==================== alu_datapath_sync
==> alu_datapath_sync/route_heat.png <==
Scale bar: 20 um. The die is cut into 11 by 21 equal tiles; black is low, pale yellow is high, scaled to the fullest tile. Values are wire area over tile area, all layers added.
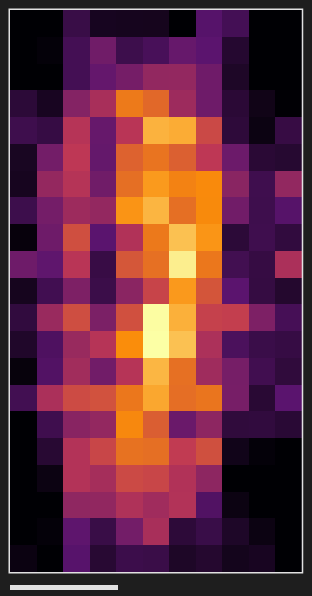

[src/rtl/alu_datapath_sync.sv]
`default_nettype none
// ============================================================================
// Module      : alu_datapath_sync
// Description : 8-bit 6502-style ALU datapath, single-clock model. Each PHI0
//               rising edge stands for one full PHI1/PHI2 period.
//               Pipeline:
//                 edge k   : operand latch (AI/BI)
//                 edge k+1 : operate (ADD, ACR, AVR, DAAL, DAAH)
//                 edge k+2 : BCD correction (ADDC)
// Ports       : PHI0 clock, RES sync active-high reset
//               SB_in/DB_in/ADL_in      : source buses
//               SB_ADD, Z_ADD           : AI load selects (Z_ADD wins)
//               NDB_ADD, ADL_ADD, DB_ADD: BI load selects (in that priority)
//               SUMS/ANDS/EORS/ORS/SRS  : op selects (in that priority)
//               n_ACIN, n_DAA, n_DSA    : active-low carry in / decimal modes
//               ADD_SB06/ADD_SB7/ADD_ADL: result drive enables
//               SB_out/ADL_out          : corrected result, SB_oe/ADL_oe enables
//               n_COUT, AVR, ADD_q      : carry out (low), overflow, raw adder
// Revision    : 1.0  initial release
// ============================================================================
module alu_datapath_sync #(
  parameter int WIDTH = 8
) (
  input  logic             PHI0,
  input  logic             RES,
  input  logic [WIDTH-1:0] SB_in,
  input  logic [WIDTH-1:0] DB_in,
  input  logic [WIDTH-1:0] ADL_in,
  input  logic             SB_ADD,
  input  logic             Z_ADD,
  input  logic             NDB_ADD,
  input  logic             DB_ADD,
  input  logic             ADL_ADD,
  input  logic             SUMS,
  input  logic             ANDS,
  input  logic             EORS,
  input  logic             ORS,
  input  logic             SRS,
  input  logic             n_ACIN,
  input  logic             n_DAA,
  input  logic             n_DSA,
  input  logic             ADD_SB06,
  input  logic             ADD_SB7,
  input  logic             ADD_ADL,
  output logic [WIDTH-1:0] SB_out,
  output logic [1:0]       SB_oe,
  output logic [WIDTH-1:0] ADL_out,
  output logic             ADL_oe,
  output logic             n_COUT,
  output logic             AVR,
  output logic [WIDTH-1:0] ADD_q
);

  // Pipeline state
  logic [WIDTH-1:0] r_ai;
  logic [WIDTH-1:0] r_bi;
  logic [WIDTH-1:0] r_add;
  logic [WIDTH-1:0] r_addc;
  logic             r_acr;
  logic             r_avr;
  logic             r_daal;
  logic             r_daah;
  logic             r_dsa;   // correction direction captured with the op

  // Nibble-split adder; the low-nibble decimal carry feeds the high nibble
  logic       w_cin;
  logic [4:0] w_lo;
  logic       w_dc3;
  logic [4:0] w_hi;
  logic       w_sum_acr;
  logic       w_sum_avr;
  logic       w_sum_daal;
  logic       w_sum_daah;
  logic [WIDTH-1:0] w_and;

  assign w_cin     = ~n_ACIN;
  assign w_lo      = {1'b0, r_ai[3:0]} + {1'b0, r_bi[3:0]} + {4'b0000, w_cin};
  assign w_dc3     = w_lo[4] | (~n_DAA & (w_lo[3:0] > 4'd9));
  assign w_hi      = {1'b0, r_ai[7:4]} + {1'b0, r_bi[7:4]} + {4'b0000, w_dc3};
  assign w_sum_acr = w_hi[4] | (~n_DAA & (w_hi[3:0] > 4'd9));
  // Overflow: same-sign operands producing a result of the other sign
  assign w_sum_avr = (r_ai[7] ~^ r_bi[7]) & (r_ai[7] ^ w_hi[3]);
  // Subtract mode flags a nibble for -6 when it produced no carry (borrow);
  // it overrides add-mode correction if both modes are requested.
  assign w_sum_daal = ~n_DSA ? ~w_lo[4] : (~n_DAA & w_dc3);
  assign w_sum_daah = ~n_DSA ? ~w_hi[4] : (~n_DAA & w_sum_acr);
  assign w_and      = r_ai & r_bi;

  // Operation select
  logic             w_op_valid;
  logic [WIDTH-1:0] w_add_nxt;
  logic             w_acr_nxt;
  logic             w_avr_nxt;
  logic             w_daal_nxt;
  logic             w_daah_nxt;

  always_comb begin
    w_op_valid = SUMS | ANDS | EORS | ORS | SRS;
    w_add_nxt  = r_add;
    w_acr_nxt  = 1'b0;
    w_avr_nxt  = 1'b0;
    w_daal_nxt = 1'b0;
    w_daah_nxt = 1'b0;
    if (SUMS) begin
      w_add_nxt  = {w_hi[3:0], w_lo[3:0]};
      w_acr_nxt  = w_sum_acr;
      w_avr_nxt  = w_sum_avr;
      w_daal_nxt = w_sum_daal;
      w_daah_nxt = w_sum_daah;
    end else if (ANDS) begin
      w_add_nxt = w_and;
    end else if (EORS) begin
      w_add_nxt = r_ai ^ r_bi;
    end else if (ORS) begin
      w_add_nxt = r_ai | r_bi;
    end else if (SRS) begin
      w_add_nxt = {1'b0, w_and[7:1]};
      w_acr_nxt = w_and[0];
    end
  end

  // Decimal correction: independent mod-16 nibble adjust, no inter-nibble carry
  logic [3:0]       w_lo_c;
  logic [3:0]       w_hi_c;
  logic [WIDTH-1:0] w_addc_nxt;

  assign w_lo_c     = r_daal ? (r_dsa ? r_add[3:0] - 4'd6 : r_add[3:0] + 4'd6) : r_add[3:0];
  assign w_hi_c     = r_daah ? (r_dsa ? r_add[7:4] - 4'd6 : r_add[7:4] + 4'd6) : r_add[7:4];
  assign w_addc_nxt = {w_hi_c, w_lo_c};

  always_ff @(posedge PHI0) begin
    if (RES) begin
      r_ai   <= '0;
      r_bi   <= '0;
      r_add  <= '0;
      r_addc <= '0;
      r_acr  <= 1'b0;
      r_avr  <= 1'b0;
      r_daal <= 1'b0;
      r_daah <= 1'b0;
      r_dsa  <= 1'b0;
    end else begin
      if (Z_ADD) begin
        r_ai <= '0;
      end else if (SB_ADD) begin
        r_ai <= SB_in;
      end

      if (NDB_ADD) begin
        r_bi <= ~DB_in;
      end else if (ADL_ADD) begin
        r_bi <= ADL_in;
      end else if (DB_ADD) begin
        r_bi <= DB_in;
      end

      if (w_op_valid) begin
        r_add  <= w_add_nxt;
        r_acr  <= w_acr_nxt;
        r_avr  <= w_avr_nxt;
        r_daal <= w_daal_nxt;
        r_daah <= w_daah_nxt;
        r_dsa  <= ~n_DSA;
      end

      r_addc <= w_addc_nxt;
    end
  end

  assign SB_out  = r_addc;
  assign ADL_out = r_addc;
  assign SB_oe   = {ADD_SB06 & ADD_SB7, ADD_SB06};
  assign ADL_oe  = ADD_ADL;
  assign n_COUT  = ~r_acr;
  assign AVR     = r_avr;
  assign ADD_q   = r_add;

endmodule
`default_nettype wire

[config.mk]
export PLATFORM = sky130hd
export DESIGN_NAME = alu_datapath_sync
export DESIGN_NICKNAME = d
export VERILOG_FILES = /design/src/rtl/alu_datapath_sync.sv
export SDC_FILE = /design/constraint.sdc
export NUM_CORES = 1
export LEC_CHECK = 0
export CAP_MARGIN = 0
export CORE_ASPECT_RATIO = 2
export CORE_MARGIN = 2
export CORE_UTILIZATION = 50
export DETAILED_ROUTE_END_ITERATION = 16
export GPL_TIMING_DRIVEN = 0
export PLACE_DENSITY = 0.92
export REMOVE_ABC_BUFFERS = 1
export SLEW_MARGIN = 20
export SYNTH_ARGS = -nofsm -noshare
export SYNTH_HDL_FRONTEND = slang
export SYNTH_SLANG_ARGS = --single-unit
[constraint.sdc]
create_clock -name PHI0 -period 4.3 [get_ports PHI0]
set_input_delay 0.43 -clock PHI0 [delete_from_list [all_inputs] [get_ports PHI0]]
set_output_delay 0.43 -clock PHI0 [all_outputs]
set_load 0.1 [all_outputs]
==================== divider
File: src/rtl/divider_pkg.sv
// Shared constants for the iterative divider: state encodings, bus widths, result zero
// value and the start levels used by stage_ex.
package divider_pkg;

   localparam int DIV_WIDTH        = 32;
   localparam int DIV_COUNT_WIDTH  = 6;
   localparam int DIV_RESULT_WIDTH = 2 * DIV_WIDTH;

   typedef enum logic [1:0] {
      DIV_FREE    = 2'd0,
      DIV_BY_ZERO = 2'd1,
      DIV_ON      = 2'd2,
      DIV_END     = 2'd3
   } div_state_t;

   localparam logic [DIV_RESULT_WIDTH-1:0] DIV_RESULT_ZERO = {DIV_RESULT_WIDTH{1'b0}};

   localparam logic DIV_START = 1'b1;
   localparam logic DIV_STOP  = 1'b0;

endpackage

File: src/rtl/divider_step.sv
// One restoring-division step: shift one dividend bit into the partial remainder,
// then subtract the divisor when that does not borrow.
module divider_step
   import divider_pkg::*;
#(
   parameter int WIDTH = DIV_WIDTH
) (
   input  logic [WIDTH-1:0] rem_in,
   input  logic             bit_in,
   input  logic [WIDTH-1:0] divisor,
   output logic [WIDTH-1:0] rem_out,
   output logic             q_bit
);

   logic [WIDTH:0]   shifted_s;
   logic [WIDTH+1:0] diff_s;

   // shift, trial subtract, restore on borrow
   always_comb begin
      shifted_s = {rem_in, bit_in};
      diff_s    = {1'b0, shifted_s} - {2'b00, divisor};
      q_bit     = ~diff_s[WIDTH+1];
      if (q_bit) begin
         rem_out = diff_s[WIDTH-1:0];
      end else begin
         rem_out = shifted_s[WIDTH-1:0];
      end
   end

endmodule

File: src/rtl/divider.sv
// Iterative radix-2 restoring divider for DIV/DIVU; result = {remainder, quotient}.
// Define DIVIDER_EARLY_EXIT_EN to finish early when |dividend| < |divisor|.
module divider
   import divider_pkg::*;
#(
   parameter int WIDTH       = DIV_WIDTH,
   parameter int COUNT_WIDTH = DIV_COUNT_WIDTH
) (
   input  logic               clock,
   input  logic               reset,
   input  logic               start,
   input  logic               cancel,
   input  logic               signed_div,
   input  logic [WIDTH-1:0]   operand_a,
   input  logic [WIDTH-1:0]   operand_b,
   output logic [2*WIDTH-1:0] result,
   output logic               ready
);

   localparam logic [COUNT_WIDTH-1:0] LAST_COUNT = COUNT_WIDTH'(WIDTH - 1);

   function automatic logic [WIDTH-1:0] neg_if(input logic [WIDTH-1:0] v, input logic neg);
      if (neg) begin
         neg_if = ~v + {{(WIDTH-1){1'b0}}, 1'b1};
      end else begin
         neg_if = v;
      end
   endfunction

   div_state_t             state_r, state_next_s;
   logic [COUNT_WIDTH-1:0] count_r;
   logic [WIDTH-1:0]       rem_r, quo_r, div_r;
   logic                   sign_a_r, sign_b_r, signed_r, early_r;
   logic [2*WIDTH-1:0]     result_r;
   logic                   ready_r;

   logic [WIDTH-1:0] abs_a_s, abs_b_s, step_rem_s, q_raw_s, r_raw_s, q_fix_s, r_fix_s;
   logic             step_q_s, early_s, load_s, step_s, finish_s, zero_s;

   // operand magnitudes and the early-exit test, evaluated while FREE
   always_comb begin
      abs_a_s = neg_if(operand_a, signed_div & operand_a[WIDTH-1]);
      abs_b_s = neg_if(operand_b, signed_div & operand_b[WIDTH-1]);
`ifdef DIVIDER_EARLY_EXIT_EN
      early_s = (abs_a_s < abs_b_s);
`else
      early_s = 1'b0;
`endif
   end

   divider_step #(.WIDTH(WIDTH)) u_step (
      .rem_in  (rem_r),
      .bit_in  (quo_r[WIDTH-1]),
      .divisor (div_r),
      .rem_out (step_rem_s),
      .q_bit   (step_q_s)
   );

   // state register
   always_ff @(posedge clock or posedge reset) begin
      if (reset) begin
         state_r <= DIV_FREE;
      end else begin
         state_r <= state_next_s;
      end
   end

   // next-state logic; cancel overrides everything
   always_comb begin
      state_next_s = state_r;
      if (cancel) begin
         state_next_s = DIV_FREE;
      end else begin
         case (state_r)
            DIV_FREE: begin
               if (start == DIV_START) begin
                  if (operand_b == {WIDTH{1'b0}}) begin
                     state_next_s = DIV_BY_ZERO;
                  end else begin
                     state_next_s = DIV_ON;
                  end
               end else begin
                  state_next_s = DIV_FREE;
               end
            end
            DIV_BY_ZERO: state_next_s = DIV_END;
            DIV_ON: begin
               if (early_r || (count_r == LAST_COUNT)) begin
                  state_next_s = DIV_END;
               end else begin
                  state_next_s = DIV_ON;
               end
            end
            DIV_END: begin
               if (start == DIV_START) begin
                  state_next_s = DIV_END;
               end else begin
                  state_next_s = DIV_FREE;
               end
            end
            default: state_next_s = DIV_FREE;
         endcase
      end
   end

   // datapath controls decoded from the current state
   always_comb begin
      load_s   = 1'b0;
      step_s   = 1'b0;
      finish_s = 1'b0;
      zero_s   = 1'b0;
      case (state_r)
         DIV_FREE:    load_s   = !cancel && (start == DIV_START) && (operand_b != {WIDTH{1'b0}});
         DIV_BY_ZERO: zero_s   = !cancel;
         DIV_ON: begin
            step_s   = !cancel && !early_r;
            finish_s = !cancel && (early_r || (count_r == LAST_COUNT));
         end
         DIV_END:     load_s   = 1'b0;
         default:     load_s   = 1'b0;
      endcase
   end

   // final magnitudes, then sign correction applied on entry to END
   always_comb begin
      if (early_r) begin
         q_raw_s = {WIDTH{1'b0}};
         r_raw_s = quo_r;
      end else begin
         q_raw_s = {quo_r[WIDTH-2:0], step_q_s};
         r_raw_s = step_rem_s;
      end
      q_fix_s = neg_if(q_raw_s, signed_r & (sign_a_r ^ sign_b_r));
      r_fix_s = neg_if(r_raw_s, signed_r & sign_a_r);
   end

   // iteration registers, result and ready
   always_ff @(posedge clock or posedge reset) begin
      if (reset) begin
         count_r  <= {COUNT_WIDTH{1'b0}};
         rem_r    <= {WIDTH{1'b0}};
         quo_r    <= {WIDTH{1'b0}};
         div_r    <= {WIDTH{1'b0}};
         sign_a_r <= 1'b0;
         sign_b_r <= 1'b0;
         signed_r <= 1'b0;
         early_r  <= 1'b0;
         result_r <= {(2*WIDTH){1'b0}};
         ready_r  <= 1'b0;
      end else begin
         ready_r <= (state_next_s == DIV_END);
         if (cancel) begin
            result_r <= {(2*WIDTH){1'b0}};
            count_r  <= {COUNT_WIDTH{1'b0}};
            early_r  <= 1'b0;
         end else if (load_s) begin
            quo_r    <= abs_a_s;
            div_r    <= abs_b_s;
            rem_r    <= {WIDTH{1'b0}};
            count_r  <= {COUNT_WIDTH{1'b0}};
            sign_a_r <= operand_a[WIDTH-1];
            sign_b_r <= operand_b[WIDTH-1];
            signed_r <= signed_div;
            early_r  <= early_s;
         end else if (step_s || finish_s) begin
            rem_r   <= step_rem_s;
            quo_r   <= {quo_r[WIDTH-2:0], step_q_s};
            count_r <= count_r + COUNT_WIDTH'(1);
            if (finish_s) begin
               result_r <= {r_fix_s, q_fix_s};
            end
         end else if (zero_s) begin
            result_r <= {(2*WIDTH){1'b0}};
         end
      end
   end

   assign result = result_r;
   assign ready  = ready_r;

endmodule
File: config.mk
export PLATFORM = sky130hd
export DESIGN_NAME = divider
export DESIGN_NICKNAME = d
export VERILOG_FILES = /design/src/rtl/divider_pkg.sv /design/src/rtl/divider_step.sv /design/src/rtl/divider.sv
export SDC_FILE = /design/constraint.sdc
export NUM_CORES = 1
export LEC_CHECK = 0
export ABC_AREA = 1
export ABC_CLOCK_PERIOD_IN_PS = 10900
export CORE_MARGIN = 2
export CORE_UTILIZATION = 63
export CTS_CLUSTER_SIZE = 40
export DETAILED_ROUTE_END_ITERATION = 8
export GPL_TIMING_DRIVEN = 0
export HOLD_SLACK_MARGIN = 0.05
export PLACE_DENSITY = 0.95
export SYNTH_ARGS = -nofsm -noshare
export SYNTH_HDL_FRONTEND = slang
export SYNTH_SLANG_ARGS = --single-unit
File: constraint.sdc
create_clock -name clock -period 10.9 [get_ports clock]
set_clock_uncertainty 0.2 [all_clocks]
set_input_delay 2.18 -clock clock [delete_from_list [all_inputs] [get_ports clock]]
set_output_delay 2.18 -clock clock [all_outputs]
set_load 0.01 [all_outputs]
==================== seg_scan_capture_flat
### src/rtl/seg_scan_capture_if.sv
// seg_scan_capture_if: scan bus in, decoded display frame and status out
interface seg_scan_capture_if;
  logic [7:0]  seg_en;
  logic [7:0]  seg_out;
  logic [31:0] digits;
  logic [7:0]  dp_mask;
  logic [7:0]  err_mask;
  logic        frame_valid;
  logic        enable_err;
  logic        scan_stall;
  modport master (output seg_en, seg_out, input digits, dp_mask, err_mask, frame_valid, enable_err, scan_stall);
  modport slave  (input seg_en, seg_out, output digits, dp_mask, err_mask, frame_valid, enable_err, scan_stall);
endinterface

### src/rtl/seg_scan_capture.sv
// seg_scan_capture: follows a 7-segment scan, captures settled digits and assembles BCD frames
module seg_scan_capture #(
  parameter int          STABLE_CYCLES = 16,
  parameter int          STALL_CYCLES  = 200000,
  parameter logic [7:0]  DIGIT_MASK    = 8'h3F
) (
  input  logic             clk,
  input  logic             rst_n,
  seg_scan_capture_if.slave bus
);
  localparam int CW = $clog2(STABLE_CYCLES + 1);
  localparam int SW = $clog2(STALL_CYCLES + 1);
  typedef enum logic [1:0] {IDLE, SETTLE, HELD} state_t;
  state_t      r_state, w_next;
  logic [7:0]  r_en, r_seg;
  logic [15:0] r_prev;
  logic [CW-1:0] r_cnt;
  logic [SW-1:0] r_stall;
  logic [7:0]  r_seen;
  logic [31:0] r_stage_d;
  logic [7:0]  r_stage_dp, r_stage_err;
  logic        r_cap_d;
  logic [31:0] r_digits;
  logic [7:0]  r_dp, r_err;
  logic        r_fv, r_enable_err;
  logic        w_chg, w_onehot, w_multi, w_cap, w_done, w_bad;
  logic [2:0]  w_pos;
  logic [3:0]  w_nib;
  logic [6:0]  w_pat;
  logic [7:0]  w_bit;
  assign w_chg    = {r_en, r_seg} != r_prev;
  assign w_onehot = $onehot(~r_en);
  assign w_multi  = !$onehot0(~r_en);
  assign w_pat    = ~r_seg[6:0];
  assign w_bit    = 8'(1) << w_pos;
  assign w_done   = r_cap_d && ((r_seen & DIGIT_MASK) == DIGIT_MASK);
  // Sample the scan bus once; decisions compare this sample with the one before it
  always_ff @(posedge clk) begin
    if (!rst_n) begin
      r_en   <= 8'hFF;
      r_seg  <= 8'hFF;
      r_prev <= 16'hFFFF;
    end else begin
      r_en   <= bus.seg_en;
      r_seg  <= bus.seg_out;
      r_prev <= {r_en, r_seg};
    end
  end
  // FSM state register
  always_ff @(posedge clk) r_state <= !rst_n ? IDLE : w_next;
  // FSM next state: any change restarts settling, a full stable dwell captures once
  always_comb begin
    w_next = r_state;
    case (r_state)
      IDLE:    w_next = w_onehot ? SETTLE : IDLE;
      SETTLE:  w_next = w_chg ? (w_onehot ? SETTLE : IDLE) : (r_cnt == CW'(STABLE_CYCLES - 1) ? HELD : SETTLE);
      HELD:    w_next = w_chg ? (w_onehot ? SETTLE : IDLE) : HELD;
      default: w_next = IDLE;
    endcase
  end
  // FSM outputs: capture strobe, scanned position and segment decode
  always_comb begin
    w_cap = r_state == SETTLE && !w_chg && r_cnt == CW'(STABLE_CYCLES - 1);
    w_pos = '0;
    for (int k = 0; k < 8; k++) if (!r_en[k]) w_pos = 3'(k);
    case (w_pat)
      7'h3F:   w_nib = 4'd0;
      7'h06:   w_nib = 4'd1;
      7'h5B:   w_nib = 4'd2;
      7'h4F:   w_nib = 4'd3;
      7'h66:   w_nib = 4'd4;
      7'h6D:   w_nib = 4'd5;
      7'h7D:   w_nib = 4'd6;
      7'h07:   w_nib = 4'd7;
      7'h7F:   w_nib = 4'd8;
      7'h6F:   w_nib = 4'd9;
      default: w_nib = 4'hF;
    endcase
    w_bad = w_nib == 4'hF && w_pat != 7'h00;
  end
  // Stability counter runs only while settling on an unchanged sample
  always_ff @(posedge clk) r_cnt <= (rst_n && r_state == SETTLE && !w_chg && !w_cap) ? r_cnt + 1'b1 : '0;
  // Staging buffer: newest capture of each position wins
  always_ff @(posedge clk) begin
    if (!rst_n) begin
      r_stage_d   <= 32'hFFFF_FFFF;
      r_stage_dp  <= '0;
      r_stage_err <= '0;
    end else if (w_cap) begin
      r_stage_d[{w_pos, 2'b00} +: 4] <= w_nib;
      r_stage_dp[w_pos]              <= ~r_seg[7];
      r_stage_err[w_pos]             <= w_bad;
    end
  end
  // Frame assembly: publish staging once every masked position has been seen
  always_ff @(posedge clk) begin
    if (!rst_n) begin
      r_seen   <= '0;
      r_cap_d  <= 1'b0;
      r_fv     <= 1'b0;
      r_digits <= 32'hFFFF_FFFF;
      r_dp     <= '0;
      r_err    <= '0;
    end else begin
      r_cap_d  <= w_cap;
      r_fv     <= w_done;
      r_seen   <= (w_done ? 8'h00 : r_seen) | (w_cap ? w_bit : 8'h00);
      r_digits <= w_done ? r_stage_d : r_digits;
      r_dp     <= w_done ? r_stage_dp : r_dp;
      r_err    <= w_done ? r_stage_err : r_err;
    end
  end
  // Sticky flag for more than one digit enabled at once
  always_ff @(posedge clk) r_enable_err <= rst_n && (r_enable_err || w_multi);
  // Stall timer: saturating count of cycles since the last capture
  always_ff @(posedge clk) r_stall <= (!rst_n || w_cap) ? '0 : (r_stall == SW'(STALL_CYCLES) ? r_stall : r_stall + 1'b1);
  assign bus.digits      = r_digits;
  assign bus.dp_mask     = r_dp;
  assign bus.err_mask    = r_err;
  assign bus.frame_valid = r_fv;
  assign bus.enable_err  = r_enable_err;
  assign bus.scan_stall  = r_stall == SW'(STALL_CYCLES);
endmodule

### src/flat_wrapper.sv
// flat-port wrapper written by rule: the top's interface ports become plain ports
module seg_scan_capture_flat 
#(
  parameter int          STABLE_CYCLES = 16,
  parameter int          STALL_CYCLES  = 200000,
  parameter logic [7:0]  DIGIT_MASK    = 8'h3F
)
  (clk, rst_n, bus_seg_en, bus_seg_out, bus_digits, bus_dp_mask, bus_err_mask, bus_frame_valid, bus_enable_err, bus_scan_stall);
  seg_scan_capture_if bus_i ();
  input  logic clk;
  input  logic rst_n;
  input wire logic [$bits(bus_i.seg_en)-1:0] bus_seg_en;
  input wire logic [$bits(bus_i.seg_out)-1:0] bus_seg_out;
  output wire logic [$bits(bus_i.digits)-1:0] bus_digits;
  output wire logic [$bits(bus_i.dp_mask)-1:0] bus_dp_mask;
  output wire logic [$bits(bus_i.err_mask)-1:0] bus_err_mask;
  output wire logic [$bits(bus_i.frame_valid)-1:0] bus_frame_valid;
  output wire logic [$bits(bus_i.enable_err)-1:0] bus_enable_err;
  output wire logic [$bits(bus_i.scan_stall)-1:0] bus_scan_stall;
  assign bus_i.seg_en = bus_seg_en;
  assign bus_i.seg_out = bus_seg_out;
  assign bus_digits = bus_i.digits;
  assign bus_dp_mask = bus_i.dp_mask;
  assign bus_err_mask = bus_i.err_mask;
  assign bus_frame_valid = bus_i.frame_valid;
  assign bus_enable_err = bus_i.enable_err;
  assign bus_scan_stall = bus_i.scan_stall;
  seg_scan_capture #(.STABLE_CYCLES(STABLE_CYCLES), .STALL_CYCLES(STALL_CYCLES), .DIGIT_MASK(DIGIT_MASK)) u_core (.clk(clk), .rst_n(rst_n), .bus(bus_i));
endmodule
### config.mk
export PLATFORM = sky130hd
export DESIGN_NAME = seg_scan_capture_flat
export DESIGN_NICKNAME = d
export VERILOG_FILES = /design/src/rtl/seg_scan_capture_if.sv /design/src/rtl/seg_scan_capture.sv /design/src/flat_wrapper.sv
export SDC_FILE = /design/constraint.sdc
export NUM_CORES = 1
export LEC_CHECK = 0
export CAP_MARGIN = 20
export CORE_MARGIN = 2
export CORE_UTILIZATION = 55
export DETAILED_ROUTE_END_ITERATION = 10
export GPL_ROUTABILITY_DRIVEN = 0
export PLACE_DENSITY = 0.89
export SYNTH_ARGS = -nofsm -noshare
export SYNTH_HDL_FRONTEND = slang
export SYNTH_SLANG_ARGS = --single-unit
### constraint.sdc
create_clock -name clk -period 3.9 [get_ports clk]
set_input_delay 0.78 -clock clk [delete_from_list [all_inputs] [get_ports clk]]
set_output_delay 0.78 -clock clk [all_outputs]
set_load 0.03 [all_outputs]
==> alu_datapath_sync/m2.png <==
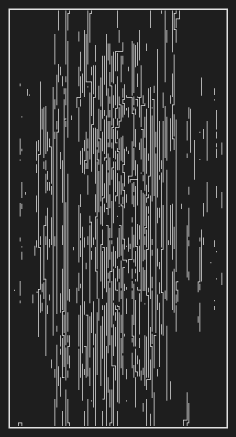
longest straight run: 62.2 um
share of all routed wire: 60%
via count: 2263
Post-Route WL: 5850 um
GR Util met2: 0.429

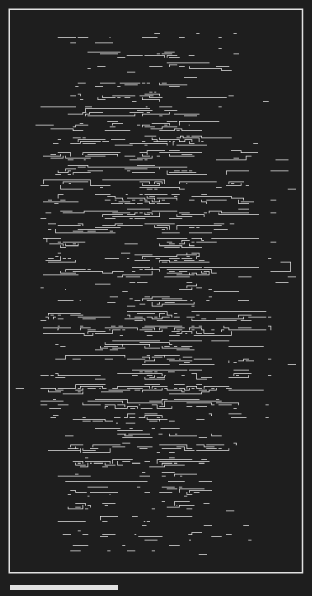
(alu_datapath_sync/m1.png)
Scale bar: 20 um.
nets with wire on the layer: 350
share of all routed wire: 33%
global routing usage on met1: 0.210

## Picture notes: alu_datapath_sync/route_heat.png
fullest tile: 0.52
mean over tiles: 0.16
densest ninth of the die: centre
GRT Total Usage: 0.230
routed wire length per instance: 14.3 um

==> reports/metrics.csv, alu_datapath_sync <==
metric,value,unit
status,completed,
ys cells,303,
clock buffer depth,2,
fin cells,410,
xor/xnor share,0.0277,
number of remaining DRC errors,0,
"Adder Share, Synth",0.127,
Cells after Synth,303,
WP data arrival,3870,ps
post-layout util,0.662,
die area,0.00567,mm2
Non-CTS buffers,68,
Hold WS,469,ps
P per Cell Area,310,mW/mm2
vias per cell,5.52,
Synth Area in Simple Gates,0.169,
area of placed instances,0.00313,mm2
post-route ant nets,0,
Die Y,105,um
I/O pins,71,
r2r endpoint,r_daah,
worst vdd ir,289,uV
## alu_datapath_sync: per-layer routing
| metal | wire, um | GRT usage |
|---|---|---|
| met2 | 3490 | 0.429 |
| met3 | 224 | 0.0371 |
| met5 | 0 | 0 |
| met4 | 180 | 0.130 |
| met1 | 1950 | 0.210 |
## alu_datapath_sync: worst max-delay path: cells and delay by family
| family | cells | cell delay, ps |
|---|---|---|
| adders and majority gates | 4 | 1480 |
| buffers and inverters | 4 | 670 |
| and+or+nand+nor | 3 | 370 |
| AOI/OAI and AO/OA | 3 | 650 |
| muxes | 1 | 250 |
## alu_datapath_sync: synth_stat cells (all sizes together), types with 5 or more instances
master / count / area share
ha: 16 / 0.079
mux2i: 28 / 0.11
a211oi: 5 / 0.019
dfxtp: 37 / 0.29
nand2b: 5 / 0.012
a21oi: 15 / 0.033
nand2: 22 / 0.033
xor2: 6 / 0.021
nor2: 35 / 0.053
nor2b: 8 / 0.020
clkbuf: 6 / 0.0089
inv: 36 / 0.053
buf: 20 / 0.052
fa: 6 / 0.048
o21ai: 13 / 0.026
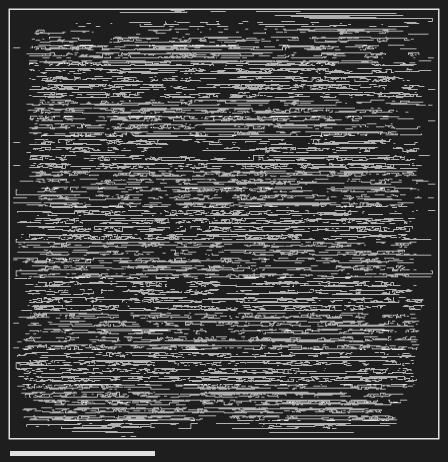
(divider/m1.png)
Scale bar: 50 um.
wire length on this layer: 17300 um
main direction: horizontal
via count: 14232
global routing usage on met1: 0.557

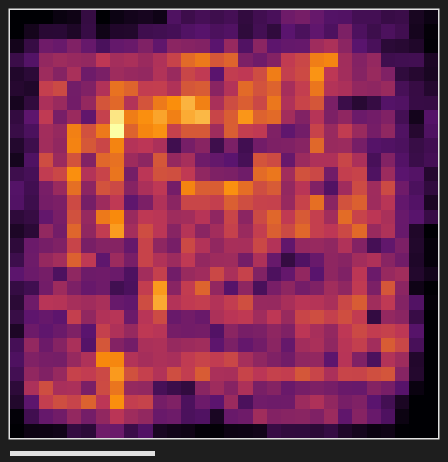
(divider/route_heat.png)
Scale bar: 50 um. The die is cut into 30 by 30 equal tiles; black is low, pale yellow is high, scaled to the fullest tile. Values are wire area over tile area, all layers added.
tiles over half the peak: 25%
nearly empty tiles: 3.2%
fullest tile: 0.96
mean over tiles: 0.35
Post-Route WL: 43900 um
GRT Total Usage: 0.405

==> reports/metrics.csv, divider <==
metric,value,unit
number of global-route vias before repair,13307,
Logic Gate Count,1457,
Levels on crit path,15,
Die Y,148,um
Nets,2233,
crit path to,rem_r[10],
min-delay src,result[57],
tool warnings,28,
tapcells inserted,270,
ys cells,1974,
setup repair after global routing missed its margin,no,
status,completed,
clkbuf count,19,
post-CTS setup buffer count,0,
Hold WS,283,ps
Logic pwr share,0.658,
"Adder Share, Synth",0.0372,
r2r startpoint,div_r[23],
Cell Int Power,2.02,mW
Worst Setup SP,operand_b[0],
layout cells sized above 1,0.0561,
FP Util,0.642,
final slew viol count,0,
Flop area,0.00430,mm2
dominant class by area,combinational gates,
WL met1,17300,um
Starting DRT DRC Count,1559,
number of remaining DRC errors,0,
clock group share of total power,0.143,
worst vdd ir,181,uV
CP endpoint kind,flop,
Worst path top cell family by delay,simple AND/OR/NAND/NOR gates,
footprint of the multi-input gates,0.00732,mm2
grt total ovfl,0,
hold crit path type,flop to flop,
fmax,194,MHz
Slew HR,0.369,
LEAKAGE,7.63,nW
worst r2r path cells,27,
#FFs+latches synth,172,
critical path class,input port to flop,
MaxCap Viol Count,0,
post-synthesis area per instance,6.58,um2
comb area leader,simple AND/OR/NAND/NOR gates,
Inverters,288,
hold depth,2,
cts bufs inserted,17,
Mapped Area,0.0130,mm2
WHS Endpoint,result[57],
Post-Synth AOI/OAI Area,0.120,
P per Cell Area,296,mW/mm2
clock sink count,172,
hpwl dp,34400,um
Crit Path Max Fanout,10,
number of hold violations in the final report,0,
Final Cell Area,0.0153,mm2
area grow syn2layout,17.7,%
synth unique cells,56,
min Tclk post-route,5170,ps
flop share of the area,0.282,
Slew @ Worst Pin,947,ps
[divider: power by group through the flow]
stage	Sequential, mW	Clock [mW]	Combinational (mW)
finish	0.901	0.646	2.98
global route	0.909	0.673	3.28
CTS	0.894	0.641	2.89
detailed placement	0.904	0	2.85
global placement	0.897	0	2.78
floorplan	0.855	0	2.14
[divider: through the flow]
step,utilization,cells
global placement,0.724,2376
floorplan,-,1974
global route,0.755,2409
finish,0.755,2409
CTS,0.755,2409
detailed placement,0.725,2377
[divider: cells in the mapped netlist, types with 5 or more instances]
library cell  instances  area [um2]
or2_2                 5        31.3
clkbuf_1             41         154
o221ai_1             18         158
buf_2                 8        40.0
nor4_1                9        56.3
a21oi_1              45         225
o211ai_1              8        60.1
nand4_1              20         125
nand2_1             656        2460
inv_2                 8        30.0
xnor2_1              19         166
xor2_1               66         578
o31ai_1               6        45.0
a22oi_1              11        82.6
dfrtp_1             172        4300
nor2_1              164         616
ha_1                 37         463
o21ai_1              22         110
a31oi_1               6        37.5
nand2_2              21         131
nand3_1             115         576
nor2_2               15        93.8
o21ai_0             140         701
inv_1               276        1040
nor3_1               30         150
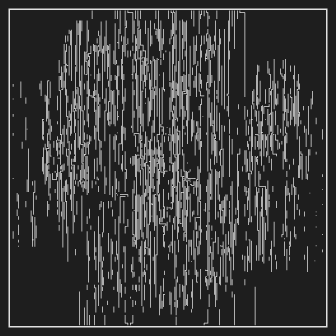
(seg_scan_capture_flat/m2.png)
nets with wire on the layer: 704
wire length on this layer: 6660 um
share of all routed wire: 50%
GR Util met2: 0.368
Post-Route WL: 13400 um
via count: 5168

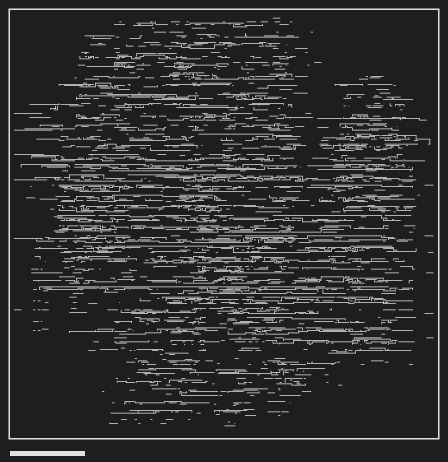
(seg_scan_capture_flat/m1.png)
Scale bar: 20 um.
longest straight run: 39.5 um
nets with wire on the layer: 766
wire length on this layer: 6010 um
share of all routed wire: 45%
main direction: horizontal

==> reports/metrics.csv, seg_scan_capture_flat <==
metric,value,unit
status,completed,
Inverters,27,
number of global-route vias before repair,4948,
final total power,3.62,mW
Post-synth EDFFs,0,
clock sink count,162,
I/O pins,69,
layout cells sized above 1,0.0667,
number of remaining DRC errors,0,
Commonest Layout Cell,dfxtp_1,
Post-synth top flop,dfxtp_1,
Worst path top cell family by delay,simple AND/OR/NAND/NOR gates,
clkbuf count,18,
routed wire length per instance,14.1,um
Seq. pwr,1.70,mW
DP Cell Count,924,
worst setup margin,517,ps
fin cells,956,
flop share of the area,0.404,
hpwl dp,9020,um
sequential fraction of the synthesis area,0.486,
Non-CTS buffers,74,
WHS Endpoint,u_core.r_cnt[0],
Hold WS,450,ps
tool warnings,33,
Most common cell on crit path,ha_1,
crit path to,u_core.r_stage_d[10],
Comb power,0.200,mW
Flop area,0.00324,mm2
vias per cell,5.41,
Die Width,114,um
synth unique cells,56,
flop2flop setup slack,520,ps
cts bufs inserted,17,
Crit Path Max Fanout,5,
Clk power,1.72,mW
WP data arrival,3660,ps
xor/xnor share,0.0446,
PortBufs,68,
CTS tree,yes,
max layer used,met4,
clock slew at reported path FFs,70,ps
setup repair after global routing missed its margin,no,
seg_scan_capture_flat: flip-flops by register name, summed over array words and instances, names as in the netlist, 2 cells and up:
name	flops
u_core.bus.digits	32
u_core.bus.dp_mask	8
u_core.bus.err_mask	8
u_core.r_cnt	5
u_core.r_en	8
u_core.r_prev	16
u_core.r_seen	6
u_core.r_seg	8
u_core.r_stage_d	32
u_core.r_stage_dp	8
u_core.r_stage_err	8
u_core.r_stall	18
u_core.r_state	2
seg_scan_capture_flat: synthesized netlist by cell type (all sizes together), types with 3 or more instances:
| library cell | instances |
|---|---|
| clkbuf | 30 |
| nand3b | 3 |
| and4 | 8 |
| nand4 | 10 |
| a2111oi | 3 |
| nor3 | 13 |
| nand2b | 27 |
| nor2 | 74 |
| mux2i | 49 |
| or4 | 3 |
| o21ai | 7 |
| and3 | 6 |
| inv | 27 |
| xor2 | 19 |
| nor4 | 5 |
| nand3 | 56 |
| nand4b | 3 |
| buf | 11 |
| fa | 4 |
| xnor2 | 15 |
| ha | 18 |
| a21oi | 24 |
| nand2 | 136 |
| or3b | 4 |
| nor4b | 3 |
| dfxtp | 162 |

==> layout pictures side by side <==
Congestion heat map.
(a)
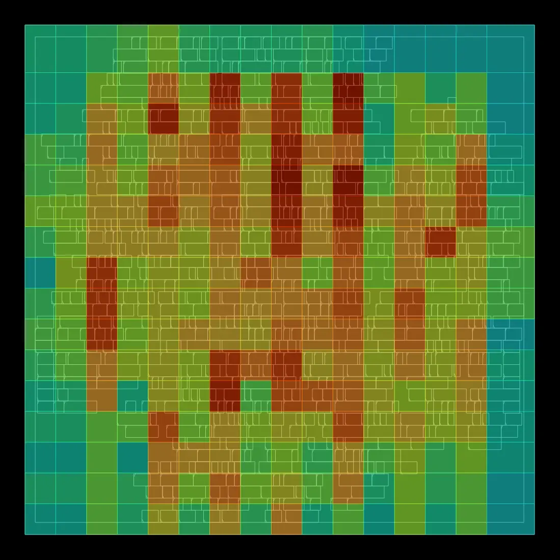
(b)
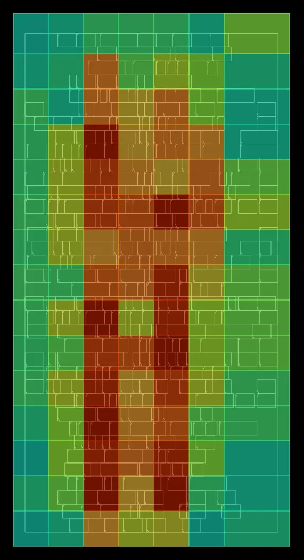
(c)
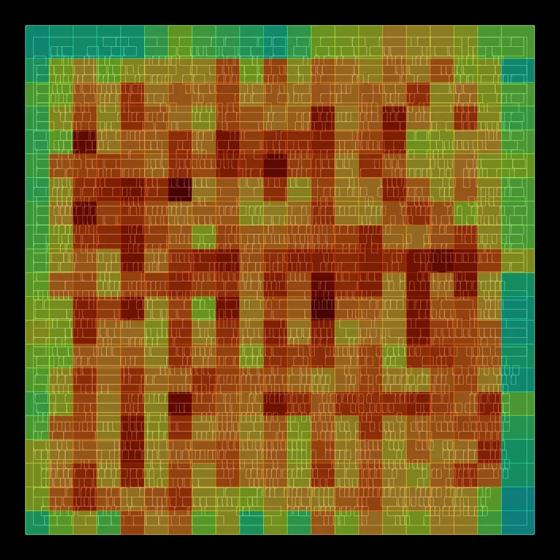
(a) comes from seg_scan_capture_flat.
(b) comes from alu_datapath_sync.
(c) comes from divider.
- highest track usage: (c)
- most wire per cell: (c)


==================== readout_seq
==> readout_seq/m2.png <==
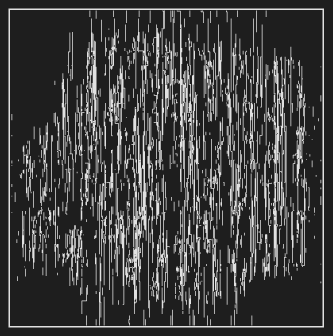

### src/rtl/readout_pkg.sv
// Shared state encoding and output word layout for the column readout sequencer.
// Frame header words exist only when READOUT_FRAME_HDR_EN is defined.
package readout_pkg;

  typedef enum logic [2:0] {
    S_IDLE,
    S_FREEZE,
    S_RD_HI,
    S_RD_LO,
    S_WAIT,
    S_DONE
  } state_t;

  localparam int BCID_W   = 6;
  localparam int ADDR_W   = 6;
  localparam int DATA_W   = 21;
  localparam int WORD_W   = 1 + BCID_W + ADDR_W + DATA_W;
  localparam int FLAG_BIT = WORD_W - 1;
  localparam int FCNT_W   = 16;

  function automatic logic [WORD_W-1:0] hit_word(
    input logic [BCID_W-1:0] b,
    input logic [ADDR_W-1:0] a,
    input logic [DATA_W-1:0] d
  );
    return {1'b0, b, a, d};
  endfunction

  // Header: flag, spare zero, frame timestamp, pad, frame number.
  function automatic logic [WORD_W-1:0] hdr_word(
    input logic [BCID_W-1:0] b,
    input logic [FCNT_W-1:0] n
  );
    return {1'b1, 1'b0, b, 10'b0, n};
  endfunction

endpackage

### src/rtl/readout_fifo.sv
// First-word-fall-through FIFO; a push into a full FIFO is accepted only
// when a pop happens on the same edge, otherwise it is dropped and flagged.
module readout_fifo #(
  parameter int WIDTH = 34,
  parameter int DEPTH = 8
) (
  input  logic             clk,
  input  logic             rst,
  input  logic             push,
  input  logic [WIDTH-1:0] wdata,
  input  logic             pop,
  output logic [WIDTH-1:0] rdata,
  output logic             full,
  output logic             empty,
  output logic             drop
);

  localparam int AW = $clog2(DEPTH);

  logic [WIDTH-1:0] mem_q [DEPTH];
  logic [AW:0]      wr_q, wr_d;
  logic [AW:0]      rd_q, rd_d;
  logic             do_push;
  logic             do_pop;

  assign empty   = wr_q == rd_q;
  assign full    = (wr_q[AW] != rd_q[AW]) &&
                   (wr_q[AW-1:0] == rd_q[AW-1:0]);
  assign do_pop  = pop && !empty;
  assign do_push = push && (!full || do_pop);
  assign drop    = push && !do_push;
  assign rdata   = empty ? '0 : mem_q[rd_q[AW-1:0]];

  always_comb begin
    wr_d = wr_q;
    rd_d = rd_q;
    if (do_push) wr_d = wr_q + (AW+1)'(1);
    if (do_pop)  rd_d = rd_q + (AW+1)'(1);
  end

  always_ff @(posedge clk or posedge rst) begin
    if (rst) begin
      wr_q <= '0;
      rd_q <= '0;
    end else begin
      wr_q <= wr_d;
      rd_q <= rd_d;
    end
  end

  always_ff @(posedge clk) begin
    if (do_push) mem_q[wr_q[AW-1:0]] <= wdata;
  end

endmodule

### src/rtl/readout_seq.sv
// Token-driven column readout sequencer with timestamped hit words.
// Define READOUT_FRAME_HDR_EN to emit a numbered header word per frame.
import readout_pkg::*;

module readout_seq #(
  parameter int FREEZE_CYC = 2,
  parameter int READ_HI    = 2,
  parameter int READ_LO    = 2,
  parameter int FIFO_DEPTH = 8
) (
  input  logic              Clk,
  input  logic              Rst,
  input  logic              TokIn,
  input  logic [5:0]        ColAddr,
  input  logic [20:0]       ColData,
  output logic              Read,
  output logic              Freeze,
  output logic [5:0]        Bcid,
  output logic [WORD_W-1:0] DataOut,
  output logic              DataValid,
  input  logic              DataReady,
  output logic              Overflow
);

  localparam int CW = 8;

  state_t            state_q, state_d;
  logic [CW-1:0]     cnt_q, cnt_d;
  logic [BCID_W-1:0] bcid_q, bcid_d;
  logic [BCID_W-1:0] bfrz_q, bfrz_d;
  logic [1:0]        sync_q, sync_d;
  logic              read_q, read_d;
  logic              frz_q, frz_d;
  logic              ovf_q, ovf_d;
  logic              tok_s;
  logic              push;
  logic [WORD_W-1:0] wdata;
  logic              full, empty, drop;
`ifdef READOUT_FRAME_HDR_EN
  logic [FCNT_W-1:0] fcnt_q, fcnt_d;
`endif

  assign tok_s = sync_q[1];

  always_comb begin
    state_d = state_q;
    cnt_d   = cnt_q + CW'(1);
    bcid_d  = bcid_q + 6'd1;
    bfrz_d  = bfrz_q;
    sync_d  = {sync_q[0], TokIn};
    push    = 1'b0;
    wdata   = hit_word(bfrz_q, ColAddr, ColData);
`ifdef READOUT_FRAME_HDR_EN
    fcnt_d  = fcnt_q;
`endif
    unique case (state_q)
      S_IDLE: if (tok_s) begin
        state_d = S_FREEZE;
        cnt_d   = '0;
        bfrz_d  = bcid_q;
`ifdef READOUT_FRAME_HDR_EN
        push    = 1'b1;
        wdata   = hdr_word(bcid_q, fcnt_q);
        fcnt_d  = fcnt_q + 16'd1;
`endif
      end
      S_FREEZE: if (cnt_q == CW'(FREEZE_CYC - 1)) begin
        state_d = full ? S_WAIT : S_RD_HI;
        cnt_d   = '0;
      end
      // Capture on the last strobe cycle so the column data has settled.
      S_RD_HI: if (cnt_q == CW'(READ_HI - 1)) begin
        push    = 1'b1;
        state_d = S_RD_LO;
        cnt_d   = '0;
      end
      S_RD_LO: if (cnt_q == CW'(READ_LO - 1)) begin
        cnt_d = '0;
        if (!tok_s)     state_d = S_DONE;
        else if (!full) state_d = S_RD_HI;
        else            state_d = S_WAIT;
      end
      S_WAIT: begin
        cnt_d = '0;
        if (!tok_s)     state_d = S_DONE;
        else if (!full) state_d = S_RD_HI;
      end
      S_DONE:  state_d = S_IDLE;
      default: state_d = S_IDLE;
    endcase
    read_d = state_d == S_RD_HI;
    frz_d  = state_d inside {S_FREEZE, S_RD_HI, S_RD_LO, S_WAIT};
    ovf_d  = ovf_q | drop;
  end

  always_ff @(posedge Clk or posedge Rst) begin
    if (Rst) begin
      state_q <= S_IDLE;
      cnt_q   <= '0;
      bcid_q  <= '0;
      bfrz_q  <= '0;
      sync_q  <= '0;
      read_q  <= 1'b0;
      frz_q   <= 1'b0;
      ovf_q   <= 1'b0;
    end else begin
      state_q <= state_d;
      cnt_q   <= cnt_d;
      bcid_q  <= bcid_d;
      bfrz_q  <= bfrz_d;
      sync_q  <= sync_d;
      read_q  <= read_d;
      frz_q   <= frz_d;
      ovf_q   <= ovf_d;
    end
  end

`ifdef READOUT_FRAME_HDR_EN
  always_ff @(posedge Clk or posedge Rst) begin
    if (Rst) fcnt_q <= '0;
    else     fcnt_q <= fcnt_d;
  end
`endif

  readout_fifo #(
    .WIDTH (WORD_W),
    .DEPTH (FIFO_DEPTH)
  ) u_fifo (
    .clk   (Clk),
    .rst   (Rst),
    .push  (push),
    .wdata (wdata),
    .pop   (DataReady),
    .rdata (DataOut),
    .full  (full),
    .empty (empty),
    .drop  (drop)
  );

  assign Read      = read_q;
  assign Freeze    = frz_q;
  assign Bcid      = bcid_q;
  assign DataValid = !empty;
  assign Overflow  = ovf_q;

endmodule

### config.mk
export PLATFORM = sky130hd
export DESIGN_NAME = readout_seq
export DESIGN_NICKNAME = d
export VERILOG_FILES = /design/src/rtl/readout_pkg.sv /design/src/rtl/readout_fifo.sv /design/src/rtl/readout_seq.sv
export SDC_FILE = /design/constraint.sdc
export NUM_CORES = 1
export LEC_CHECK = 0
export ABC_AREA = 1
export ABC_CLOCK_PERIOD_IN_PS = 7400
export CORE_AREA = 2 2 179 181
export DETAILED_ROUTE_END_ITERATION = 10
export DIE_AREA = 0 0 181 183
export GPL_ROUTABILITY_DRIVEN = 1
export PLACE_DENSITY_LB_ADDON = 0.2
export SYNTH_ARGS = -nofsm -noshare
export SYNTH_HDL_FRONTEND = slang
export SYNTH_HIERARCHICAL = 1
export SYNTH_SLANG_ARGS = --single-unit
### constraint.sdc
create_clock -name Clk -period 7.4 [get_ports Clk]
set_input_delay 2.22 -clock Clk [delete_from_list [all_inputs] [get_ports Clk]]
set_output_delay 2.22 -clock Clk [all_outputs]
set_load 0.01 [all_outputs]
==================== carryless_poly_reducer
`config.mk`:
```
export PLATFORM = sky130hd
export DESIGN_NAME = carryless_poly_reducer
export DESIGN_NICKNAME = d
export VERILOG_FILES = /design/src/rtl/carryless_poly_reducer.sv
export SDC_FILE = /design/constraint.sdc
export NUM_CORES = 1
export LEC_CHECK = 0
export CORE_ASPECT_RATIO = 0.75
export CORE_MARGIN = 3
export CORE_UTILIZATION = 52
export CTS_CLUSTER_SIZE = 25
export DETAILED_ROUTE_END_ITERATION = 12
export HOLD_SLACK_MARGIN = 0.12
export PLACE_DENSITY = 0.86
export SYNTH_ARGS = -nofsm -noshare
export SYNTH_HDL_FRONTEND = slang
export SYNTH_SLANG_ARGS = --single-unit
```
`constraint.sdc`:
```
create_clock -name clk_i -period 5.65 [get_ports clk_i]
set_clock_uncertainty 0.05 [all_clocks]
set_input_delay 1.4125 -clock clk_i [delete_from_list [all_inputs] [get_ports clk_i]]
set_output_delay 1.4125 -clock clk_i [all_outputs]
set_load 0.005 [all_outputs]
```
`src/rtl/carryless_poly_reducer.sv`:
```
// Reduces a {high, low} carryless product modulo x^DATA_WIDTH + polynomial_i using
// iterative MSB-first long division, BITS_PER_CYCLE steps per clock.
module carryless_poly_reducer #(
    parameter int DATA_WIDTH     = 32,
    parameter int BITS_PER_CYCLE = 1
) (
    input  logic                  clk_i,
    input  logic                  rst_i,
    input  logic                  valid_i,
    output logic                  ready_o,
    input  logic [DATA_WIDTH-1:0] product_high_i,
    input  logic [DATA_WIDTH-1:0] product_low_i,
    input  logic [DATA_WIDTH-1:0] polynomial_i,
    output logic                  valid_o,
    input  logic                  ready_i,
    output logic [DATA_WIDTH-1:0] remainder_o
);

    localparam int STEPS = DATA_WIDTH / BITS_PER_CYCLE;
    localparam int CW    = (STEPS > 1) ? $clog2(STEPS) : 1;

    // IDLE: waiting for operands | REDUCE: division steps running | DONE: result held until taken
    typedef enum logic [1:0] {
        IDLE   = 2'd0,
        REDUCE = 2'd1,
        DONE   = 2'd2
    } state_t;

    state_t                state_q, state_d;
    logic [CW-1:0]         cnt_q, cnt_d;
    logic [DATA_WIDTH-1:0] r_q, r_d;
    logic [DATA_WIDTH-1:0] l_q, l_d;
    logic [DATA_WIDTH-1:0] p_q, p_d;
    logic [DATA_WIDTH-1:0] r_step, l_step;
    logic                  fb;
    logic                  accept;

    always_comb begin
        r_step = r_q;
        l_step = l_q;
        fb     = 1'b0;
        for (int i = 0; i < BITS_PER_CYCLE; i++) begin
            fb     = r_step[DATA_WIDTH-1];
            r_step = {r_step[DATA_WIDTH-2:0], l_step[DATA_WIDTH-1]} ^ (fb ? p_q : '0);
            l_step = {l_step[DATA_WIDTH-2:0], 1'b0};
        end
    end

    assign ready_o     = (state_q == IDLE) | ((state_q == DONE) & ready_i);
    assign accept      = valid_i & ready_o;
    assign valid_o     = (state_q == DONE);
    assign remainder_o = r_q;

    always_comb begin
        state_d = state_q;
        cnt_d   = cnt_q;
        r_d     = r_q;
        l_d     = l_q;
        p_d     = p_q;
        case (state_q)
            IDLE, DONE: begin
                if (accept) begin
                    r_d     = product_high_i;
                    l_d     = product_low_i;
                    p_d     = polynomial_i;
                    cnt_d   = '0;
                    state_d = REDUCE;
                end else if (state_q == DONE && ready_i) begin
                    state_d = IDLE;
                end
            end
            REDUCE: begin
                r_d = r_step;
                l_d = l_step;
                if (cnt_q == CW'(STEPS - 1)) begin
                    cnt_d   = '0;
                    state_d = DONE;
                end else begin
                    cnt_d = cnt_q + 1'b1;
                end
            end
            default: state_d = IDLE;
        endcase
    end

    always_ff @(posedge clk_i or posedge rst_i) begin
        if (rst_i) begin
            state_q <= IDLE;
            cnt_q   <= '0;
            r_q     <= '0;
            l_q     <= '0;
            p_q     <= '0;
        end else begin
            state_q <= state_d;
            cnt_q   <= cnt_d;
            r_q     <= r_d;
            l_q     <= l_d;
            p_q     <= p_d;
        end
    end

endmodule

```
==================== switch_allocator
[src/rtl/noc_params.sv]
// noc_params: shared router dimensions, port encoding and buffer depth.
package noc_params;
  localparam int PORT_NUM = 5;
  localparam int VC_NUM = 2;
  localparam int VC_SIZE = $clog2(VC_NUM);
  localparam int BUFFER_SIZE = 8;
  typedef enum logic [2:0] {LOCAL, NORTH, SOUTH, WEST, EAST} port_t;
  localparam int PORT_SIZE = $bits(port_t);
endpackage

[src/rtl/switch_allocator_rr.sv]
// round_robin_arbiter: combinational round-robin pick, priority starting at ptr_i.
module round_robin_arbiter #(
  parameter int N = 4,
  localparam int W = N > 1 ? $clog2(N) : 1
) (
  input  logic [N-1:0] req_i,
  input  logic [W-1:0] ptr_i,
  output logic [N-1:0] gnt_o,
  output logic [W-1:0] idx_o
);
  logic [W-1:0] j;
  logic found;
  always_comb begin
    gnt_o = '0;
    idx_o = '0;
    found = 1'b0;
    j = '0;
    for (int i = 0; i < N; i++) begin
      j = W'((int'(ptr_i) + i) % N);
      if (!found && req_i[j]) begin
        found = 1'b1;
        gnt_o[j] = 1'b1;
        idx_o = j;
      end
    end
  end
endmodule

[src/rtl/switch_allocator.sv]
// switch_allocator: separable input-first VC/port allocator with registered grants.
// Define SA_CREDIT_CHECK_EN to add downstream credit counters that gate eligibility.
module switch_allocator
  import noc_params::*;
#(
  parameter int BUFFER_SIZE = noc_params::BUFFER_SIZE
) (
  input  logic                              clk,
  input  logic                              rst,
  input  logic [PORT_NUM-1:0][VC_NUM-1:0]   request_i,
  input  port_t                             out_port_i [PORT_NUM][VC_NUM],
  input  logic [VC_SIZE-1:0]                downstream_vc_i [PORT_NUM][VC_NUM],
  input  logic [PORT_NUM-1:0][VC_NUM-1:0]   credit_i,
  output logic [PORT_NUM-1:0][VC_NUM-1:0]   grant_o,
  output port_t                             xbar_sel_o [PORT_NUM],
  output logic [PORT_NUM-1:0]               valid_o
);
  logic [PORT_NUM-1:0][VC_NUM-1:0] elig, vc_gnt, has_cr, grant_d, grant_q;
  logic [PORT_NUM-1:0][VC_SIZE-1:0] vc_idx, ptr1_d, ptr1_q;
  logic [PORT_NUM-1:0][PORT_SIZE-1:0] in_idx, ptr2_d, ptr2_q;
  logic [PORT_NUM-1:0][PORT_NUM-1:0] in_req, in_gnt;
  logic [PORT_NUM-1:0] s1_vld, won, valid_d, valid_q;
  port_t s1_out [PORT_NUM];
  port_t xbar_d [PORT_NUM];
  port_t xbar_q [PORT_NUM];
`ifdef SA_CREDIT_CHECK_EN
  localparam int CW = $clog2(BUFFER_SIZE + 1);
  logic [CW-1:0] cnt_q [PORT_NUM][VC_NUM];
  logic [CW-1:0] cnt_d [PORT_NUM][VC_NUM];
  logic [PORT_NUM-1:0][VC_NUM-1:0] dec;
  logic [PORT_NUM-1:0][VC_SIZE-1:0] s1_dvc;
  always_comb begin
    for (int p = 0; p < PORT_NUM; p++)
      for (int v = 0; v < VC_NUM; v++)
        has_cr[p][v] = int'(out_port_i[p][v]) < PORT_NUM &&
                       cnt_q[out_port_i[p][v]][downstream_vc_i[p][v]] != '0;
  end
  always_comb begin
    for (int p = 0; p < PORT_NUM; p++) s1_dvc[p] = downstream_vc_i[p][vc_idx[p]];
  end
  // A grant and a returning credit on the same edge cancel out.
  always_comb begin
    dec = '0;
    for (int o = 0; o < PORT_NUM; o++)
      for (int d = 0; d < VC_NUM; d++) begin
        for (int p = 0; p < PORT_NUM; p++)
          dec[o][d] = dec[o][d] | (won[p] && int'(s1_out[p]) == o && int'(s1_dvc[p]) == d);
        cnt_d[o][d] = dec[o][d] && !credit_i[o][d] ? cnt_q[o][d] - 1'b1 :
                      credit_i[o][d] && !dec[o][d] && cnt_q[o][d] < CW'(BUFFER_SIZE) ? cnt_q[o][d] + 1'b1 :
                      cnt_q[o][d];
      end
  end
  always_ff @(posedge clk or negedge rst) begin
    if (!rst) begin
      for (int o = 0; o < PORT_NUM; o++)
        for (int d = 0; d < VC_NUM; d++) cnt_q[o][d] <= CW'(BUFFER_SIZE);
    end else begin
      cnt_q <= cnt_d;
    end
  end
`else
  logic unused_in;
  assign has_cr = '1;
  always_comb begin
    unused_in = ^credit_i;
    for (int p = 0; p < PORT_NUM; p++)
      for (int v = 0; v < VC_NUM; v++) unused_in = unused_in ^ (^downstream_vc_i[p][v]);
  end
`endif
  always_comb begin
    for (int p = 0; p < PORT_NUM; p++)
      for (int v = 0; v < VC_NUM; v++)
        elig[p][v] = request_i[p][v] && int'(out_port_i[p][v]) < PORT_NUM && has_cr[p][v];
  end
  for (genvar g = 0; g < PORT_NUM; g++) begin : g_arb
    round_robin_arbiter #(.N(VC_NUM)) u_vc (
      .req_i(elig[g]), .ptr_i(ptr1_q[g]), .gnt_o(vc_gnt[g]), .idx_o(vc_idx[g])
    );
    round_robin_arbiter #(.N(PORT_NUM)) u_in (
      .req_i(in_req[g]), .ptr_i(ptr2_q[g]), .gnt_o(in_gnt[g]), .idx_o(in_idx[g])
    );
  end
  always_comb begin
    in_req = '0;
    for (int p = 0; p < PORT_NUM; p++) begin
      s1_vld[p] = |elig[p];
      s1_out[p] = out_port_i[p][vc_idx[p]];
      for (int o = 0; o < PORT_NUM; o++) in_req[o][p] = s1_vld[p] && int'(s1_out[p]) == o;
    end
  end
  always_comb begin
    won = '0;
    for (int o = 0; o < PORT_NUM; o++) won = won | in_gnt[o];
  end
  // Stage-1 pointer only moves when its winner also clears stage 2.
  always_comb begin
    for (int p = 0; p < PORT_NUM; p++) begin
      grant_d[p] = won[p] ? vc_gnt[p] : '0;
      ptr1_d[p] = won[p] ? VC_SIZE'((int'(vc_idx[p]) + 1) % VC_NUM) : ptr1_q[p];
    end
    for (int o = 0; o < PORT_NUM; o++) begin
      valid_d[o] = |in_req[o];
      xbar_d[o] = valid_d[o] ? port_t'(in_idx[o]) : LOCAL;
      ptr2_d[o] = valid_d[o] ? PORT_SIZE'((int'(in_idx[o]) + 1) % PORT_NUM) : ptr2_q[o];
    end
  end
  always_ff @(posedge clk or negedge rst) begin
    if (!rst) begin
      grant_q <= '0;
      valid_q <= '0;
      ptr1_q <= '0;
      ptr2_q <= '0;
      for (int o = 0; o < PORT_NUM; o++) xbar_q[o] <= LOCAL;
    end else begin
      grant_q <= grant_d;
      valid_q <= valid_d;
      ptr1_q <= ptr1_d;
      ptr2_q <= ptr2_d;
      xbar_q <= xbar_d;
    end
  end
  assign grant_o = grant_q;
  assign valid_o = valid_q;
  assign xbar_sel_o = xbar_q;
endmodule

[config.mk]
export PLATFORM = sky130hd
export DESIGN_NAME = switch_allocator
export DESIGN_NICKNAME = d
export VERILOG_FILES = /design/src/rtl/noc_params.sv /design/src/rtl/switch_allocator_rr.sv /design/src/rtl/switch_allocator.sv
export SDC_FILE = /design/constraint.sdc
export NUM_CORES = 1
export LEC_CHECK = 0
export CAP_MARGIN = 20
export CORE_MARGIN = 2
export CORE_UTILIZATION = 60
export DETAILED_ROUTE_END_ITERATION = 10
export HOLD_SLACK_MARGIN = 0.03
export PLACE_DENSITY = 0.86
export SYNTH_ARGS = -nofsm -noshare
export SYNTH_HDL_FRONTEND = slang
export SYNTH_HIERARCHICAL = 1
export SYNTH_SLANG_ARGS = --single-unit
[constraint.sdc]
create_clock -name clk -period 15.6 [get_ports clk]
set_clock_uncertainty 0.1 [all_clocks]
set_input_delay 3.9 -clock clk [delete_from_list [all_inputs] [get_ports clk]]
set_output_delay 3.9 -clock clk [all_outputs]
set_load 0.02 [all_outputs]

==> layout pictures side by side <==
M1 wires.
Plate I
Scale bar: 20 um.
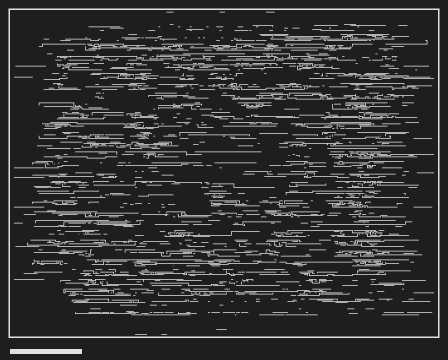
Plate II
Scale bar: 50 um.
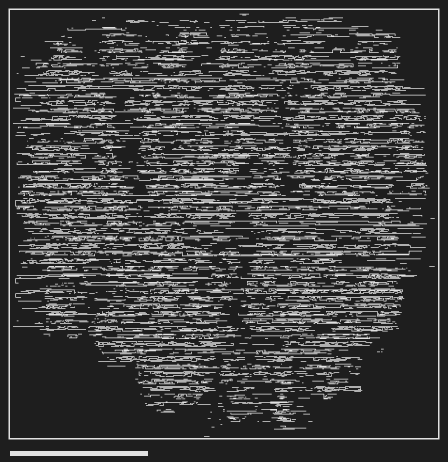
Plate III
Scale bar: 50 um.
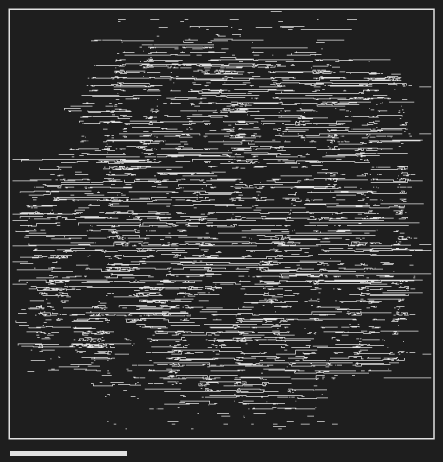
| from | picture |
|---|---|
| switch_allocator | Plate II |
| readout_seq | Plate III |
| carryless_poly_reducer | Plate I |

Key to Plate III:
wire length on this layer: 12400 um
main direction: horizontal
share of all routed wire: 45%
nets with wire on the layer: 1066
longest straight run: 63.9 um

==> switch_allocator/util_map.png <==
Scale bar: 50 um. The die is cut into 15 by 15 equal tiles; black is low, pale yellow is high, 0 to 100% covered.
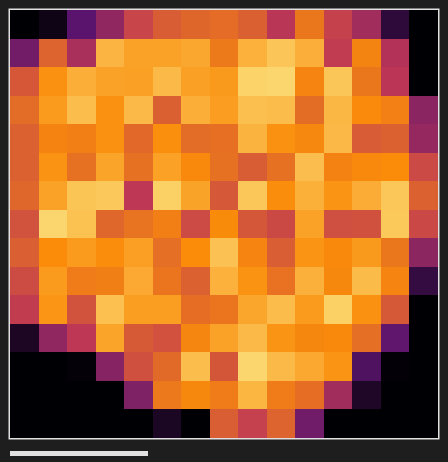
mean over tiles: 60%
nearly empty tiles: 12%
fullest tile: 91%
tiles over 75% full: 36%
emptiest ninth of the die: south-west

==> reports/metrics.csv, switch_allocator <==
metric,value,unit
clock buffer depth,2,
Ant. Diodes,0,
slowest CP cell,a21boi_1,
Slew HR,0.278,
area of placed instances,0.0144,mm2
Cells after Synth,1730,
Post-Synth AOI/OAI Area,0.288,
CTS resizes,0,
share of the synthesized area in the top cell type,0.119,
H-tree Lvls,2,
setup repair after global routing missed its margin,no,
Crit Path Max Fanout,8,
fill cell count,1875,
clock slew at reported path FFs,80,ps
r2r startpoint,ptr2_q[6],
post-layout util,0.652,
root buffer cell,clkbuf_16,
CP startpoint kind,input port,
die area,0.0239,mm2
clk latency of the worst-skew pair,320,ps
WHS Endpoint,ptr1_q[0],
area grow syn2layout,7.37,%
Slew @ Worst Pin,1080,ps
layout cells sized above 1,0.127,
hold depth,2,
final slew viol count,0,
post-synth top area cell,ha_1,
main area contributors,"ha_1 (12%), dfrtp_1 (9.2%), mux2i_1 (5.4%), xnor2_1 (3.7%), inv_1 (3.6%)",
via count,13808,
Std-Cell Rows,55,
Worst Setup SP,out_port_i[25],
Yosys Warn Count,6,
sequential fraction of the synthesis area,0.0919,
CTS Hold Buffers Added,0,
Post-Route WL,37300,um
number of global-route vias before repair,13015,
GPL Wtd Cong,0.983,
synthesis area per yosys,0.0136,mm2
Detailed Routing Iterations Pass 1,8,
r2r endpoint,ptr2_q[7],
post-route ant nets,0,
final setup vio count,0,
synth unique cells,112,
FP Util,0.607,
Synth Area in Simple Gates,0.278,
"Adder Share, Synth",0.119,
Worst EP required,15700,ps
final setup TNS,0,ps
xor/xnor share,0.0458,
CP endpoint kind,flop,
status,completed,
I/O pins,92,
largest net degree at the start of global routing,51,
Final period util,0.692,
hpwl dp,28900,um
## switch_allocator: critical path, delay by kind of cell
family                   cells  cell delay [ps]
AND/OR/NAND/NOR              7             2460
AND-OR/OR-AND               10             2370
buffers and inverters        2              630
multiplexers                 2              610
adder cells (fa/ha/maj)      2              570
XOR/XNOR                     2              340
## switch_allocator: synth_stat cells, types with 37 or more instances
cell type  number
nor2b_1        37
o21ai_0        62
inv_1         129
dfrtp_1        50
xnor2_1        57
nor3_1         61
nand2_1        87
nand3_1        63
mux2i_1        74
ha_1          129
nor2_1        118
a211oi_1       37
a21oi_1        75
## switch_allocator: metal layers
metal  GRT usage  vias to the layer above  wire length, um
met5           0                        -                0
met1       0.369                     6510            15600
met2       0.538                      583            18100
met4       0.114                        0             1260
met3      0.0378                      109             2380
li1            -                     6606                -
## switch_allocator: cell type report
class / instances / area [um2] / area share
multi-input combinational: 1467 / 11400 / 0.781
sequential: 50 / 1250 / 0.0856
timing repair buffer: 95 / 886 / 0.0606
inverter: 138 / 528 / 0.0361
tap: 285 / 357 / 0.0244
clock buffer: 5 / 125 / 0.00856
clock inverter: 3 / 48.8 / 0.00334
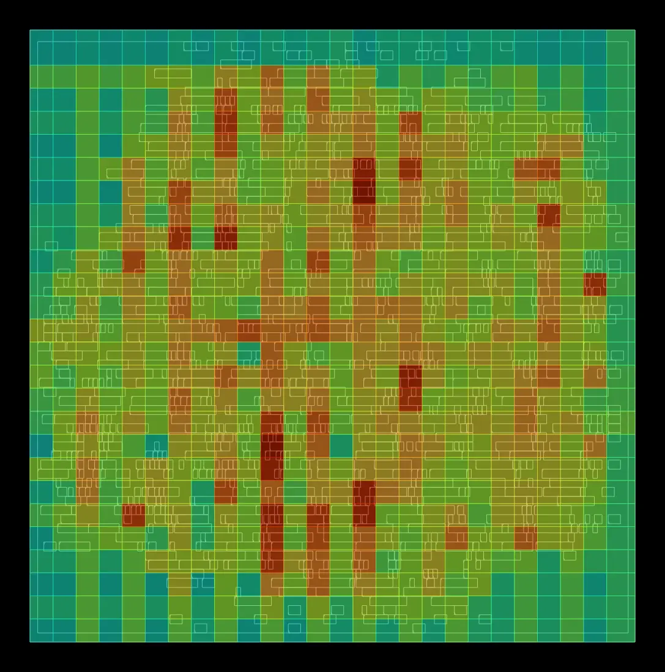
(readout_seq/congestion_map.png)
GRT busiest layer: met2
GR Util met2: 0.285
global routing usage on met1: 0.226
post-layout util: 0.472

## Picture notes: readout_seq/m2.png
share of all routed wire: 48%
longest straight run: 80.2 um
nets with wire on the layer: 844
main direction: vertical
via count: 7918
Post-Route WL: 27300 um

==> reports/metrics.csv, readout_seq <==
metric,value,unit
status,completed,
CTS resizes,0,
clock slew at reported path FFs,60,ps
clk latency of the worst-skew pair,500,ps
Ant. Diodes,0,
Crit Path Max Fanout,82,
dominant class by area,flip-flops and latches,
wire length on met2,13100,um
root buffer cell,clkbuf_16,
worst clock skew,9.49,ps
final setup vio count,0,
H-tree Lvls,2,
Mapped Area,0.0126,mm2
worst setup margin,1430,ps
Std-Cell Rows,65,
tool warnings,29,
most frequent cells after synthesis,"edfxtp_1 (272), nor2_1 (248), o21ai_0 (151)",
Comb area share,0.212,
MaxCap Viol Count,0,
CP startpoint kind,flop,
crit path to,DataOut[24],
setup repair after global routing missed its margin,no,
share of the synthesized area in the top cell type,0.648,
#FFs+latches synth,308,
Flop area,0.00907,mm2
clock buffer depth,3,
CP endpoint kind,output port,
"Adder Share, Synth",0.00497,
area grow syn2layout,16.9,%
Non-CTS buffers,88,
Worst Setup SP,u_fifo/rd_q[0],
max layer used,met4,
Final period util,0.806,
flop2flop setup slack,3980,ps
largest net degree at the start of global routing,107,
grt total ovfl,0,
CTS tree,yes,
synthesis area per yosys,0.0126,mm2
-- readout_seq: worst max-delay path, stage by stage, from the launching register on --
cell	delay, ps
dfrtp_4	710
inv_4	510
buf_4	780
o21ai_0	200
o21ai_0	110
o21ai_0	100
nor2_1	230
clkdlybuf4s50_1	580
-- readout_seq: per-stage QoR --
stage / hold slack [ps] / area (um2) / util / std cells
2_1_floorplan: 331 / 12600 / - / 1046
3_3_place_gp: 338 / 13700 / 0.439 / 1479
3_5_place_dp: 342 / 13700 / 0.439 / 1479
4_1_cts: 355 / 14700 / 0.472 / 1537
5_1_grt: 357 / 14700 / 0.472 / 1537
6_report: 352 / 14700 / 0.472 / 1537
-- readout_seq: worst min-delay path by stage --
| stage | start | end | slack [ps] | depth (start not counted) |
|---|---|---|---|---|
| floorplan | sync_q[0] | sync_q[1] | 330 | 0 |
| global placement | sync_q[0] | sync_q[1] | 340 | 0 |
| detailed placement | sync_q[0] | sync_q[1] | 340 | 0 |
| CTS | sync_q[0] | sync_q[1] | 350 | 0 |
| global route | sync_q[0] | sync_q[1] | 360 | 0 |
| finish | sync_q[0] | sync_q[1] | 350 | 0 |
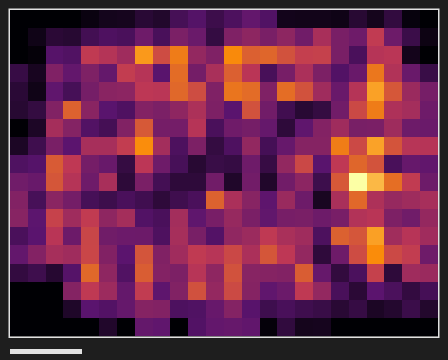
(carryless_poly_reducer/route_heat.png)
Scale bar: 20 um. The die is cut into 24 by 18 equal tiles; black is low, pale yellow is high, scaled to the fullest tile. Values are wire area over tile area, all layers added.
tiles over half the peak: 17%
densest ninth of the die: east
fullest tile: 0.59
mean over tiles: 0.19
nearly empty tiles: 6.9%
GRT Total Usage: 0.241
routed wire length per instance: 18.7 um
Post-Route WL: 12600 um
via count: 4043

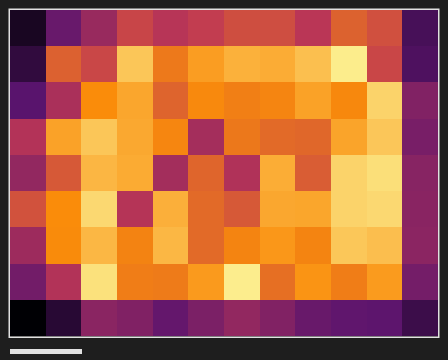
(carryless_poly_reducer/util_map.png)
Scale bar: 20 um. The die is cut into 12 by 9 equal tiles; black is low, pale yellow is high, 0 to 100% covered.
fullest tile: 96%
tiles over 75% full: 33%
nearly empty tiles: 0.90%
mean over tiles: 61%

==> reports/metrics.csv, carryless_poly_reducer <==
metric,value,unit
status,completed,
Non-CTS buffers,141,
Commonest Layout Cell,clkdlybuf4s50_1,
share of the synthesized area in the top cell type,0.520,
H-tree Lvls,3,
clk latency of the worst-skew pair,340,ps
clock slew at reported path FFs,70,ps
clkbuf count,12,
asr flop ratio synth,1.00,
fill cell count,671,
core area,0.00916,mm2
Worst path top cell family by delay,buffers and inverters,
footprint of the multi-input gates,0.00207,mm2
main area contributors,"dfrtp_1 (52%), mux2_2 (7.3%), a21oi_1 (6.5%), a21bo_2 (6.3%), a221o_1 (6.3%)",
final slew viol count,0,
WP data arrival,2540,ps
tapcells inserted,128,
Slew @ Worst Pin,946,ps
GPL Wtd Cong,0.795,
first-pass GRT wire length,21000,um
Yosys Warn Count,0,
min-delay src,l_q[10],
CP endpoint kind,output port,
Mapped Area,0.00496,mm2
Std-Cell Rows,30,
Detailed Routing Iterations Pass 1,5,
most frequent cells in the layout,"clkdlybuf4s50_1 (133), dfrtp_1 (102), a21oi_1 (63)",
Slew HR,0.368,
Flop area,0.00258,mm2
Cells after Synth,430,
Crit Path Max Fanout,2,
Logic Gate Count,258,
Crit path buffers/inverters,2,
Worst EP required,4190,ps
final setup TNS,0,ps
Post-synth EDFFs,0,
r2r endpoint,p_q[6],
clock network share of area,0.0520,
critical path class,input port to output port,
I/O pins,134,
Die Width,119,um
hold crit path type,flop to flop,
ys cells,430,
[carryless_poly_reducer: worst register-to-register path, cell delays in order (launching register included)]
cell and delay [ps]:
dfrtp_1 460, nand2b_1 180, buf_4 250, nor2_4 510, buf_4 420, mux2_2 400
[carryless_poly_reducer: registers in the layout, indices dropped and copies added (netlist names)]
register,count
remainder_o,32
cnt_q,5
state_q,2
p_q,32
l_q,32
[carryless_poly_reducer: through the flow]
step | hold slack [ps] | setup slack [ps] | cells | utilization
global route | 483 | 1580 | 677 | 0.728
floorplan | 439 | 1480 | 430 | -
CTS | 468 | 1650 | 677 | 0.728
global placement | 450 | 1650 | 662 | 0.691
finish | 469 | 1650 | 677 | 0.728
detailed placement | 457 | 1660 | 662 | 0.691
[carryless_poly_reducer: cells by family (layout without fill, tap and decap cells)]
family	count (synthesis)	count (layout)	share of synthesized area
adders and majority gates	2	2	0.00505
DFF	103	103	0.520
muxes	32	32	0.0727
and+or+nand+nor	57	57	0.0778
AOI/OAI and AO/OA	167	167	0.258
buffers and inverters	69	188	0.0661

==================== dmi_req_arbiter
==> dmi_req_arbiter/route_heat.png <==
Scale bar: 20 um. The die is cut into 23 by 23 equal tiles; black is low, pale yellow is high, scaled to the fullest tile. Values are wire area over tile area, all layers added.
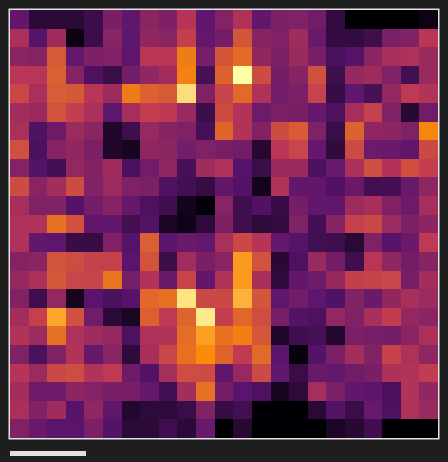

==> config.mk <==
export PLATFORM = sky130hd
export DESIGN_NAME = dmi_req_arbiter
export DESIGN_NICKNAME = d
export VERILOG_FILES = /design/src/rtl/dmi_req_arbiter.sv
export SDC_FILE = /design/constraint.sdc
export NUM_CORES = 1
export LEC_CHECK = 0
export CAP_MARGIN = 30
export CORE_MARGIN = 3
export CORE_UTILIZATION = 40
export CTS_CLUSTER_DIAMETER = 40
export CTS_CLUSTER_SIZE = 40
export DETAILED_ROUTE_END_ITERATION = 7
export PLACE_DENSITY_LB_ADDON = 0.05
export SETUP_SLACK_MARGIN = 0.5
export SYNTH_ARGS = -nofsm -noshare
export SYNTH_HDL_FRONTEND = slang
export SYNTH_SLANG_ARGS = --single-unit
==> constraint.sdc <==
create_clock -name clk_i -period 2.6 [get_ports clk_i]
set_input_delay 0.65 -clock clk_i [delete_from_list [all_inputs] [get_ports clk_i]]
set_output_delay 0.65 -clock clk_i [all_outputs]
set_load 0.005 [all_outputs]
==> src/rtl/dmi_req_arbiter.sv <==
// dmi_req_arbiter: shares the DM-side DMI port between two requesters
// (m0 = JTAG DTM, m1 = secondary debug channel). One transaction is in
// flight at a time, grants are round-robin, and each response is routed
// back to its issuer. A response timeout returns a synthetic op-failed
// response, and the late DM response is then drained and discarded.
// Optional feature macro: DMI_ARB_LOCK_EN adds m0_lock_i/m1_lock_i, which
// let a requester hold the port across several transactions.
module dmi_req_arbiter #(
  parameter int TimeoutCycles = 1023
) (
  input  logic        clk_i,
  input  logic        trst_n,
  input  logic        clear_i,
  input  logic [40:0] m0_req_i,
  input  logic        m0_req_valid_i,
  output logic        m0_req_ready_o,
  output logic [33:0] m0_resp_o,
  output logic        m0_resp_valid_o,
  input  logic        m0_resp_ready_i,
  input  logic [40:0] m1_req_i,
  input  logic        m1_req_valid_i,
  output logic        m1_req_ready_o,
  output logic [33:0] m1_resp_o,
  output logic        m1_resp_valid_o,
  input  logic        m1_resp_ready_i,
`ifdef DMI_ARB_LOCK_EN
  input  logic        m0_lock_i,
  input  logic        m1_lock_i,
`endif
  output logic [40:0] dmi_req_o,
  output logic        dmi_req_valid_o,
  input  logic        dmi_req_ready_i,
  input  logic [33:0] dmi_resp_i,
  input  logic        dmi_resp_valid_i,
  output logic        dmi_resp_ready_o,
  output logic        owner_o,
  output logic        busy_o,
  output logic        timeout_o
);

  localparam int CntRaw = $clog2(TimeoutCycles + 1);
  localparam int CntW = (CntRaw < 1) ? 1 : CntRaw;
  localparam bit TimeoutEn = (TimeoutCycles != 0);
  localparam logic [CntW-1:0] CntLast = CntW'((TimeoutCycles == 0) ? 0 : (TimeoutCycles - 1));
  localparam logic [33:0] RespTimeout = {32'h0000_0000, 2'b10};

  typedef enum logic [2:0] {
    ST_IDLE  = 3'd0,
    ST_REQ   = 3'd1,
    ST_WAIT  = 3'd2,
    ST_RESP  = 3'd3,
    ST_DRAIN = 3'd4
  } state_e;

  state_e          state_r;
  state_e          state_next_s;
  logic [40:0]     req_r;
  logic [33:0]     resp_r;
  logic            owner_r;
  logic            last_grant_r;
  logic            drain_r;
  logic [CntW-1:0] cnt_r;
  logic            grant_s;
  logic            grant_valid_s;
  logic            idle_hs_s;
  logic            resp_hs_s;
  logic            timeout_fire_s;
  logic            locked_s;

  // Grant selection: locked owner only, else sole requester, else alternate
  always_comb begin
    grant_s       = 1'b0;
    grant_valid_s = 1'b0;
    if (locked_s) begin
      grant_s       = owner_r;
      grant_valid_s = owner_r ? m1_req_valid_i : m0_req_valid_i;
    end else if (m0_req_valid_i && m1_req_valid_i) begin
      grant_s       = ~last_grant_r;
      grant_valid_s = 1'b1;
    end else if (m0_req_valid_i) begin
      grant_s       = 1'b0;
      grant_valid_s = 1'b1;
    end else if (m1_req_valid_i) begin
      grant_s       = 1'b1;
      grant_valid_s = 1'b1;
    end else begin
      grant_s       = 1'b0;
      grant_valid_s = 1'b0;
    end
  end

  assign idle_hs_s = (state_r == ST_IDLE) && grant_valid_s && !clear_i;
  assign resp_hs_s = (state_r == ST_RESP) && !clear_i &&
                     (owner_r ? m1_resp_ready_i : m0_resp_ready_i);
  // A real response on the expiry cycle wins over the timeout.
  assign timeout_fire_s = (state_r == ST_WAIT) && TimeoutEn && !clear_i &&
                          !dmi_resp_valid_i && (cnt_r == CntLast);

  // State register
  always_ff @(posedge clk_i or negedge trst_n) begin
    if (!trst_n) begin
      state_r <= ST_IDLE;
    end else begin
      state_r <= state_next_s;
    end
  end

  // Next-state logic; clear_i overrides every transition
  always_comb begin
    state_next_s = state_r;
    case (state_r)
      ST_IDLE:  state_next_s = idle_hs_s ? ST_REQ : ST_IDLE;
      ST_REQ:   state_next_s = dmi_req_ready_i ? ST_WAIT : ST_REQ;
      ST_WAIT: begin
        if (dmi_resp_valid_i || timeout_fire_s) begin
          state_next_s = ST_RESP;
        end else begin
          state_next_s = ST_WAIT;
        end
      end
      ST_RESP: begin
        if (resp_hs_s) begin
          state_next_s = drain_r ? ST_DRAIN : ST_IDLE;
        end else begin
          state_next_s = ST_RESP;
        end
      end
      ST_DRAIN: state_next_s = dmi_resp_valid_i ? ST_IDLE : ST_DRAIN;
      default:  state_next_s = ST_IDLE;
    endcase
    if (clear_i) begin
      state_next_s = ST_IDLE;
    end else begin
      state_next_s = state_next_s;
    end
  end

  // Handshake outputs decoded from state; all forced low while clear_i is high
  always_comb begin
    m0_req_ready_o   = 1'b0;
    m1_req_ready_o   = 1'b0;
    dmi_req_valid_o  = 1'b0;
    dmi_resp_ready_o = 1'b0;
    m0_resp_valid_o  = 1'b0;
    m1_resp_valid_o  = 1'b0;
    timeout_o        = 1'b0;
    if (!clear_i) begin
      case (state_r)
        ST_IDLE: begin
          m0_req_ready_o = idle_hs_s && !grant_s;
          m1_req_ready_o = idle_hs_s && grant_s;
        end
        ST_REQ:   dmi_req_valid_o = 1'b1;
        ST_WAIT: begin
          dmi_resp_ready_o = 1'b1;
          timeout_o        = timeout_fire_s;
        end
        ST_RESP: begin
          m0_resp_valid_o = !owner_r;
          m1_resp_valid_o = owner_r;
        end
        ST_DRAIN: dmi_resp_ready_o = 1'b1;
        default:  dmi_resp_ready_o = 1'b0;
      endcase
    end else begin
      timeout_o = 1'b0;
    end
  end

  // Datapath: latch request/response, track owner, grant history, counter, drain
  always_ff @(posedge clk_i or negedge trst_n) begin
    if (!trst_n) begin
      req_r        <= 41'h0;
      resp_r       <= 34'h0;
      owner_r      <= 1'b0;
      last_grant_r <= 1'b1;
      drain_r      <= 1'b0;
      cnt_r        <= '0;
    end else if (clear_i) begin
      drain_r <= 1'b0;
      cnt_r   <= '0;
    end else begin
      case (state_r)
        ST_IDLE: begin
          if (idle_hs_s) begin
            req_r        <= grant_s ? m1_req_i : m0_req_i;
            owner_r      <= grant_s;
            last_grant_r <= grant_s;
          end
        end
        ST_REQ: begin
          if (dmi_req_ready_i) begin
            cnt_r <= '0;
          end
        end
        ST_WAIT: begin
          cnt_r <= cnt_r + CntW'(1);
          if (dmi_resp_valid_i) begin
            resp_r <= dmi_resp_i;
          end else if (timeout_fire_s) begin
            resp_r  <= RespTimeout;
            drain_r <= 1'b1;
          end
        end
        ST_DRAIN: begin
          if (dmi_resp_valid_i) begin
            drain_r <= 1'b0;
          end
        end
        default: drain_r <= drain_r;
      endcase
    end
  end

`ifdef DMI_ARB_LOCK_EN
  logic locked_r;
  logic req_lock_r;
  logic lock_in_s;

  assign lock_in_s = grant_s ? m1_lock_i : m0_lock_i;
  assign locked_s  = locked_r;

  // Lock tracking: set by a locked request, released when an unlocked one completes
  always_ff @(posedge clk_i or negedge trst_n) begin
    if (!trst_n) begin
      locked_r   <= 1'b0;
      req_lock_r <= 1'b0;
    end else if (clear_i) begin
      locked_r   <= 1'b0;
      req_lock_r <= 1'b0;
    end else if (idle_hs_s) begin
      req_lock_r <= lock_in_s;
      if (lock_in_s) begin
        locked_r <= 1'b1;
      end
    end else if (resp_hs_s && !req_lock_r) begin
      locked_r <= 1'b0;
    end
  end
`else
  assign locked_s = 1'b0;
`endif

  assign dmi_req_o = req_r;
  assign m0_resp_o = resp_r;
  assign m1_resp_o = resp_r;
  assign owner_o   = owner_r;
  assign busy_o    = (state_r != ST_IDLE);

endmodule

==================== uart_rx_cfg
**config.mk**
```make
export PLATFORM = sky130hd
export DESIGN_NAME = uart_rx_cfg
export DESIGN_NICKNAME = d
export VERILOG_FILES = /design/src/rtl/uart_rx_cfg.sv
export SDC_FILE = /design/constraint.sdc
export NUM_CORES = 1
export LEC_CHECK = 0
export ABC_AREA = 1
export CORE_MARGIN = 2
export CORE_UTILIZATION = 52
export DETAILED_ROUTE_END_ITERATION = 10
export PLACE_DENSITY_LB_ADDON = 0.15
export SLEW_MARGIN = 20
export SYNTH_ARGS = -nofsm -noshare
export SYNTH_HDL_FRONTEND = slang
export SYNTH_SLANG_ARGS = --single-unit
```
**constraint.sdc**
```tcl
create_clock -name clk -period 1.29 [get_ports clk]
set_input_delay 0.129 -clock clk [delete_from_list [all_inputs] [get_ports clk]]
set_output_delay 0.129 -clock clk [all_outputs]
set_load 0.05 [all_outputs]
```
**src/rtl/uart_rx_cfg.sv**
```systemverilog
// uart_rx_cfg -- configurable oversampling UART receiver with receive storage.
//
// The rx line is resynchronised, sampled OVERSAMPLE times per bit and each
// bit is decided by a 2-of-3 majority around the bit centre. Good frames are
// pushed into storage. Frames with framing or parity errors are dropped and
// the matching one-cycle error pulse is raised. An all-zero frame with a bad
// stop bit is a line break: the receiver waits for the line to go high again.
//
// Build option: define UART_RX_FIFO_EN to get a FIFO_DEPTH-entry circular
// FIFO. Without it a single holding register is used and FIFO_DEPTH is ignored.
//
// Ports:
//   clk        system clock, rising edge
//   rst_n      asynchronous active-low reset
//   rx         asynchronous serial input, idle high
//   rd_en      pops the head entry when valid is high
//   data_out   head entry, LSB = first bit received
//   valid      storage non-empty
//   rx_busy    receiver not idle
//   frame_err  one-cycle pulse: stop bit read 0 (including a break)
//   parity_err one-cycle pulse: parity bit mismatch
//   overrun    one-cycle pulse: good frame dropped because storage was full
module uart_rx_cfg #(
  parameter int CLK_FREQ   = 1_000_000,
  parameter int BAUD_RATE  = 9600,
  parameter int OVERSAMPLE = 16,
  parameter int DATA_BITS  = 8,
  parameter int PARITY     = 0,
  parameter int STOP_BITS  = 1,
  parameter int FIFO_DEPTH = 4
) (
  input  logic                 clk,
  input  logic                 rst_n,
  input  logic                 rx,
  input  logic                 rd_en,
  output logic [DATA_BITS-1:0] data_out,
  output logic                 valid,
  output logic                 rx_busy,
  output logic                 frame_err,
  output logic                 parity_err,
  output logic                 overrun
);

  localparam int DIV_RAW = CLK_FREQ / (BAUD_RATE * OVERSAMPLE);
  localparam int DIV     = (DIV_RAW < 1) ? 1 : DIV_RAW;
  localparam int DIV_W   = (DIV > 1) ? $clog2(DIV) : 1;
  localparam int SMP_W   = $clog2(OVERSAMPLE);
  localparam int BIT_W   = $clog2(DATA_BITS);
  localparam int HALF    = OVERSAMPLE / 2;

  localparam logic [DIV_W-1:0] DIV_LAST = DIV_W'(DIV - 1);
  localparam logic [SMP_W-1:0] T_VOTE0  = SMP_W'(HALF - 1);
  localparam logic [SMP_W-1:0] T_VOTE1  = SMP_W'(HALF);
  localparam logic [SMP_W-1:0] T_DEC    = SMP_W'(HALF + 1);
  localparam logic [SMP_W-1:0] T_END    = SMP_W'(OVERSAMPLE - 1);
  localparam logic [BIT_W-1:0] BIT_LAST = BIT_W'(DATA_BITS - 1);

  if (OVERSAMPLE < 8 || (OVERSAMPLE % 2) != 0 || DATA_BITS < 5 || DATA_BITS > 9 ||
      PARITY < 0 || PARITY > 2 || STOP_BITS < 1 || STOP_BITS > 2 ||
      FIFO_DEPTH < 2 || (FIFO_DEPTH & (FIFO_DEPTH - 1)) != 0) begin : g_param_check
    $error("uart_rx_cfg: illegal parameter set");
  end

  typedef enum logic [2:0] {S_IDLE, S_START, S_DATA, S_PARITY, S_STOP, S_BREAK} state_t;

  // Two-flop synchroniser plus one history flop for falling-edge detection.
  logic rx_meta, rx_sync, rx_last;
  always_ff @(posedge clk or negedge rst_n) begin
    if (!rst_n) begin
      rx_meta <= 1'b1;
      rx_sync <= 1'b1;
      rx_last <= 1'b1;
    end else begin
      rx_meta <= rx;
      rx_sync <= rx_meta;
      rx_last <= rx_sync;
    end
  end

  state_t               state;
  logic [DIV_W-1:0]     div_cnt;
  logic [SMP_W-1:0]     smp_cnt;
  logic [1:0]           vote;
  logic [BIT_W-1:0]     bit_idx;
  logic [DATA_BITS-1:0] shift_reg;
  logic                 par_bad, stop_bad, stop_idx;
  logic                 push_req;
  logic [DATA_BITS-1:0] push_data;

  logic tick, at_dec, at_end, majority, exp_par, last_stop, stop_fail;
  assign tick      = (div_cnt == DIV_LAST);
  assign at_dec    = tick && (smp_cnt == T_DEC);
  assign at_end    = tick && (smp_cnt == T_END);
  // Third vote is the live sample taken at the decision tick.
  assign majority  = (vote[0] & vote[1]) | (vote[0] & rx_sync) | (vote[1] & rx_sync);
  assign exp_par   = (PARITY == 1) ? ~(^shift_reg) : ^shift_reg;
  assign last_stop = (STOP_BITS == 1) ? 1'b1 : stop_idx;
  assign stop_fail = stop_bad | ~majority;
  assign rx_busy   = (state != S_IDLE);

  always_ff @(posedge clk or negedge rst_n) begin
    if (!rst_n) begin
      state      <= S_IDLE;
      div_cnt    <= '0;
      smp_cnt    <= '0;
      vote       <= 2'b11;
      bit_idx    <= '0;
      shift_reg  <= '0;
      par_bad    <= 1'b0;
      stop_bad   <= 1'b0;
      stop_idx   <= 1'b0;
      push_req   <= 1'b0;
      push_data  <= '0;
      frame_err  <= 1'b0;
      parity_err <= 1'b0;
    end else begin
      push_req   <= 1'b0;
      frame_err  <= 1'b0;
      parity_err <= 1'b0;
      if (state != S_IDLE && state != S_BREAK) begin
        div_cnt <= tick ? '0 : div_cnt + 1'b1;
        if (tick) smp_cnt <= (smp_cnt == T_END) ? '0 : smp_cnt + 1'b1;
        if (tick && smp_cnt == T_VOTE0) vote[0] <= rx_sync;
        if (tick && smp_cnt == T_VOTE1) vote[1] <= rx_sync;
      end
      case (state)
        S_IDLE: begin
          // Bit timing is anchored to the detected start edge.
          if (rx_last && !rx_sync) begin
            state   <= S_START;
            div_cnt <= '0;
            smp_cnt <= '0;
          end
        end
        S_START: begin
          if (at_dec && majority) begin
            state <= S_IDLE;            // glitch: start bit did not hold
          end else if (at_end) begin
            state   <= S_DATA;
            bit_idx <= '0;
          end
        end
        S_DATA: begin
          if (at_dec) shift_reg <= {majority, shift_reg[DATA_BITS-1:1]};
          if (at_end) begin
            if (bit_idx == BIT_LAST) begin
              state    <= (PARITY == 0) ? S_STOP : S_PARITY;
              par_bad  <= 1'b0;
              stop_bad <= 1'b0;
              stop_idx <= 1'b0;
            end else begin
              bit_idx <= bit_idx + 1'b1;
            end
          end
        end
        S_PARITY: begin
          if (at_dec) par_bad <= (majority != exp_par);
          if (at_end) state <= S_STOP;
        end
        S_STOP: begin
          if (at_dec) begin
            if (last_stop) begin
              // Leave mid-bit so the next start edge is not missed.
              if (stop_fail && shift_reg == '0) begin
                frame_err <= 1'b1;
                state     <= S_BREAK;
              end else begin
                state <= S_IDLE;
                if (stop_fail) begin
                  frame_err <= 1'b1;
                end else if (par_bad) begin
                  parity_err <= 1'b1;
                end else begin
                  push_req  <= 1'b1;
                  push_data <= shift_reg;
                end
              end
            end else begin
              stop_bad <= stop_fail;
            end
          end else if (at_end) begin
            stop_idx <= 1'b1;
          end
        end
        S_BREAK: begin
          if (rx_sync) state <= S_IDLE;
        end
        default: state <= S_IDLE;
      endcase
    end
  end

`ifdef UART_RX_FIFO_EN
  localparam int PTR_W = $clog2(FIFO_DEPTH);
  localparam logic [PTR_W:0] CNT_FULL = (PTR_W + 1)'(FIFO_DEPTH);

  logic [DATA_BITS-1:0] mem [FIFO_DEPTH];
  logic [PTR_W-1:0]     wr_ptr, rd_ptr;
  logic [PTR_W:0]       count;
  logic                 pop, full, do_push;

  assign valid   = (count != '0);
  assign full    = (count == CNT_FULL);
  assign pop     = rd_en && valid;
  // A pop in the same cycle frees the slot a full store needs.
  assign do_push = push_req && (!full || pop);

  always_ff @(posedge clk) begin
    if (do_push) mem[wr_ptr] <= push_data;
  end

  always_ff @(posedge clk or negedge rst_n) begin
    if (!rst_n) begin
      wr_ptr   <= '0;
      rd_ptr   <= '0;
      count    <= '0;
      data_out <= '0;
      overrun  <= 1'b0;
    end else begin
      overrun <= push_req && full && !pop;
      if (do_push) wr_ptr <= wr_ptr + 1'b1;
      if (pop)     rd_ptr <= rd_ptr + 1'b1;
      if (do_push && !pop)      count <= count + 1'b1;
      else if (pop && !do_push) count <= count - 1'b1;
      // data_out holds the head; it only moves when the head changes.
      if (do_push && count == '0) begin
        data_out <= push_data;
      end else if (pop) begin
        if (count > (PTR_W + 1)'(1)) data_out <= mem[rd_ptr + 1'b1];
        else if (do_push)            data_out <= push_data;
      end
    end
  end
`else
  logic hold_valid, pop, do_push;

  assign valid   = hold_valid;
  assign pop     = rd_en && hold_valid;
  assign do_push = push_req && (!hold_valid || pop);

  always_ff @(posedge clk or negedge rst_n) begin
    if (!rst_n) begin
      hold_valid <= 1'b0;
      data_out   <= '0;
      overrun    <= 1'b0;
    end else begin
      overrun <= push_req && hold_valid && !pop;
      if (do_push) begin
        data_out   <= push_data;
        hold_valid <= 1'b1;
      end else if (pop) begin
        hold_valid <= 1'b0;
      end
    end
  end
`endif

endmodule

```
==================== loopback_fifo
<file path="src/rtl/loopback_fifo.sv">
// Full-duplex UART loopback: RX and TX state machines decoupled by a
// DEPTH-entry FIFO, with a per-word transform applied before queuing.
module loopback_fifo #(
    parameter int DATA_W = 8,
    parameter int DEPTH  = 16,
    localparam int AW    = $clog2(DEPTH)
) (
    input  logic              clk,
    input  logic              rst,
    input  logic [1:0]        mode,
    input  logic              rx_ready,
    output logic              r_valid,
    input  logic              rx_done,
    input  logic [DATA_W-1:0] r_data,
    input  logic              tx_ready,
    output logic              t_valid,
    output logic [DATA_W-1:0] t_data,
    input  logic              tx_done,
    output logic [AW:0]       level,
    output logic              err
);

    typedef enum logic {R_IDLE, R_WAIT} rx_state_e;
    typedef enum logic {T_IDLE, T_WAIT} tx_state_e;

    localparam logic [AW:0] LVL_FULL = (AW+1)'(DEPTH);

    rx_state_e         rx_state_q, rx_state_d;
    tx_state_e         tx_state_q, tx_state_d;
    logic              r_valid_q, r_valid_d;
    logic              t_valid_q, t_valid_d;
    logic [DATA_W-1:0] t_data_q, t_data_d;
    logic [AW:0]       level_q, level_d;
    logic              err_q, err_d;
    logic [AW-1:0]     wr_ptr_q, wr_ptr_d;
    logic [AW-1:0]     rd_ptr_q, rd_ptr_d;
    logic [DATA_W-1:0] mem_q [DEPTH];
    logic              push, pop;
    logic [DATA_W-1:0] push_data;

    always_ff @(posedge clk) begin
        if (rst) begin
            rx_state_q <= R_IDLE;
            tx_state_q <= T_IDLE;
            r_valid_q  <= 1'b0;
            t_valid_q  <= 1'b0;
            t_data_q   <= '0;
            level_q    <= '0;
            err_q      <= 1'b0;
            wr_ptr_q   <= '0;
            rd_ptr_q   <= '0;
        end else begin
            rx_state_q <= rx_state_d;
            tx_state_q <= tx_state_d;
            r_valid_q  <= r_valid_d;
            t_valid_q  <= t_valid_d;
            t_data_q   <= t_data_d;
            level_q    <= level_d;
            err_q      <= err_d;
            wr_ptr_q   <= wr_ptr_d;
            rd_ptr_q   <= rd_ptr_d;
        end
    end

    // Storage needs no reset: pointers and level define what is valid.
    always_ff @(posedge clk) begin
        if (push) mem_q[wr_ptr_q] <= push_data;
    end

    always_comb begin
        rx_state_d = rx_state_q;
        case (rx_state_q)
            R_IDLE:  if (rx_ready && level_q < LVL_FULL) rx_state_d = R_WAIT;
            R_WAIT:  if (rx_done) rx_state_d = R_IDLE;
            default: rx_state_d = R_IDLE;
        endcase
    end

    always_comb begin
        tx_state_d = tx_state_q;
        case (tx_state_q)
            T_IDLE:  if (tx_ready && level_q != '0) tx_state_d = T_WAIT;
            T_WAIT:  if (tx_done) tx_state_d = T_IDLE;
            default: tx_state_d = T_IDLE;
        endcase
    end

    always_comb begin
        case (mode)
            2'd1:    push_data = r_data + DATA_W'(1);
            2'd2:    push_data = ~r_data;
            default: push_data = r_data;
        endcase
        // Arming only with free space means a push can never overflow.
        r_valid_d = (rx_state_q == R_IDLE) && rx_ready && (level_q < LVL_FULL);
        push      = (rx_state_q == R_WAIT) && rx_done && (mode != 2'd3);
        pop       = (tx_state_q == T_IDLE) && tx_ready && (level_q != '0);
        t_valid_d = pop;
        t_data_d  = pop ? mem_q[rd_ptr_q] : t_data_q;
        wr_ptr_d  = push ? wr_ptr_q + AW'(1) : wr_ptr_q;
        rd_ptr_d  = pop ? rd_ptr_q + AW'(1) : rd_ptr_q;
        level_d   = level_q + (AW+1)'(push) - (AW+1)'(pop);
        err_d     = err_q
                  | (rx_done && rx_state_q == R_IDLE)
                  | (tx_done && tx_state_q == T_IDLE);
    end

    assign r_valid = r_valid_q;
    assign t_valid = t_valid_q;
    assign t_data  = t_data_q;
    assign level   = level_q;
    assign err     = err_q;

endmodule

</file>
<file path="config.mk">
export PLATFORM = sky130hd
export DESIGN_NAME = loopback_fifo
export DESIGN_NICKNAME = d
export VERILOG_FILES = /design/src/rtl/loopback_fifo.sv
export SDC_FILE = /design/constraint.sdc
export NUM_CORES = 1
export LEC_CHECK = 0
export CELL_PAD_IN_SITES_DETAIL_PLACEMENT = 0
export CELL_PAD_IN_SITES_GLOBAL_PLACEMENT = 2
export CORE_AREA = 2 2 150 152
export DETAILED_ROUTE_END_ITERATION = 8
export DIE_AREA = 0 0 152 154
export GPL_ROUTABILITY_DRIVEN = 0
export HOLD_SLACK_MARGIN = 0.06
export PLACE_DENSITY = 0.52
export SYNTH_ARGS = -nofsm -noshare
export SYNTH_HDL_FRONTEND = slang
export SYNTH_SLANG_ARGS = --single-unit
</file>
<file path="constraint.sdc">
create_clock -name clk -period 4.39 [get_ports clk]
set_clock_uncertainty 0.2 [all_clocks]
set_input_delay 0.878 -clock clk [delete_from_list [all_inputs] [get_ports clk]]
set_output_delay 0.878 -clock clk [all_outputs]
set_load 0.05 [all_outputs]
</file>
==> dmi_req_arbiter/m1.png <==
Scale bar: 20 um.
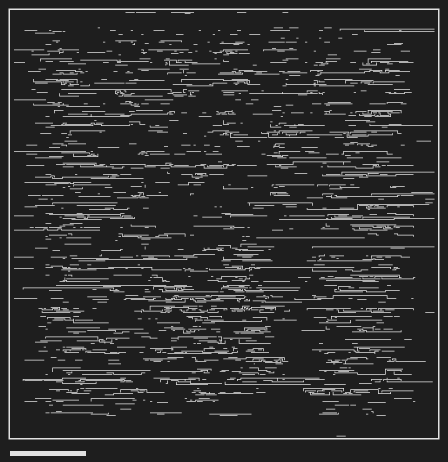
nets with wire on the layer: 673
share of all routed wire: 38%
main direction: horizontal
wire length on this layer: 5120 um
longest straight run: 32.2 um

About dmi_req_arbiter/route_heat.png:
densest ninth of the die: north
nearly empty tiles: 3.2%
tiles over half the peak: 20%
fullest tile: 0.50
Post-Route WL: 13400 um
via count: 4167
GRT Total Usage: 0.208
routed wire length per instance: 16.0 um

==> reports/metrics.csv, dmi_req_arbiter <==
metric,value,unit
post-synth top area cell,dfrtp_1,
min Tclk post-route,2470,ps
Slew @ Worst Pin,655,ps
CP endpoint kind,output port,
CTS Hold Buffers Added,0,
Crit Path Max Fanout,2,
clock buffer depth,2,
post-CTS setup buffer count,3,
final total power,5.07,mW
initial antenna violation count,1,
CP startpoint kind,input port,
Worst Setup SP,clear_i,
r2r endpoint,m0_resp_o[2],
Worst EP required,1950,ps
grt total ovfl,0,
setup slack at placement,-630,ps
#FFs+latches synth,91,
metal3 WL,1360,um
crit path to,timeout_o,
tool warnings,30,
Starting DRT DRC Count,241,
GPL Wtd Cong,0.889,
slowest CP cell,or4b_4,
Final Cell Area,0.00739,mm2
Nets,817,
footprint of the multi-input gates,0.00192,mm2
area of placed instances,0.00697,mm2
max layer used,met4,
setup repair after global routing missed its margin,yes,
status,completed,
synth unique cells,45,
final setup vio count,0,
Slew HR,0.563,
## dmi_req_arbiter: per-layer routing
metal,track usage,vias to the layer above
li1,-,1999
met1,0.247,1938
met2,0.346,205
met3,0.0690,25
met4,0.0841,0
met5,0,-
## dmi_req_arbiter: layout by cell type (no fill, tap or decap), drive strengths merged, types with 3 or more instances in the layout
cell type,instances
nand2,118
buf,42
clkbuf,13
o31ai,3
xnor2,6
clkinv,4
a211oi,3
dfrtp,90
a2111oi,3
mux2i,41
inv,4
nand2b,3
o21ai,81
a21oi,4
nor3,3
nor2,11
clkdlybuf4s50,229
nand3,3
## dmi_req_arbiter: sequential cells by signal (all words and copies together) (netlist names)
signal,cells
m0_resp_o,34
state_r,3
cnt_r,10
last_grant_r,1
owner_o,1
drain_r,1
dmi_req_o,41
## dmi_req_arbiter: power by group
group          internal, mW  switching (mW)
combinational          1.25           0.645
clock                 0.684           0.499
sequential             1.75           0.241
## dmi_req_arbiter: layout make-up
type / instances / area share
antenna: 1 / 0.000339
clock buffer: 11 / 0.0342
clock inverter: 3 / 0.00203
inverter: 5 / 0.00423
multi-input combinational: 307 / 0.260
sequential: 91 / 0.308
tap: 140 / 0.0237
timing repair buffer: 276 / 0.367
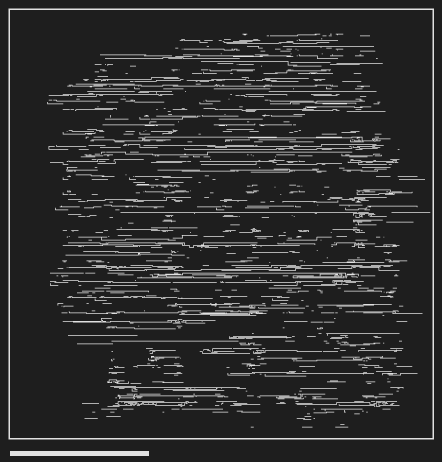
(loopback_fifo/m1.png)
Scale bar: 50 um.
main direction: horizontal
wire length on this layer: 6600 um
share of all routed wire: 48%
longest straight run: 85.1 um
via count: 3411
Post-Route WL: 13800 um
global routing usage on met1: 0.167

==> reports/metrics.csv, loopback_fifo <==
metric,value,unit
status,completed,
final total power,4.03,mW
worst vdd ir,218,uV
cts bufs inserted,17,
post-synthesis area per instance,16.7,um2
post-route ant nets,0,
Post-synth top flop,edfxtp_1,
area grow syn2layout,20.4,%
most frequent cells in the layout,"edfxtp_1 (128), mux4_2 (32), clkdlybuf4s50_1 (31)",
grt total ovfl,0,
main area contributors,"edfxtp_1 (60%), mux4_2 (11%), dfxtp_1 (8.1%), ha_1 (2.9%), mux2i_1 (2.3%)",
final slew viol count,0,
DP Cell Count,698,
r2r startpoint,level[3],
Slew HR,0.370,
WL met1,6600,um
P per Cell Area,522,mW/mm2
Syn Nets,416,
initial antenna violation count,0,
largest net degree at the start of global routing,35,
setup slack at placement,583,ps
Mux cell area share,0.143,
max layer used,met4,
crit path to,level[4],
Mapped Area,0.00640,mm2
worst r2r path cells,14,
[loopback_fifo: state kept, by name (all words and copies together), names as in the netlist]
name	count
r_valid	1
mem_q	128
rx_state_q	1
wr_ptr_q	4
level	5
err	1
t_data	8
rd_ptr_q	4
t_valid	1
tx_state_q	1
[loopback_fifo: power by group]
part | total (mW) | switching, mW | internal (mW) | leakage (nW)
combinational | 0.862 | 0.498 | 0.364 | 0.890
sequential | 1.76 | 0.0899 | 1.67 | 1.37
clock | 1.40 | 0.610 | 0.793 | 0.276
total | 4.03 | 1.20 | 2.83 | 2.54
[loopback_fifo: critical path: stages]
cell and delay (ps):
clkdlybuf4s50_1 460, ha_1 220, and3b_1 400, inv_1 80
ha_1 290, inv_1 50, ha_1 150, inv_1 50
fa_1 370, nor2b_1 160, o21bai_1 100, a21oi_1 160
nor3b_1 60
[loopback_fifo: area by class of cell]
| class | instances | area (um2) |
|---|---|---|
| clock buffer | 18 | 429 |
| sequential | 154 | 4370 |
| clock inverter | 14 | 136 |
| inverter | 16 | 60.1 |
| fill | 2015 | 14000 |
| tap | 280 | 350 |
| timing repair buffer | 55 | 490 |
| multi-input combinational | 193 | 1880 |
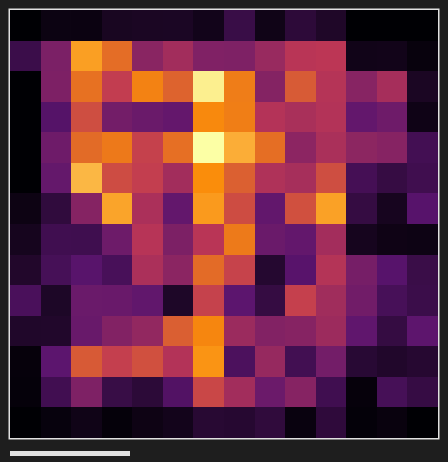
(uart_rx_cfg/route_heat.png)
Scale bar: 20 um. The die is cut into 14 by 14 equal tiles; black is low, pale yellow is high, scaled to the fullest tile. Values are wire area over tile area, all layers added.
fullest tile: 0.48
nearly empty tiles: 7.7%
mean over tiles: 0.15
tiles over half the peak: 21%

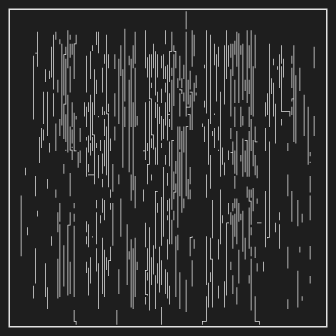
(uart_rx_cfg/m2.png)
share of all routed wire: 50%
nets with wire on the layer: 285
longest straight run: 22.8 um
main direction: vertical

==> reports/metrics.csv, uart_rx_cfg <==
metric,value,unit
Ant. Diodes,0,
Mapped Area,0.00236,mm2
setup slack at placement,-177,ps
tool warnings,31,
layout cells sized above 1,0.555,
Post-synth top flop,dfrtp_1,
number of hold violations in the final report,0,
top cell type by instance count after synthesis,nand2_1,
critical path class,flop to flop,
"Adder Share, Synth",0.0476,
final setup TNS,-4510,ps
cts bufs inserted,5,
CTS Hold Buffers Added,1,
sequential fraction of the synthesis area,0.511,
fmax,668,MHz
failing checks,setup timing,
post-route ant nets,0,
worst setup margin,-206,ps
main area contributors,"dfrtp_1 (46%), nand2_1 (9.0%), dfstp_2 (5.6%), ha_1 (4.8%), inv_1 (4.8%)",
Final Cell Area,0.00359,mm2
synth unique cells,28,
grt total ovfl,0,
comb area leader,simple AND/OR/NAND/NOR gates,
met3 layer usage reported by global route,0.0422,
worst r2r path cells,6,
clock slew at reported path FFs,80,ps
Starting DRT DRC Count,62,
via count,1892,
MaxCap Viol Count,0,
hold depth,1,
FP Util,0.543,
ys cells,246,
I/O pins,17,
fin cells,371,
post-synthesis area per instance,9.61,um2
status,finished with violations,
final setup vio count,35,
number of global-route vias before repair,1917,
GR Util met2,0.349,
Die Y,71.4,um
fill cell count,236,
min Tclk post-route,1500,ps
Cells after Synth,246,
Post-Synth AOI/OAI Area,0.0825,
Yosys Warn Count,0,
area of placed instances,0.00307,mm2
Post-Route WL,4910,um
P per Cell Area,1550,mW/mm2
most frequent cells after synthesis,"nand2_1 (57), dfrtp_1 (43), inv_1 (30)",
Final period util,1.16,
LEAKAGE,1.73,nW
## uart_rx_cfg: worst max-delay path, cell delays in order, from the launching register on
cell and delay [ps]:
dfrtp_1 440, ha_4 190, nand3_4 100, nor2_8 60
buf_12 130, nand2_4 130, mux2_2 340
## uart_rx_cfg: where the power goes
group,internal [mW],total [mW],switching (mW)
clock,0.775,1.27,0.500
combinational,1.13,2.52,1.39
sequential,1.66,1.78,0.122
total,3.56,5.57,2.01
## uart_rx_cfg: final cells by class
cell class	instances	area, um2	area share
Clock buffer	6	72.6	0.0202
Tap cell	52	65.1	0.0181
Sequential cell	48	1210	0.337
Clock inverter	2	60.1	0.0167
Multi-Input combinational cell	164	1280	0.358
Timing Repair Buffer	67	771	0.215
Inverter	32	128	0.0356
## uart_rx_cfg: logic make-up (layout without fill, tap and decap cells)
logic type | Yosys count | in the layout
AND/OR/NAND/NOR | 109 | 109
adder cells (fa/ha/maj) | 9 | 9
AND-OR/OR-AND | 33 | 33
XOR/XNOR | 4 | 4
flip-flops | 48 | 48
buffers and inverters | 34 | 107
multiplexers | 9 | 9

==> screenshots <==
Placement density heat map.
picture 1
Scale bar: 50 um. The die is cut into 15 by 15 equal tiles; black is low, pale yellow is high, 0 to 100% covered.
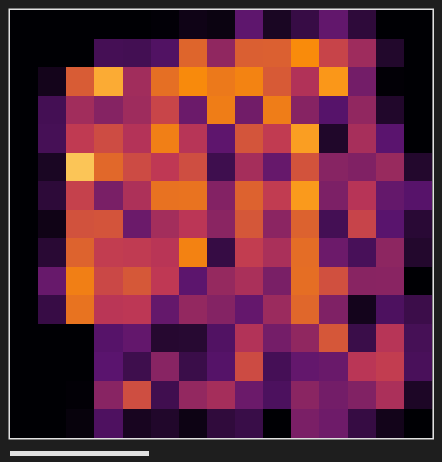
picture 2
Scale bar: 20 um. The die is cut into 7 by 7 equal tiles; black is low, pale yellow is high, 0 to 100% covered.
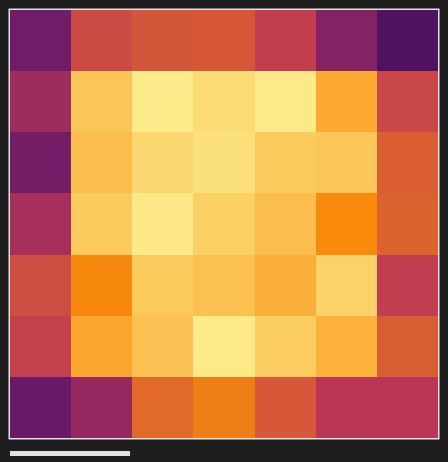
picture 3
Scale bar: 20 um. The die is cut into 11 by 11 equal tiles; black is low, pale yellow is high, 0 to 100% covered.
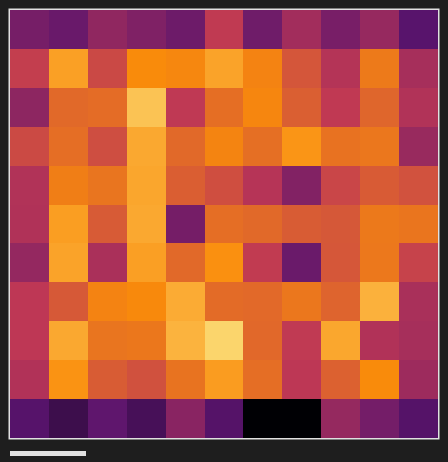
The one with the largest die is picture 1.
The one with the lowest utilization is picture 1.
picture 3: dmi_req_arbiter
picture 2: uart_rx_cfg
picture 1: loopback_fifo

Key to picture 1:
nearly empty tiles: 18%
mean over tiles: 31%
fullest tile: 88%
emptiest ninth of the die: south-west
tiles over 75% full: 2.2%


==================== ifetch_responder_flat
$ cat src/rtl/ifetch_responder_pkg.sv
// ---------------------------------------------------------------------------
// ifetch_responder_pkg
// Shared definitions for the instruction-fetch responder slice:
//   ifrState_t  - responder FSM state encoding (3 bits)
//   INST_NOP    - instruction returned in place of memory data on a fault
//   TIMER_W     - width of the wait-state down-counter
// ---------------------------------------------------------------------------
package ifetch_responder_pkg;

    typedef enum logic [2:0] {
        IFR_IDLE  = 3'd0,
        IFR_ISSUE = 3'd1,
        IFR_MEM   = 3'd2,
        IFR_WAIT  = 3'd3,
        IFR_RESP  = 3'd4
    } ifrState_t;

    // addi x0, x0, 0 -- a harmless filler so the fetch stage never sees garbage
    localparam logic [31:0] INST_NOP = 32'h0000_0013;

    localparam int TIMER_W = 4;

endpackage

$ cat src/rtl/ifetch_responder_if.sv
// ---------------------------------------------------------------------------
// ifetch_responder_if
// Request/response bus between PrePc (master) and the instruction responder
// (slave).
//   reqValid/reqAddr/flush              : master -> responder
//   reqReady                            : responder -> master, high in IDLE
//   instOut/instAddrOut/readShakeHands  : returned instruction + fill strobe
//   accessFault                         : qualifies the strobe on a bad request
// ---------------------------------------------------------------------------
interface ifetch_responder_if #(
    parameter int ADDR_W = 64,
    parameter int INST_W = 32
);
    logic              reqValid;
    logic [ADDR_W-1:0] reqAddr;
    logic              reqReady;
    logic              flush;
    logic [INST_W-1:0] instOut;
    logic [ADDR_W-1:0] instAddrOut;
    logic              readShakeHands;
    logic              accessFault;

    modport master (
        output reqValid, reqAddr, flush,
        input  reqReady, instOut, instAddrOut, readShakeHands, accessFault
    );

    modport slave (
        input  reqValid, reqAddr, flush,
        output reqReady, instOut, instAddrOut, readShakeHands, accessFault
    );
endinterface

$ cat src/rtl/ifr_wait_timer.sv
// ---------------------------------------------------------------------------
// ifr_wait_timer
// Loadable 4-bit down-counter that times the responder's wait states.
//   i_clk, i_rst_n : clock, asynchronous active-low reset
//   i_load         : load i_value this cycle (takes priority over counting)
//   i_value        : number of wait cycles to time
//   o_done         : high while the count is 1, i.e. in the last wait cycle
// ---------------------------------------------------------------------------
module ifr_wait_timer
    import ifetch_responder_pkg::*;
(
    input  logic               i_clk,
    input  logic               i_rst_n,
    input  logic               i_load,
    input  logic [TIMER_W-1:0] i_value,
    output logic               o_done
);

    logic [TIMER_W-1:0] r_count;

    // Count down towards zero after a load; parking at zero keeps a stale
    // count from ever wrapping around and raising o_done spuriously.
    always_ff @(posedge i_clk or negedge i_rst_n) begin
        if (!i_rst_n) begin
            r_count <= '0;
        end else if (i_load) begin
            r_count <= i_value;
        end else if (r_count != '0) begin
            r_count <= r_count - 1'b1;
        end
    end

    assign o_done = (r_count == TIMER_W'(1));

endmodule

$ cat src/rtl/ifetch_responder.sv
// ---------------------------------------------------------------------------
// ifetch_responder
// Serves PrePc prefetch reads from a synchronous instruction memory: one
// request per handshake, optional wait states, and a one-cycle
// readShakeHands pulse that the I-Cache uses as its fill strobe.
//   i_clk, i_rst_n : clock, asynchronous active-low reset
//   bus            : slave side of ifetch_responder_if (request/response)
//   o_memEn        : memory read enable (data returns the following cycle)
//   o_memAddr      : memory word index
//   i_memRdata     : memory read data
// ---------------------------------------------------------------------------
module ifetch_responder
    import ifetch_responder_pkg::*;
#(
    parameter int              ADDR_W    = 64,
    parameter int              INST_W    = 32,
    parameter int              MEM_AW    = 10,
    parameter logic [ADDR_W-1:0] BASE_ADDR = ADDR_W'(64'h8000_0000),
    parameter int              WAIT_CYC  = 0
) (
    input  logic                i_clk,
    input  logic                i_rst_n,
    ifetch_responder_if.slave   bus,
    output logic                o_memEn,
    output logic [MEM_AW-1:0]   o_memAddr,
    input  logic [INST_W-1:0]   i_memRdata
);

    localparam logic [ADDR_W-1:0] DEPTH_WORDS = ADDR_W'(1) << MEM_AW;

    ifrState_t         r_state;
    ifrState_t         w_nextState;
    logic [ADDR_W-1:0] r_addr;
    logic [ADDR_W-1:0] r_lastAddr;
    logic [INST_W-1:0] r_data;
    logic [INST_W-1:0] r_lastInst;
    logic              r_fault;
    logic [MEM_AW-1:0] r_memIdx;
    logic [ADDR_W-1:0] w_offset;
    logic [ADDR_W-1:0] w_wordIdx;
    logic              w_fault;
    logic              w_accept;
    logic              w_inResp;
    logic              w_pulse;
    logic              w_timerLoad;
    logic              w_timerDone;

    // The range check uses the full-width word index, so an address far above
    // the memory (or one that underflows below BASE_ADDR) can never alias
    // into it after truncation.
    assign w_offset  = bus.reqAddr - BASE_ADDR;
    assign w_wordIdx = w_offset >> 2;
    assign w_fault   = (bus.reqAddr[1:0] != 2'b00) ||
                       (bus.reqAddr < BASE_ADDR) ||
                       (w_wordIdx >= DEPTH_WORDS);
    assign w_accept  = (r_state == IFR_IDLE) && bus.reqValid && !bus.flush;

    always_ff @(posedge i_clk or negedge i_rst_n) begin
        if (!i_rst_n) begin
            r_state <= IFR_IDLE;
        end else begin
            r_state <= w_nextState;
        end
    end

    // Flush aborts any request in flight; the WAIT state is bypassed entirely
    // when no wait cycles are configured.
    always_comb begin
        w_nextState = r_state;
        unique case (r_state)
            IFR_IDLE:  if (w_accept) w_nextState = IFR_ISSUE;
            IFR_ISSUE: w_nextState = bus.flush ? IFR_IDLE : IFR_MEM;
            IFR_MEM: begin
                if (bus.flush)          w_nextState = IFR_IDLE;
                else if (WAIT_CYC == 0) w_nextState = IFR_RESP;
                else                    w_nextState = IFR_WAIT;
            end
            IFR_WAIT: begin
                if (bus.flush)        w_nextState = IFR_IDLE;
                else if (w_timerDone) w_nextState = IFR_RESP;
            end
            IFR_RESP:  w_nextState = IFR_IDLE;
            default:   w_nextState = IFR_IDLE;
        endcase
    end

    // Request latch, memory capture and the "last delivered" output copies.
    // The last-delivered copies only update on a pulse, so a flushed response
    // leaves the visible outputs as they were.
    always_ff @(posedge i_clk or negedge i_rst_n) begin
        if (!i_rst_n) begin
            r_addr     <= BASE_ADDR;
            r_fault    <= 1'b0;
            r_memIdx   <= '0;
            r_data     <= '0;
            r_lastInst <= '0;
            r_lastAddr <= BASE_ADDR;
        end else begin
            if (w_accept) begin
                r_addr   <= bus.reqAddr;
                r_fault  <= w_fault;
                r_memIdx <= w_wordIdx[MEM_AW-1:0];
            end
            if (r_state == IFR_MEM) begin
                r_data <= r_fault ? INST_W'(INST_NOP) : i_memRdata;
            end
            if (w_pulse) begin
                r_lastInst <= r_data;
                r_lastAddr <= r_addr;
            end
        end
    end

    assign w_timerLoad = (r_state == IFR_MEM);

    ifr_wait_timer u_waitTimer (
        .i_clk   (i_clk),
        .i_rst_n (i_rst_n),
        .i_load  (w_timerLoad),
        .i_value (TIMER_W'(WAIT_CYC)),
        .o_done  (w_timerDone)
    );

    assign w_inResp           = (r_state == IFR_RESP);
    assign w_pulse            = w_inResp && !bus.flush;
    assign bus.reqReady       = (r_state == IFR_IDLE);
    assign bus.readShakeHands = w_pulse;
    assign bus.accessFault    = w_pulse && r_fault;
    assign bus.instOut        = w_inResp ? r_data : r_lastInst;
    assign bus.instAddrOut    = w_inResp ? r_addr : r_lastAddr;

    assign o_memEn   = (r_state == IFR_ISSUE) && !r_fault && !bus.flush;
    assign o_memAddr = r_memIdx;

endmodule

$ cat src/flat_wrapper.sv
// flat-port wrapper written by rule: the top's interface ports become plain ports
module ifetch_responder_flat import ifetch_responder_pkg::*;
#(
    parameter int              ADDR_W    = 64,
    parameter int              INST_W    = 32,
    parameter int              MEM_AW    = 10,
    parameter logic [ADDR_W-1:0] BASE_ADDR = ADDR_W'(64'h8000_0000),
    parameter int              WAIT_CYC  = 0
)
  (i_clk, i_rst_n, o_memEn, o_memAddr, i_memRdata, bus_reqValid, bus_reqAddr, bus_flush, bus_reqReady, bus_instOut, bus_instAddrOut, bus_readShakeHands, bus_accessFault);
  ifetch_responder_if #(.ADDR_W(ADDR_W), .INST_W(INST_W)) bus_i ();
  input  logic i_clk;
  input  logic i_rst_n;
  output logic o_memEn;
  output logic [MEM_AW-1:0] o_memAddr;
  input  logic [INST_W-1:0] i_memRdata;
  input wire logic [$bits(bus_i.reqValid)-1:0] bus_reqValid;
  input wire logic [$bits(bus_i.reqAddr)-1:0] bus_reqAddr;
  input wire logic [$bits(bus_i.flush)-1:0] bus_flush;
  output wire logic [$bits(bus_i.reqReady)-1:0] bus_reqReady;
  output wire logic [$bits(bus_i.instOut)-1:0] bus_instOut;
  output wire logic [$bits(bus_i.instAddrOut)-1:0] bus_instAddrOut;
  output wire logic [$bits(bus_i.readShakeHands)-1:0] bus_readShakeHands;
  output wire logic [$bits(bus_i.accessFault)-1:0] bus_accessFault;
  assign bus_i.reqValid = bus_reqValid;
  assign bus_i.reqAddr = bus_reqAddr;
  assign bus_i.flush = bus_flush;
  assign bus_reqReady = bus_i.reqReady;
  assign bus_instOut = bus_i.instOut;
  assign bus_instAddrOut = bus_i.instAddrOut;
  assign bus_readShakeHands = bus_i.readShakeHands;
  assign bus_accessFault = bus_i.accessFault;
  ifetch_responder #(.ADDR_W(ADDR_W), .INST_W(INST_W), .MEM_AW(MEM_AW), .BASE_ADDR(BASE_ADDR), .WAIT_CYC(WAIT_CYC)) u_core (.i_clk(i_clk), .i_rst_n(i_rst_n), .bus(bus_i), .o_memEn(o_memEn), .o_memAddr(o_memAddr), .i_memRdata(i_memRdata));
endmodule
$ cat config.mk
export PLATFORM = sky130hd
export DESIGN_NAME = ifetch_responder_flat
export DESIGN_NICKNAME = d
export VERILOG_FILES = /design/src/rtl/ifetch_responder_pkg.sv /design/src/rtl/ifetch_responder_if.sv /design/src/rtl/ifr_wait_timer.sv /design/src/rtl/ifetch_responder.sv /design/src/flat_wrapper.sv
export SDC_FILE = /design/constraint.sdc
export NUM_CORES = 1
export LEC_CHECK = 0
export CAP_MARGIN = 40
export CORE_ASPECT_RATIO = 0.7
export CORE_MARGIN = 2
export CORE_UTILIZATION = 30
export DETAILED_ROUTE_END_ITERATION = 10
export SLEW_MARGIN = 20
export SYNTH_ARGS = -nofsm -noshare
export SYNTH_HDL_FRONTEND = slang
export SYNTH_HIERARCHICAL = 1
export SYNTH_SLANG_ARGS = --single-unit
$ cat constraint.sdc
create_clock -name i_clk -period 3 [get_ports i_clk]
set_clock_uncertainty 0.05 [all_clocks]
set_input_delay 0.6 -clock i_clk [delete_from_list [all_inputs] [get_ports i_clk]]
set_output_delay 0.6 -clock i_clk [all_outputs]
set_load 0.02 [all_outputs]
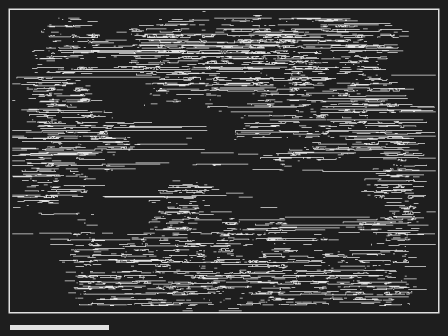
(ifetch_responder_flat/m1.png)
Scale bar: 50 um.
longest straight run: 63.9 um
share of all routed wire: 50%
wire length on this layer: 13400 um

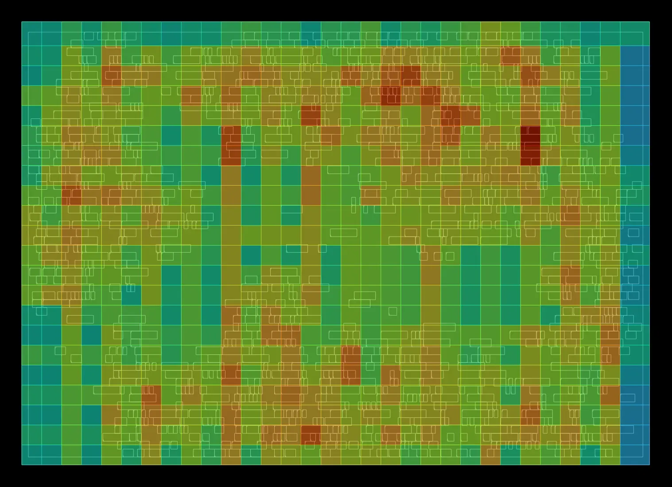
(ifetch_responder_flat/congestion_map.png)
GR Util met2: 0.233
met3 layer usage reported by global route: 0.0402

==> reports/metrics.csv <==
metric,value,unit
DP Cell Count,1549,
fmax,347,MHz
Slew @ Worst Pin,743,ps
CP startpoint kind,flop,
H-tree Lvls,4,
post-synthesis area per instance,10.2,um2
Post-Route WL,26600,um
WP data arrival,2230,ps
setup repair after global routing missed its margin,no,
largest net degree at the start of global routing,92,
fill cell count,3080,
Die Y,153,um
flop2flop setup slack,940,ps
layout cells sized above 1,0.219,
top cell type by instance count after synthesis,nand2_1,
post-CTS setup buffer count,1,
Most common cell on crit path,nand2_1,
sequential fraction of the synthesis area,0.525,
number of hold violations in the final report,0,
tool warnings,28,
Hold WS,99.5,ps
Logic pwr share,0.311,
Flop area,0.00501,mm2
status,completed,
critical path class,flop to output port,
final setup TNS,0,ps
Non-CTS buffers,252,
area grow syn2layout,35.4,%
Cells after Synth,937,
CTS resizes,76,
Std-Cell Rows,54,
synthesis area per yosys,0.00954,mm2
Worst EP required,2350,ps
Sw Share,0.328,
Post-synth top flop,dfrtp_1,
share of the synthesized area in the top cell type,0.519,
GRT Total Usage,0.165,
post-layout util,0.414,
GPL Wtd Cong,0.857,
asr flop ratio synth,1.00,
Mux cell area share,0.187,
Worst Setup SP,u_core/r_state[1],
fin cells,1583,
area of placed instances,0.0123,mm2
## power groups by stage
stage,Sequential [mW],Combinational [mW],Clock [mW]
6_report,3.76,2.77,2.37
5_1_grt,3.86,3.03,2.56
4_1_cts,3.76,2.83,2.45
3_5_place_dp,3.81,3.03,0
3_3_place_gp,3.77,3.01,0
2_1_floorplan,3.69,1.70,0
## sequential cells by signal, indices dropped and copies added (netlist names)
| name | count |
|---|---|
| u_core/r_data | 32 |
| u_core/u_waitTimer/r_count | 4 |
| u_core/r_lastInst | 32 |
| u_core/r_fault | 1 |
| u_core/r_lastAddr | 64 |
| u_core/r_addr | 64 |
| u_core/r_state | 3 |
## metal layers
metal / wire length (um) / track usage / vias up
met4: 333 / 0.0427 / 0
li1: - / - / 3549
met2: 11400 / 0.233 / 186
met5: 0 / 0 / -
met1: 13400 / 0.248 / 3563
met3: 1470 / 0.0402 / 18
## worst max-delay path: cells and delay by family, from the launching register on
kind,cells,cell delay (ps)
buffers and inverters,2,760
DFF,1,470
and+or+nand+nor,4,550


==> notes/layouts.md <==
Pictures saved along the way, in no particular order.

M2 wires.
shot_01.png
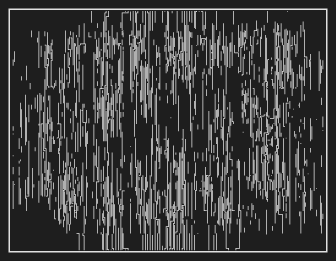
shot_02.png
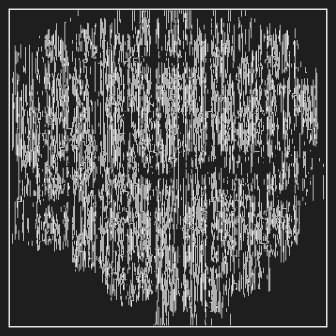
shot_03.png
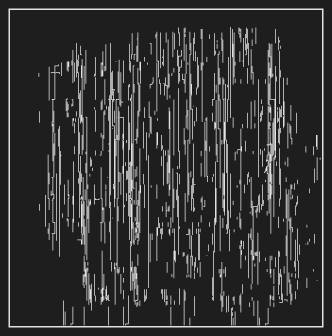
shot_04.png
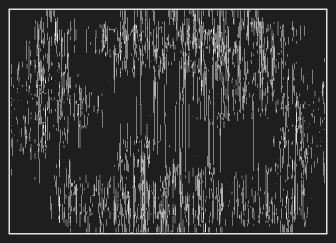
shot_05.png
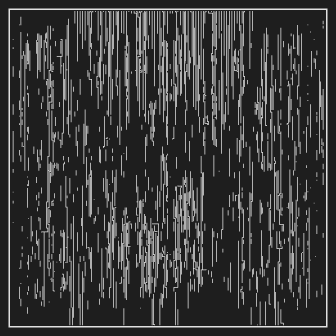
shot_06.png
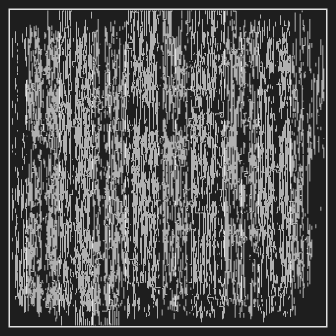
- shot_01.png = carryless_poly_reducer
- shot_06.png = divider
- shot_04.png = ifetch_responder_flat
- shot_02.png = switch_allocator
- shot_05.png = dmi_req_arbiter
- shot_03.png = loopback_fifo


==> gallery <==
Placement density heat map.
image #1
Scale bar: 50 um. The die is cut into 18 by 18 equal tiles; black is low, pale yellow is high, 0 to 100% covered.
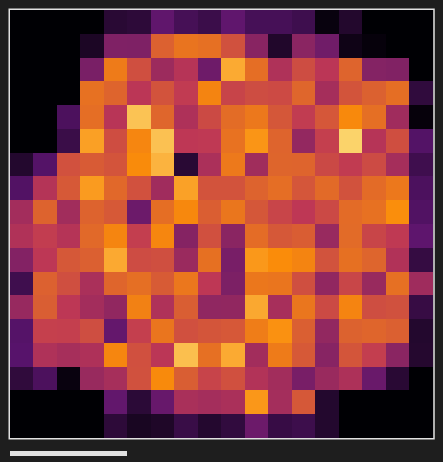
image #2
Scale bar: 20 um. The die is cut into 11 by 11 equal tiles; black is low, pale yellow is high, 0 to 100% covered.
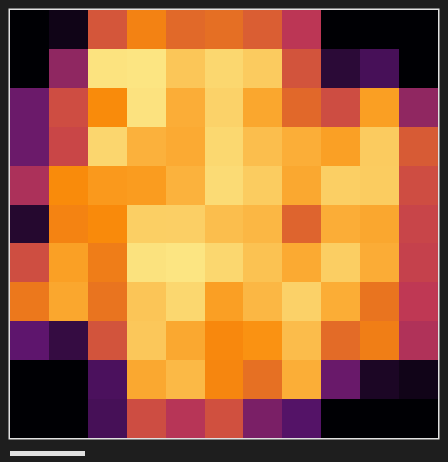
image #3
Scale bar: 50 um. The die is cut into 15 by 15 equal tiles; black is low, pale yellow is high, 0 to 100% covered.
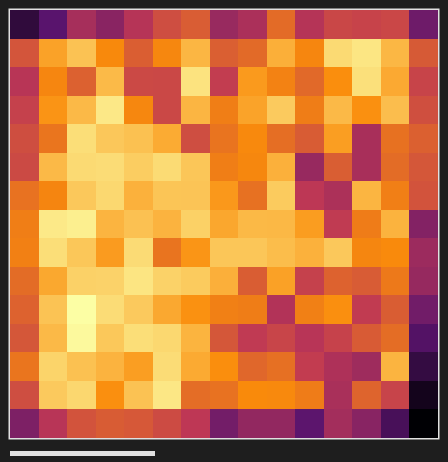
image #4
Scale bar: 20 um. The die is cut into 5 by 10 equal tiles; black is low, pale yellow is high, 0 to 100% covered.
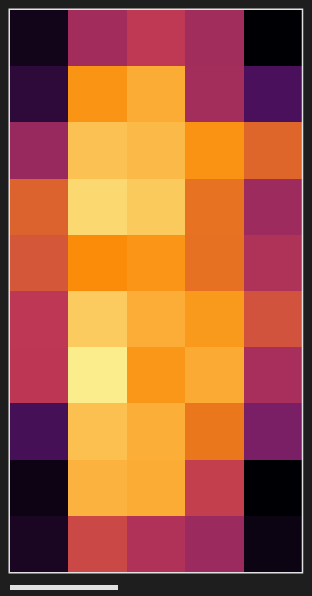
image #5
Scale bar: 50 um. The die is cut into 22 by 15 equal tiles; black is low, pale yellow is high, 0 to 100% covered.
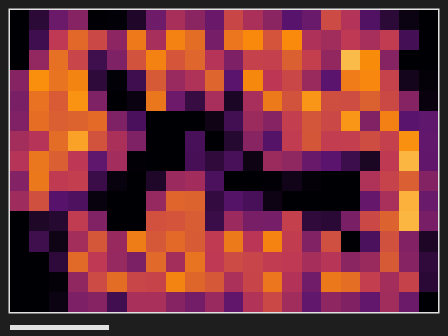
The one with the smallest die is image #4.
image #1 -> readout_seq
image #2 -> seg_scan_capture_flat
image #3 -> divider
image #5 -> ifetch_responder_flat
image #4 -> alu_datapath_sync

Power is estimated from default activity; no workload was simulated.
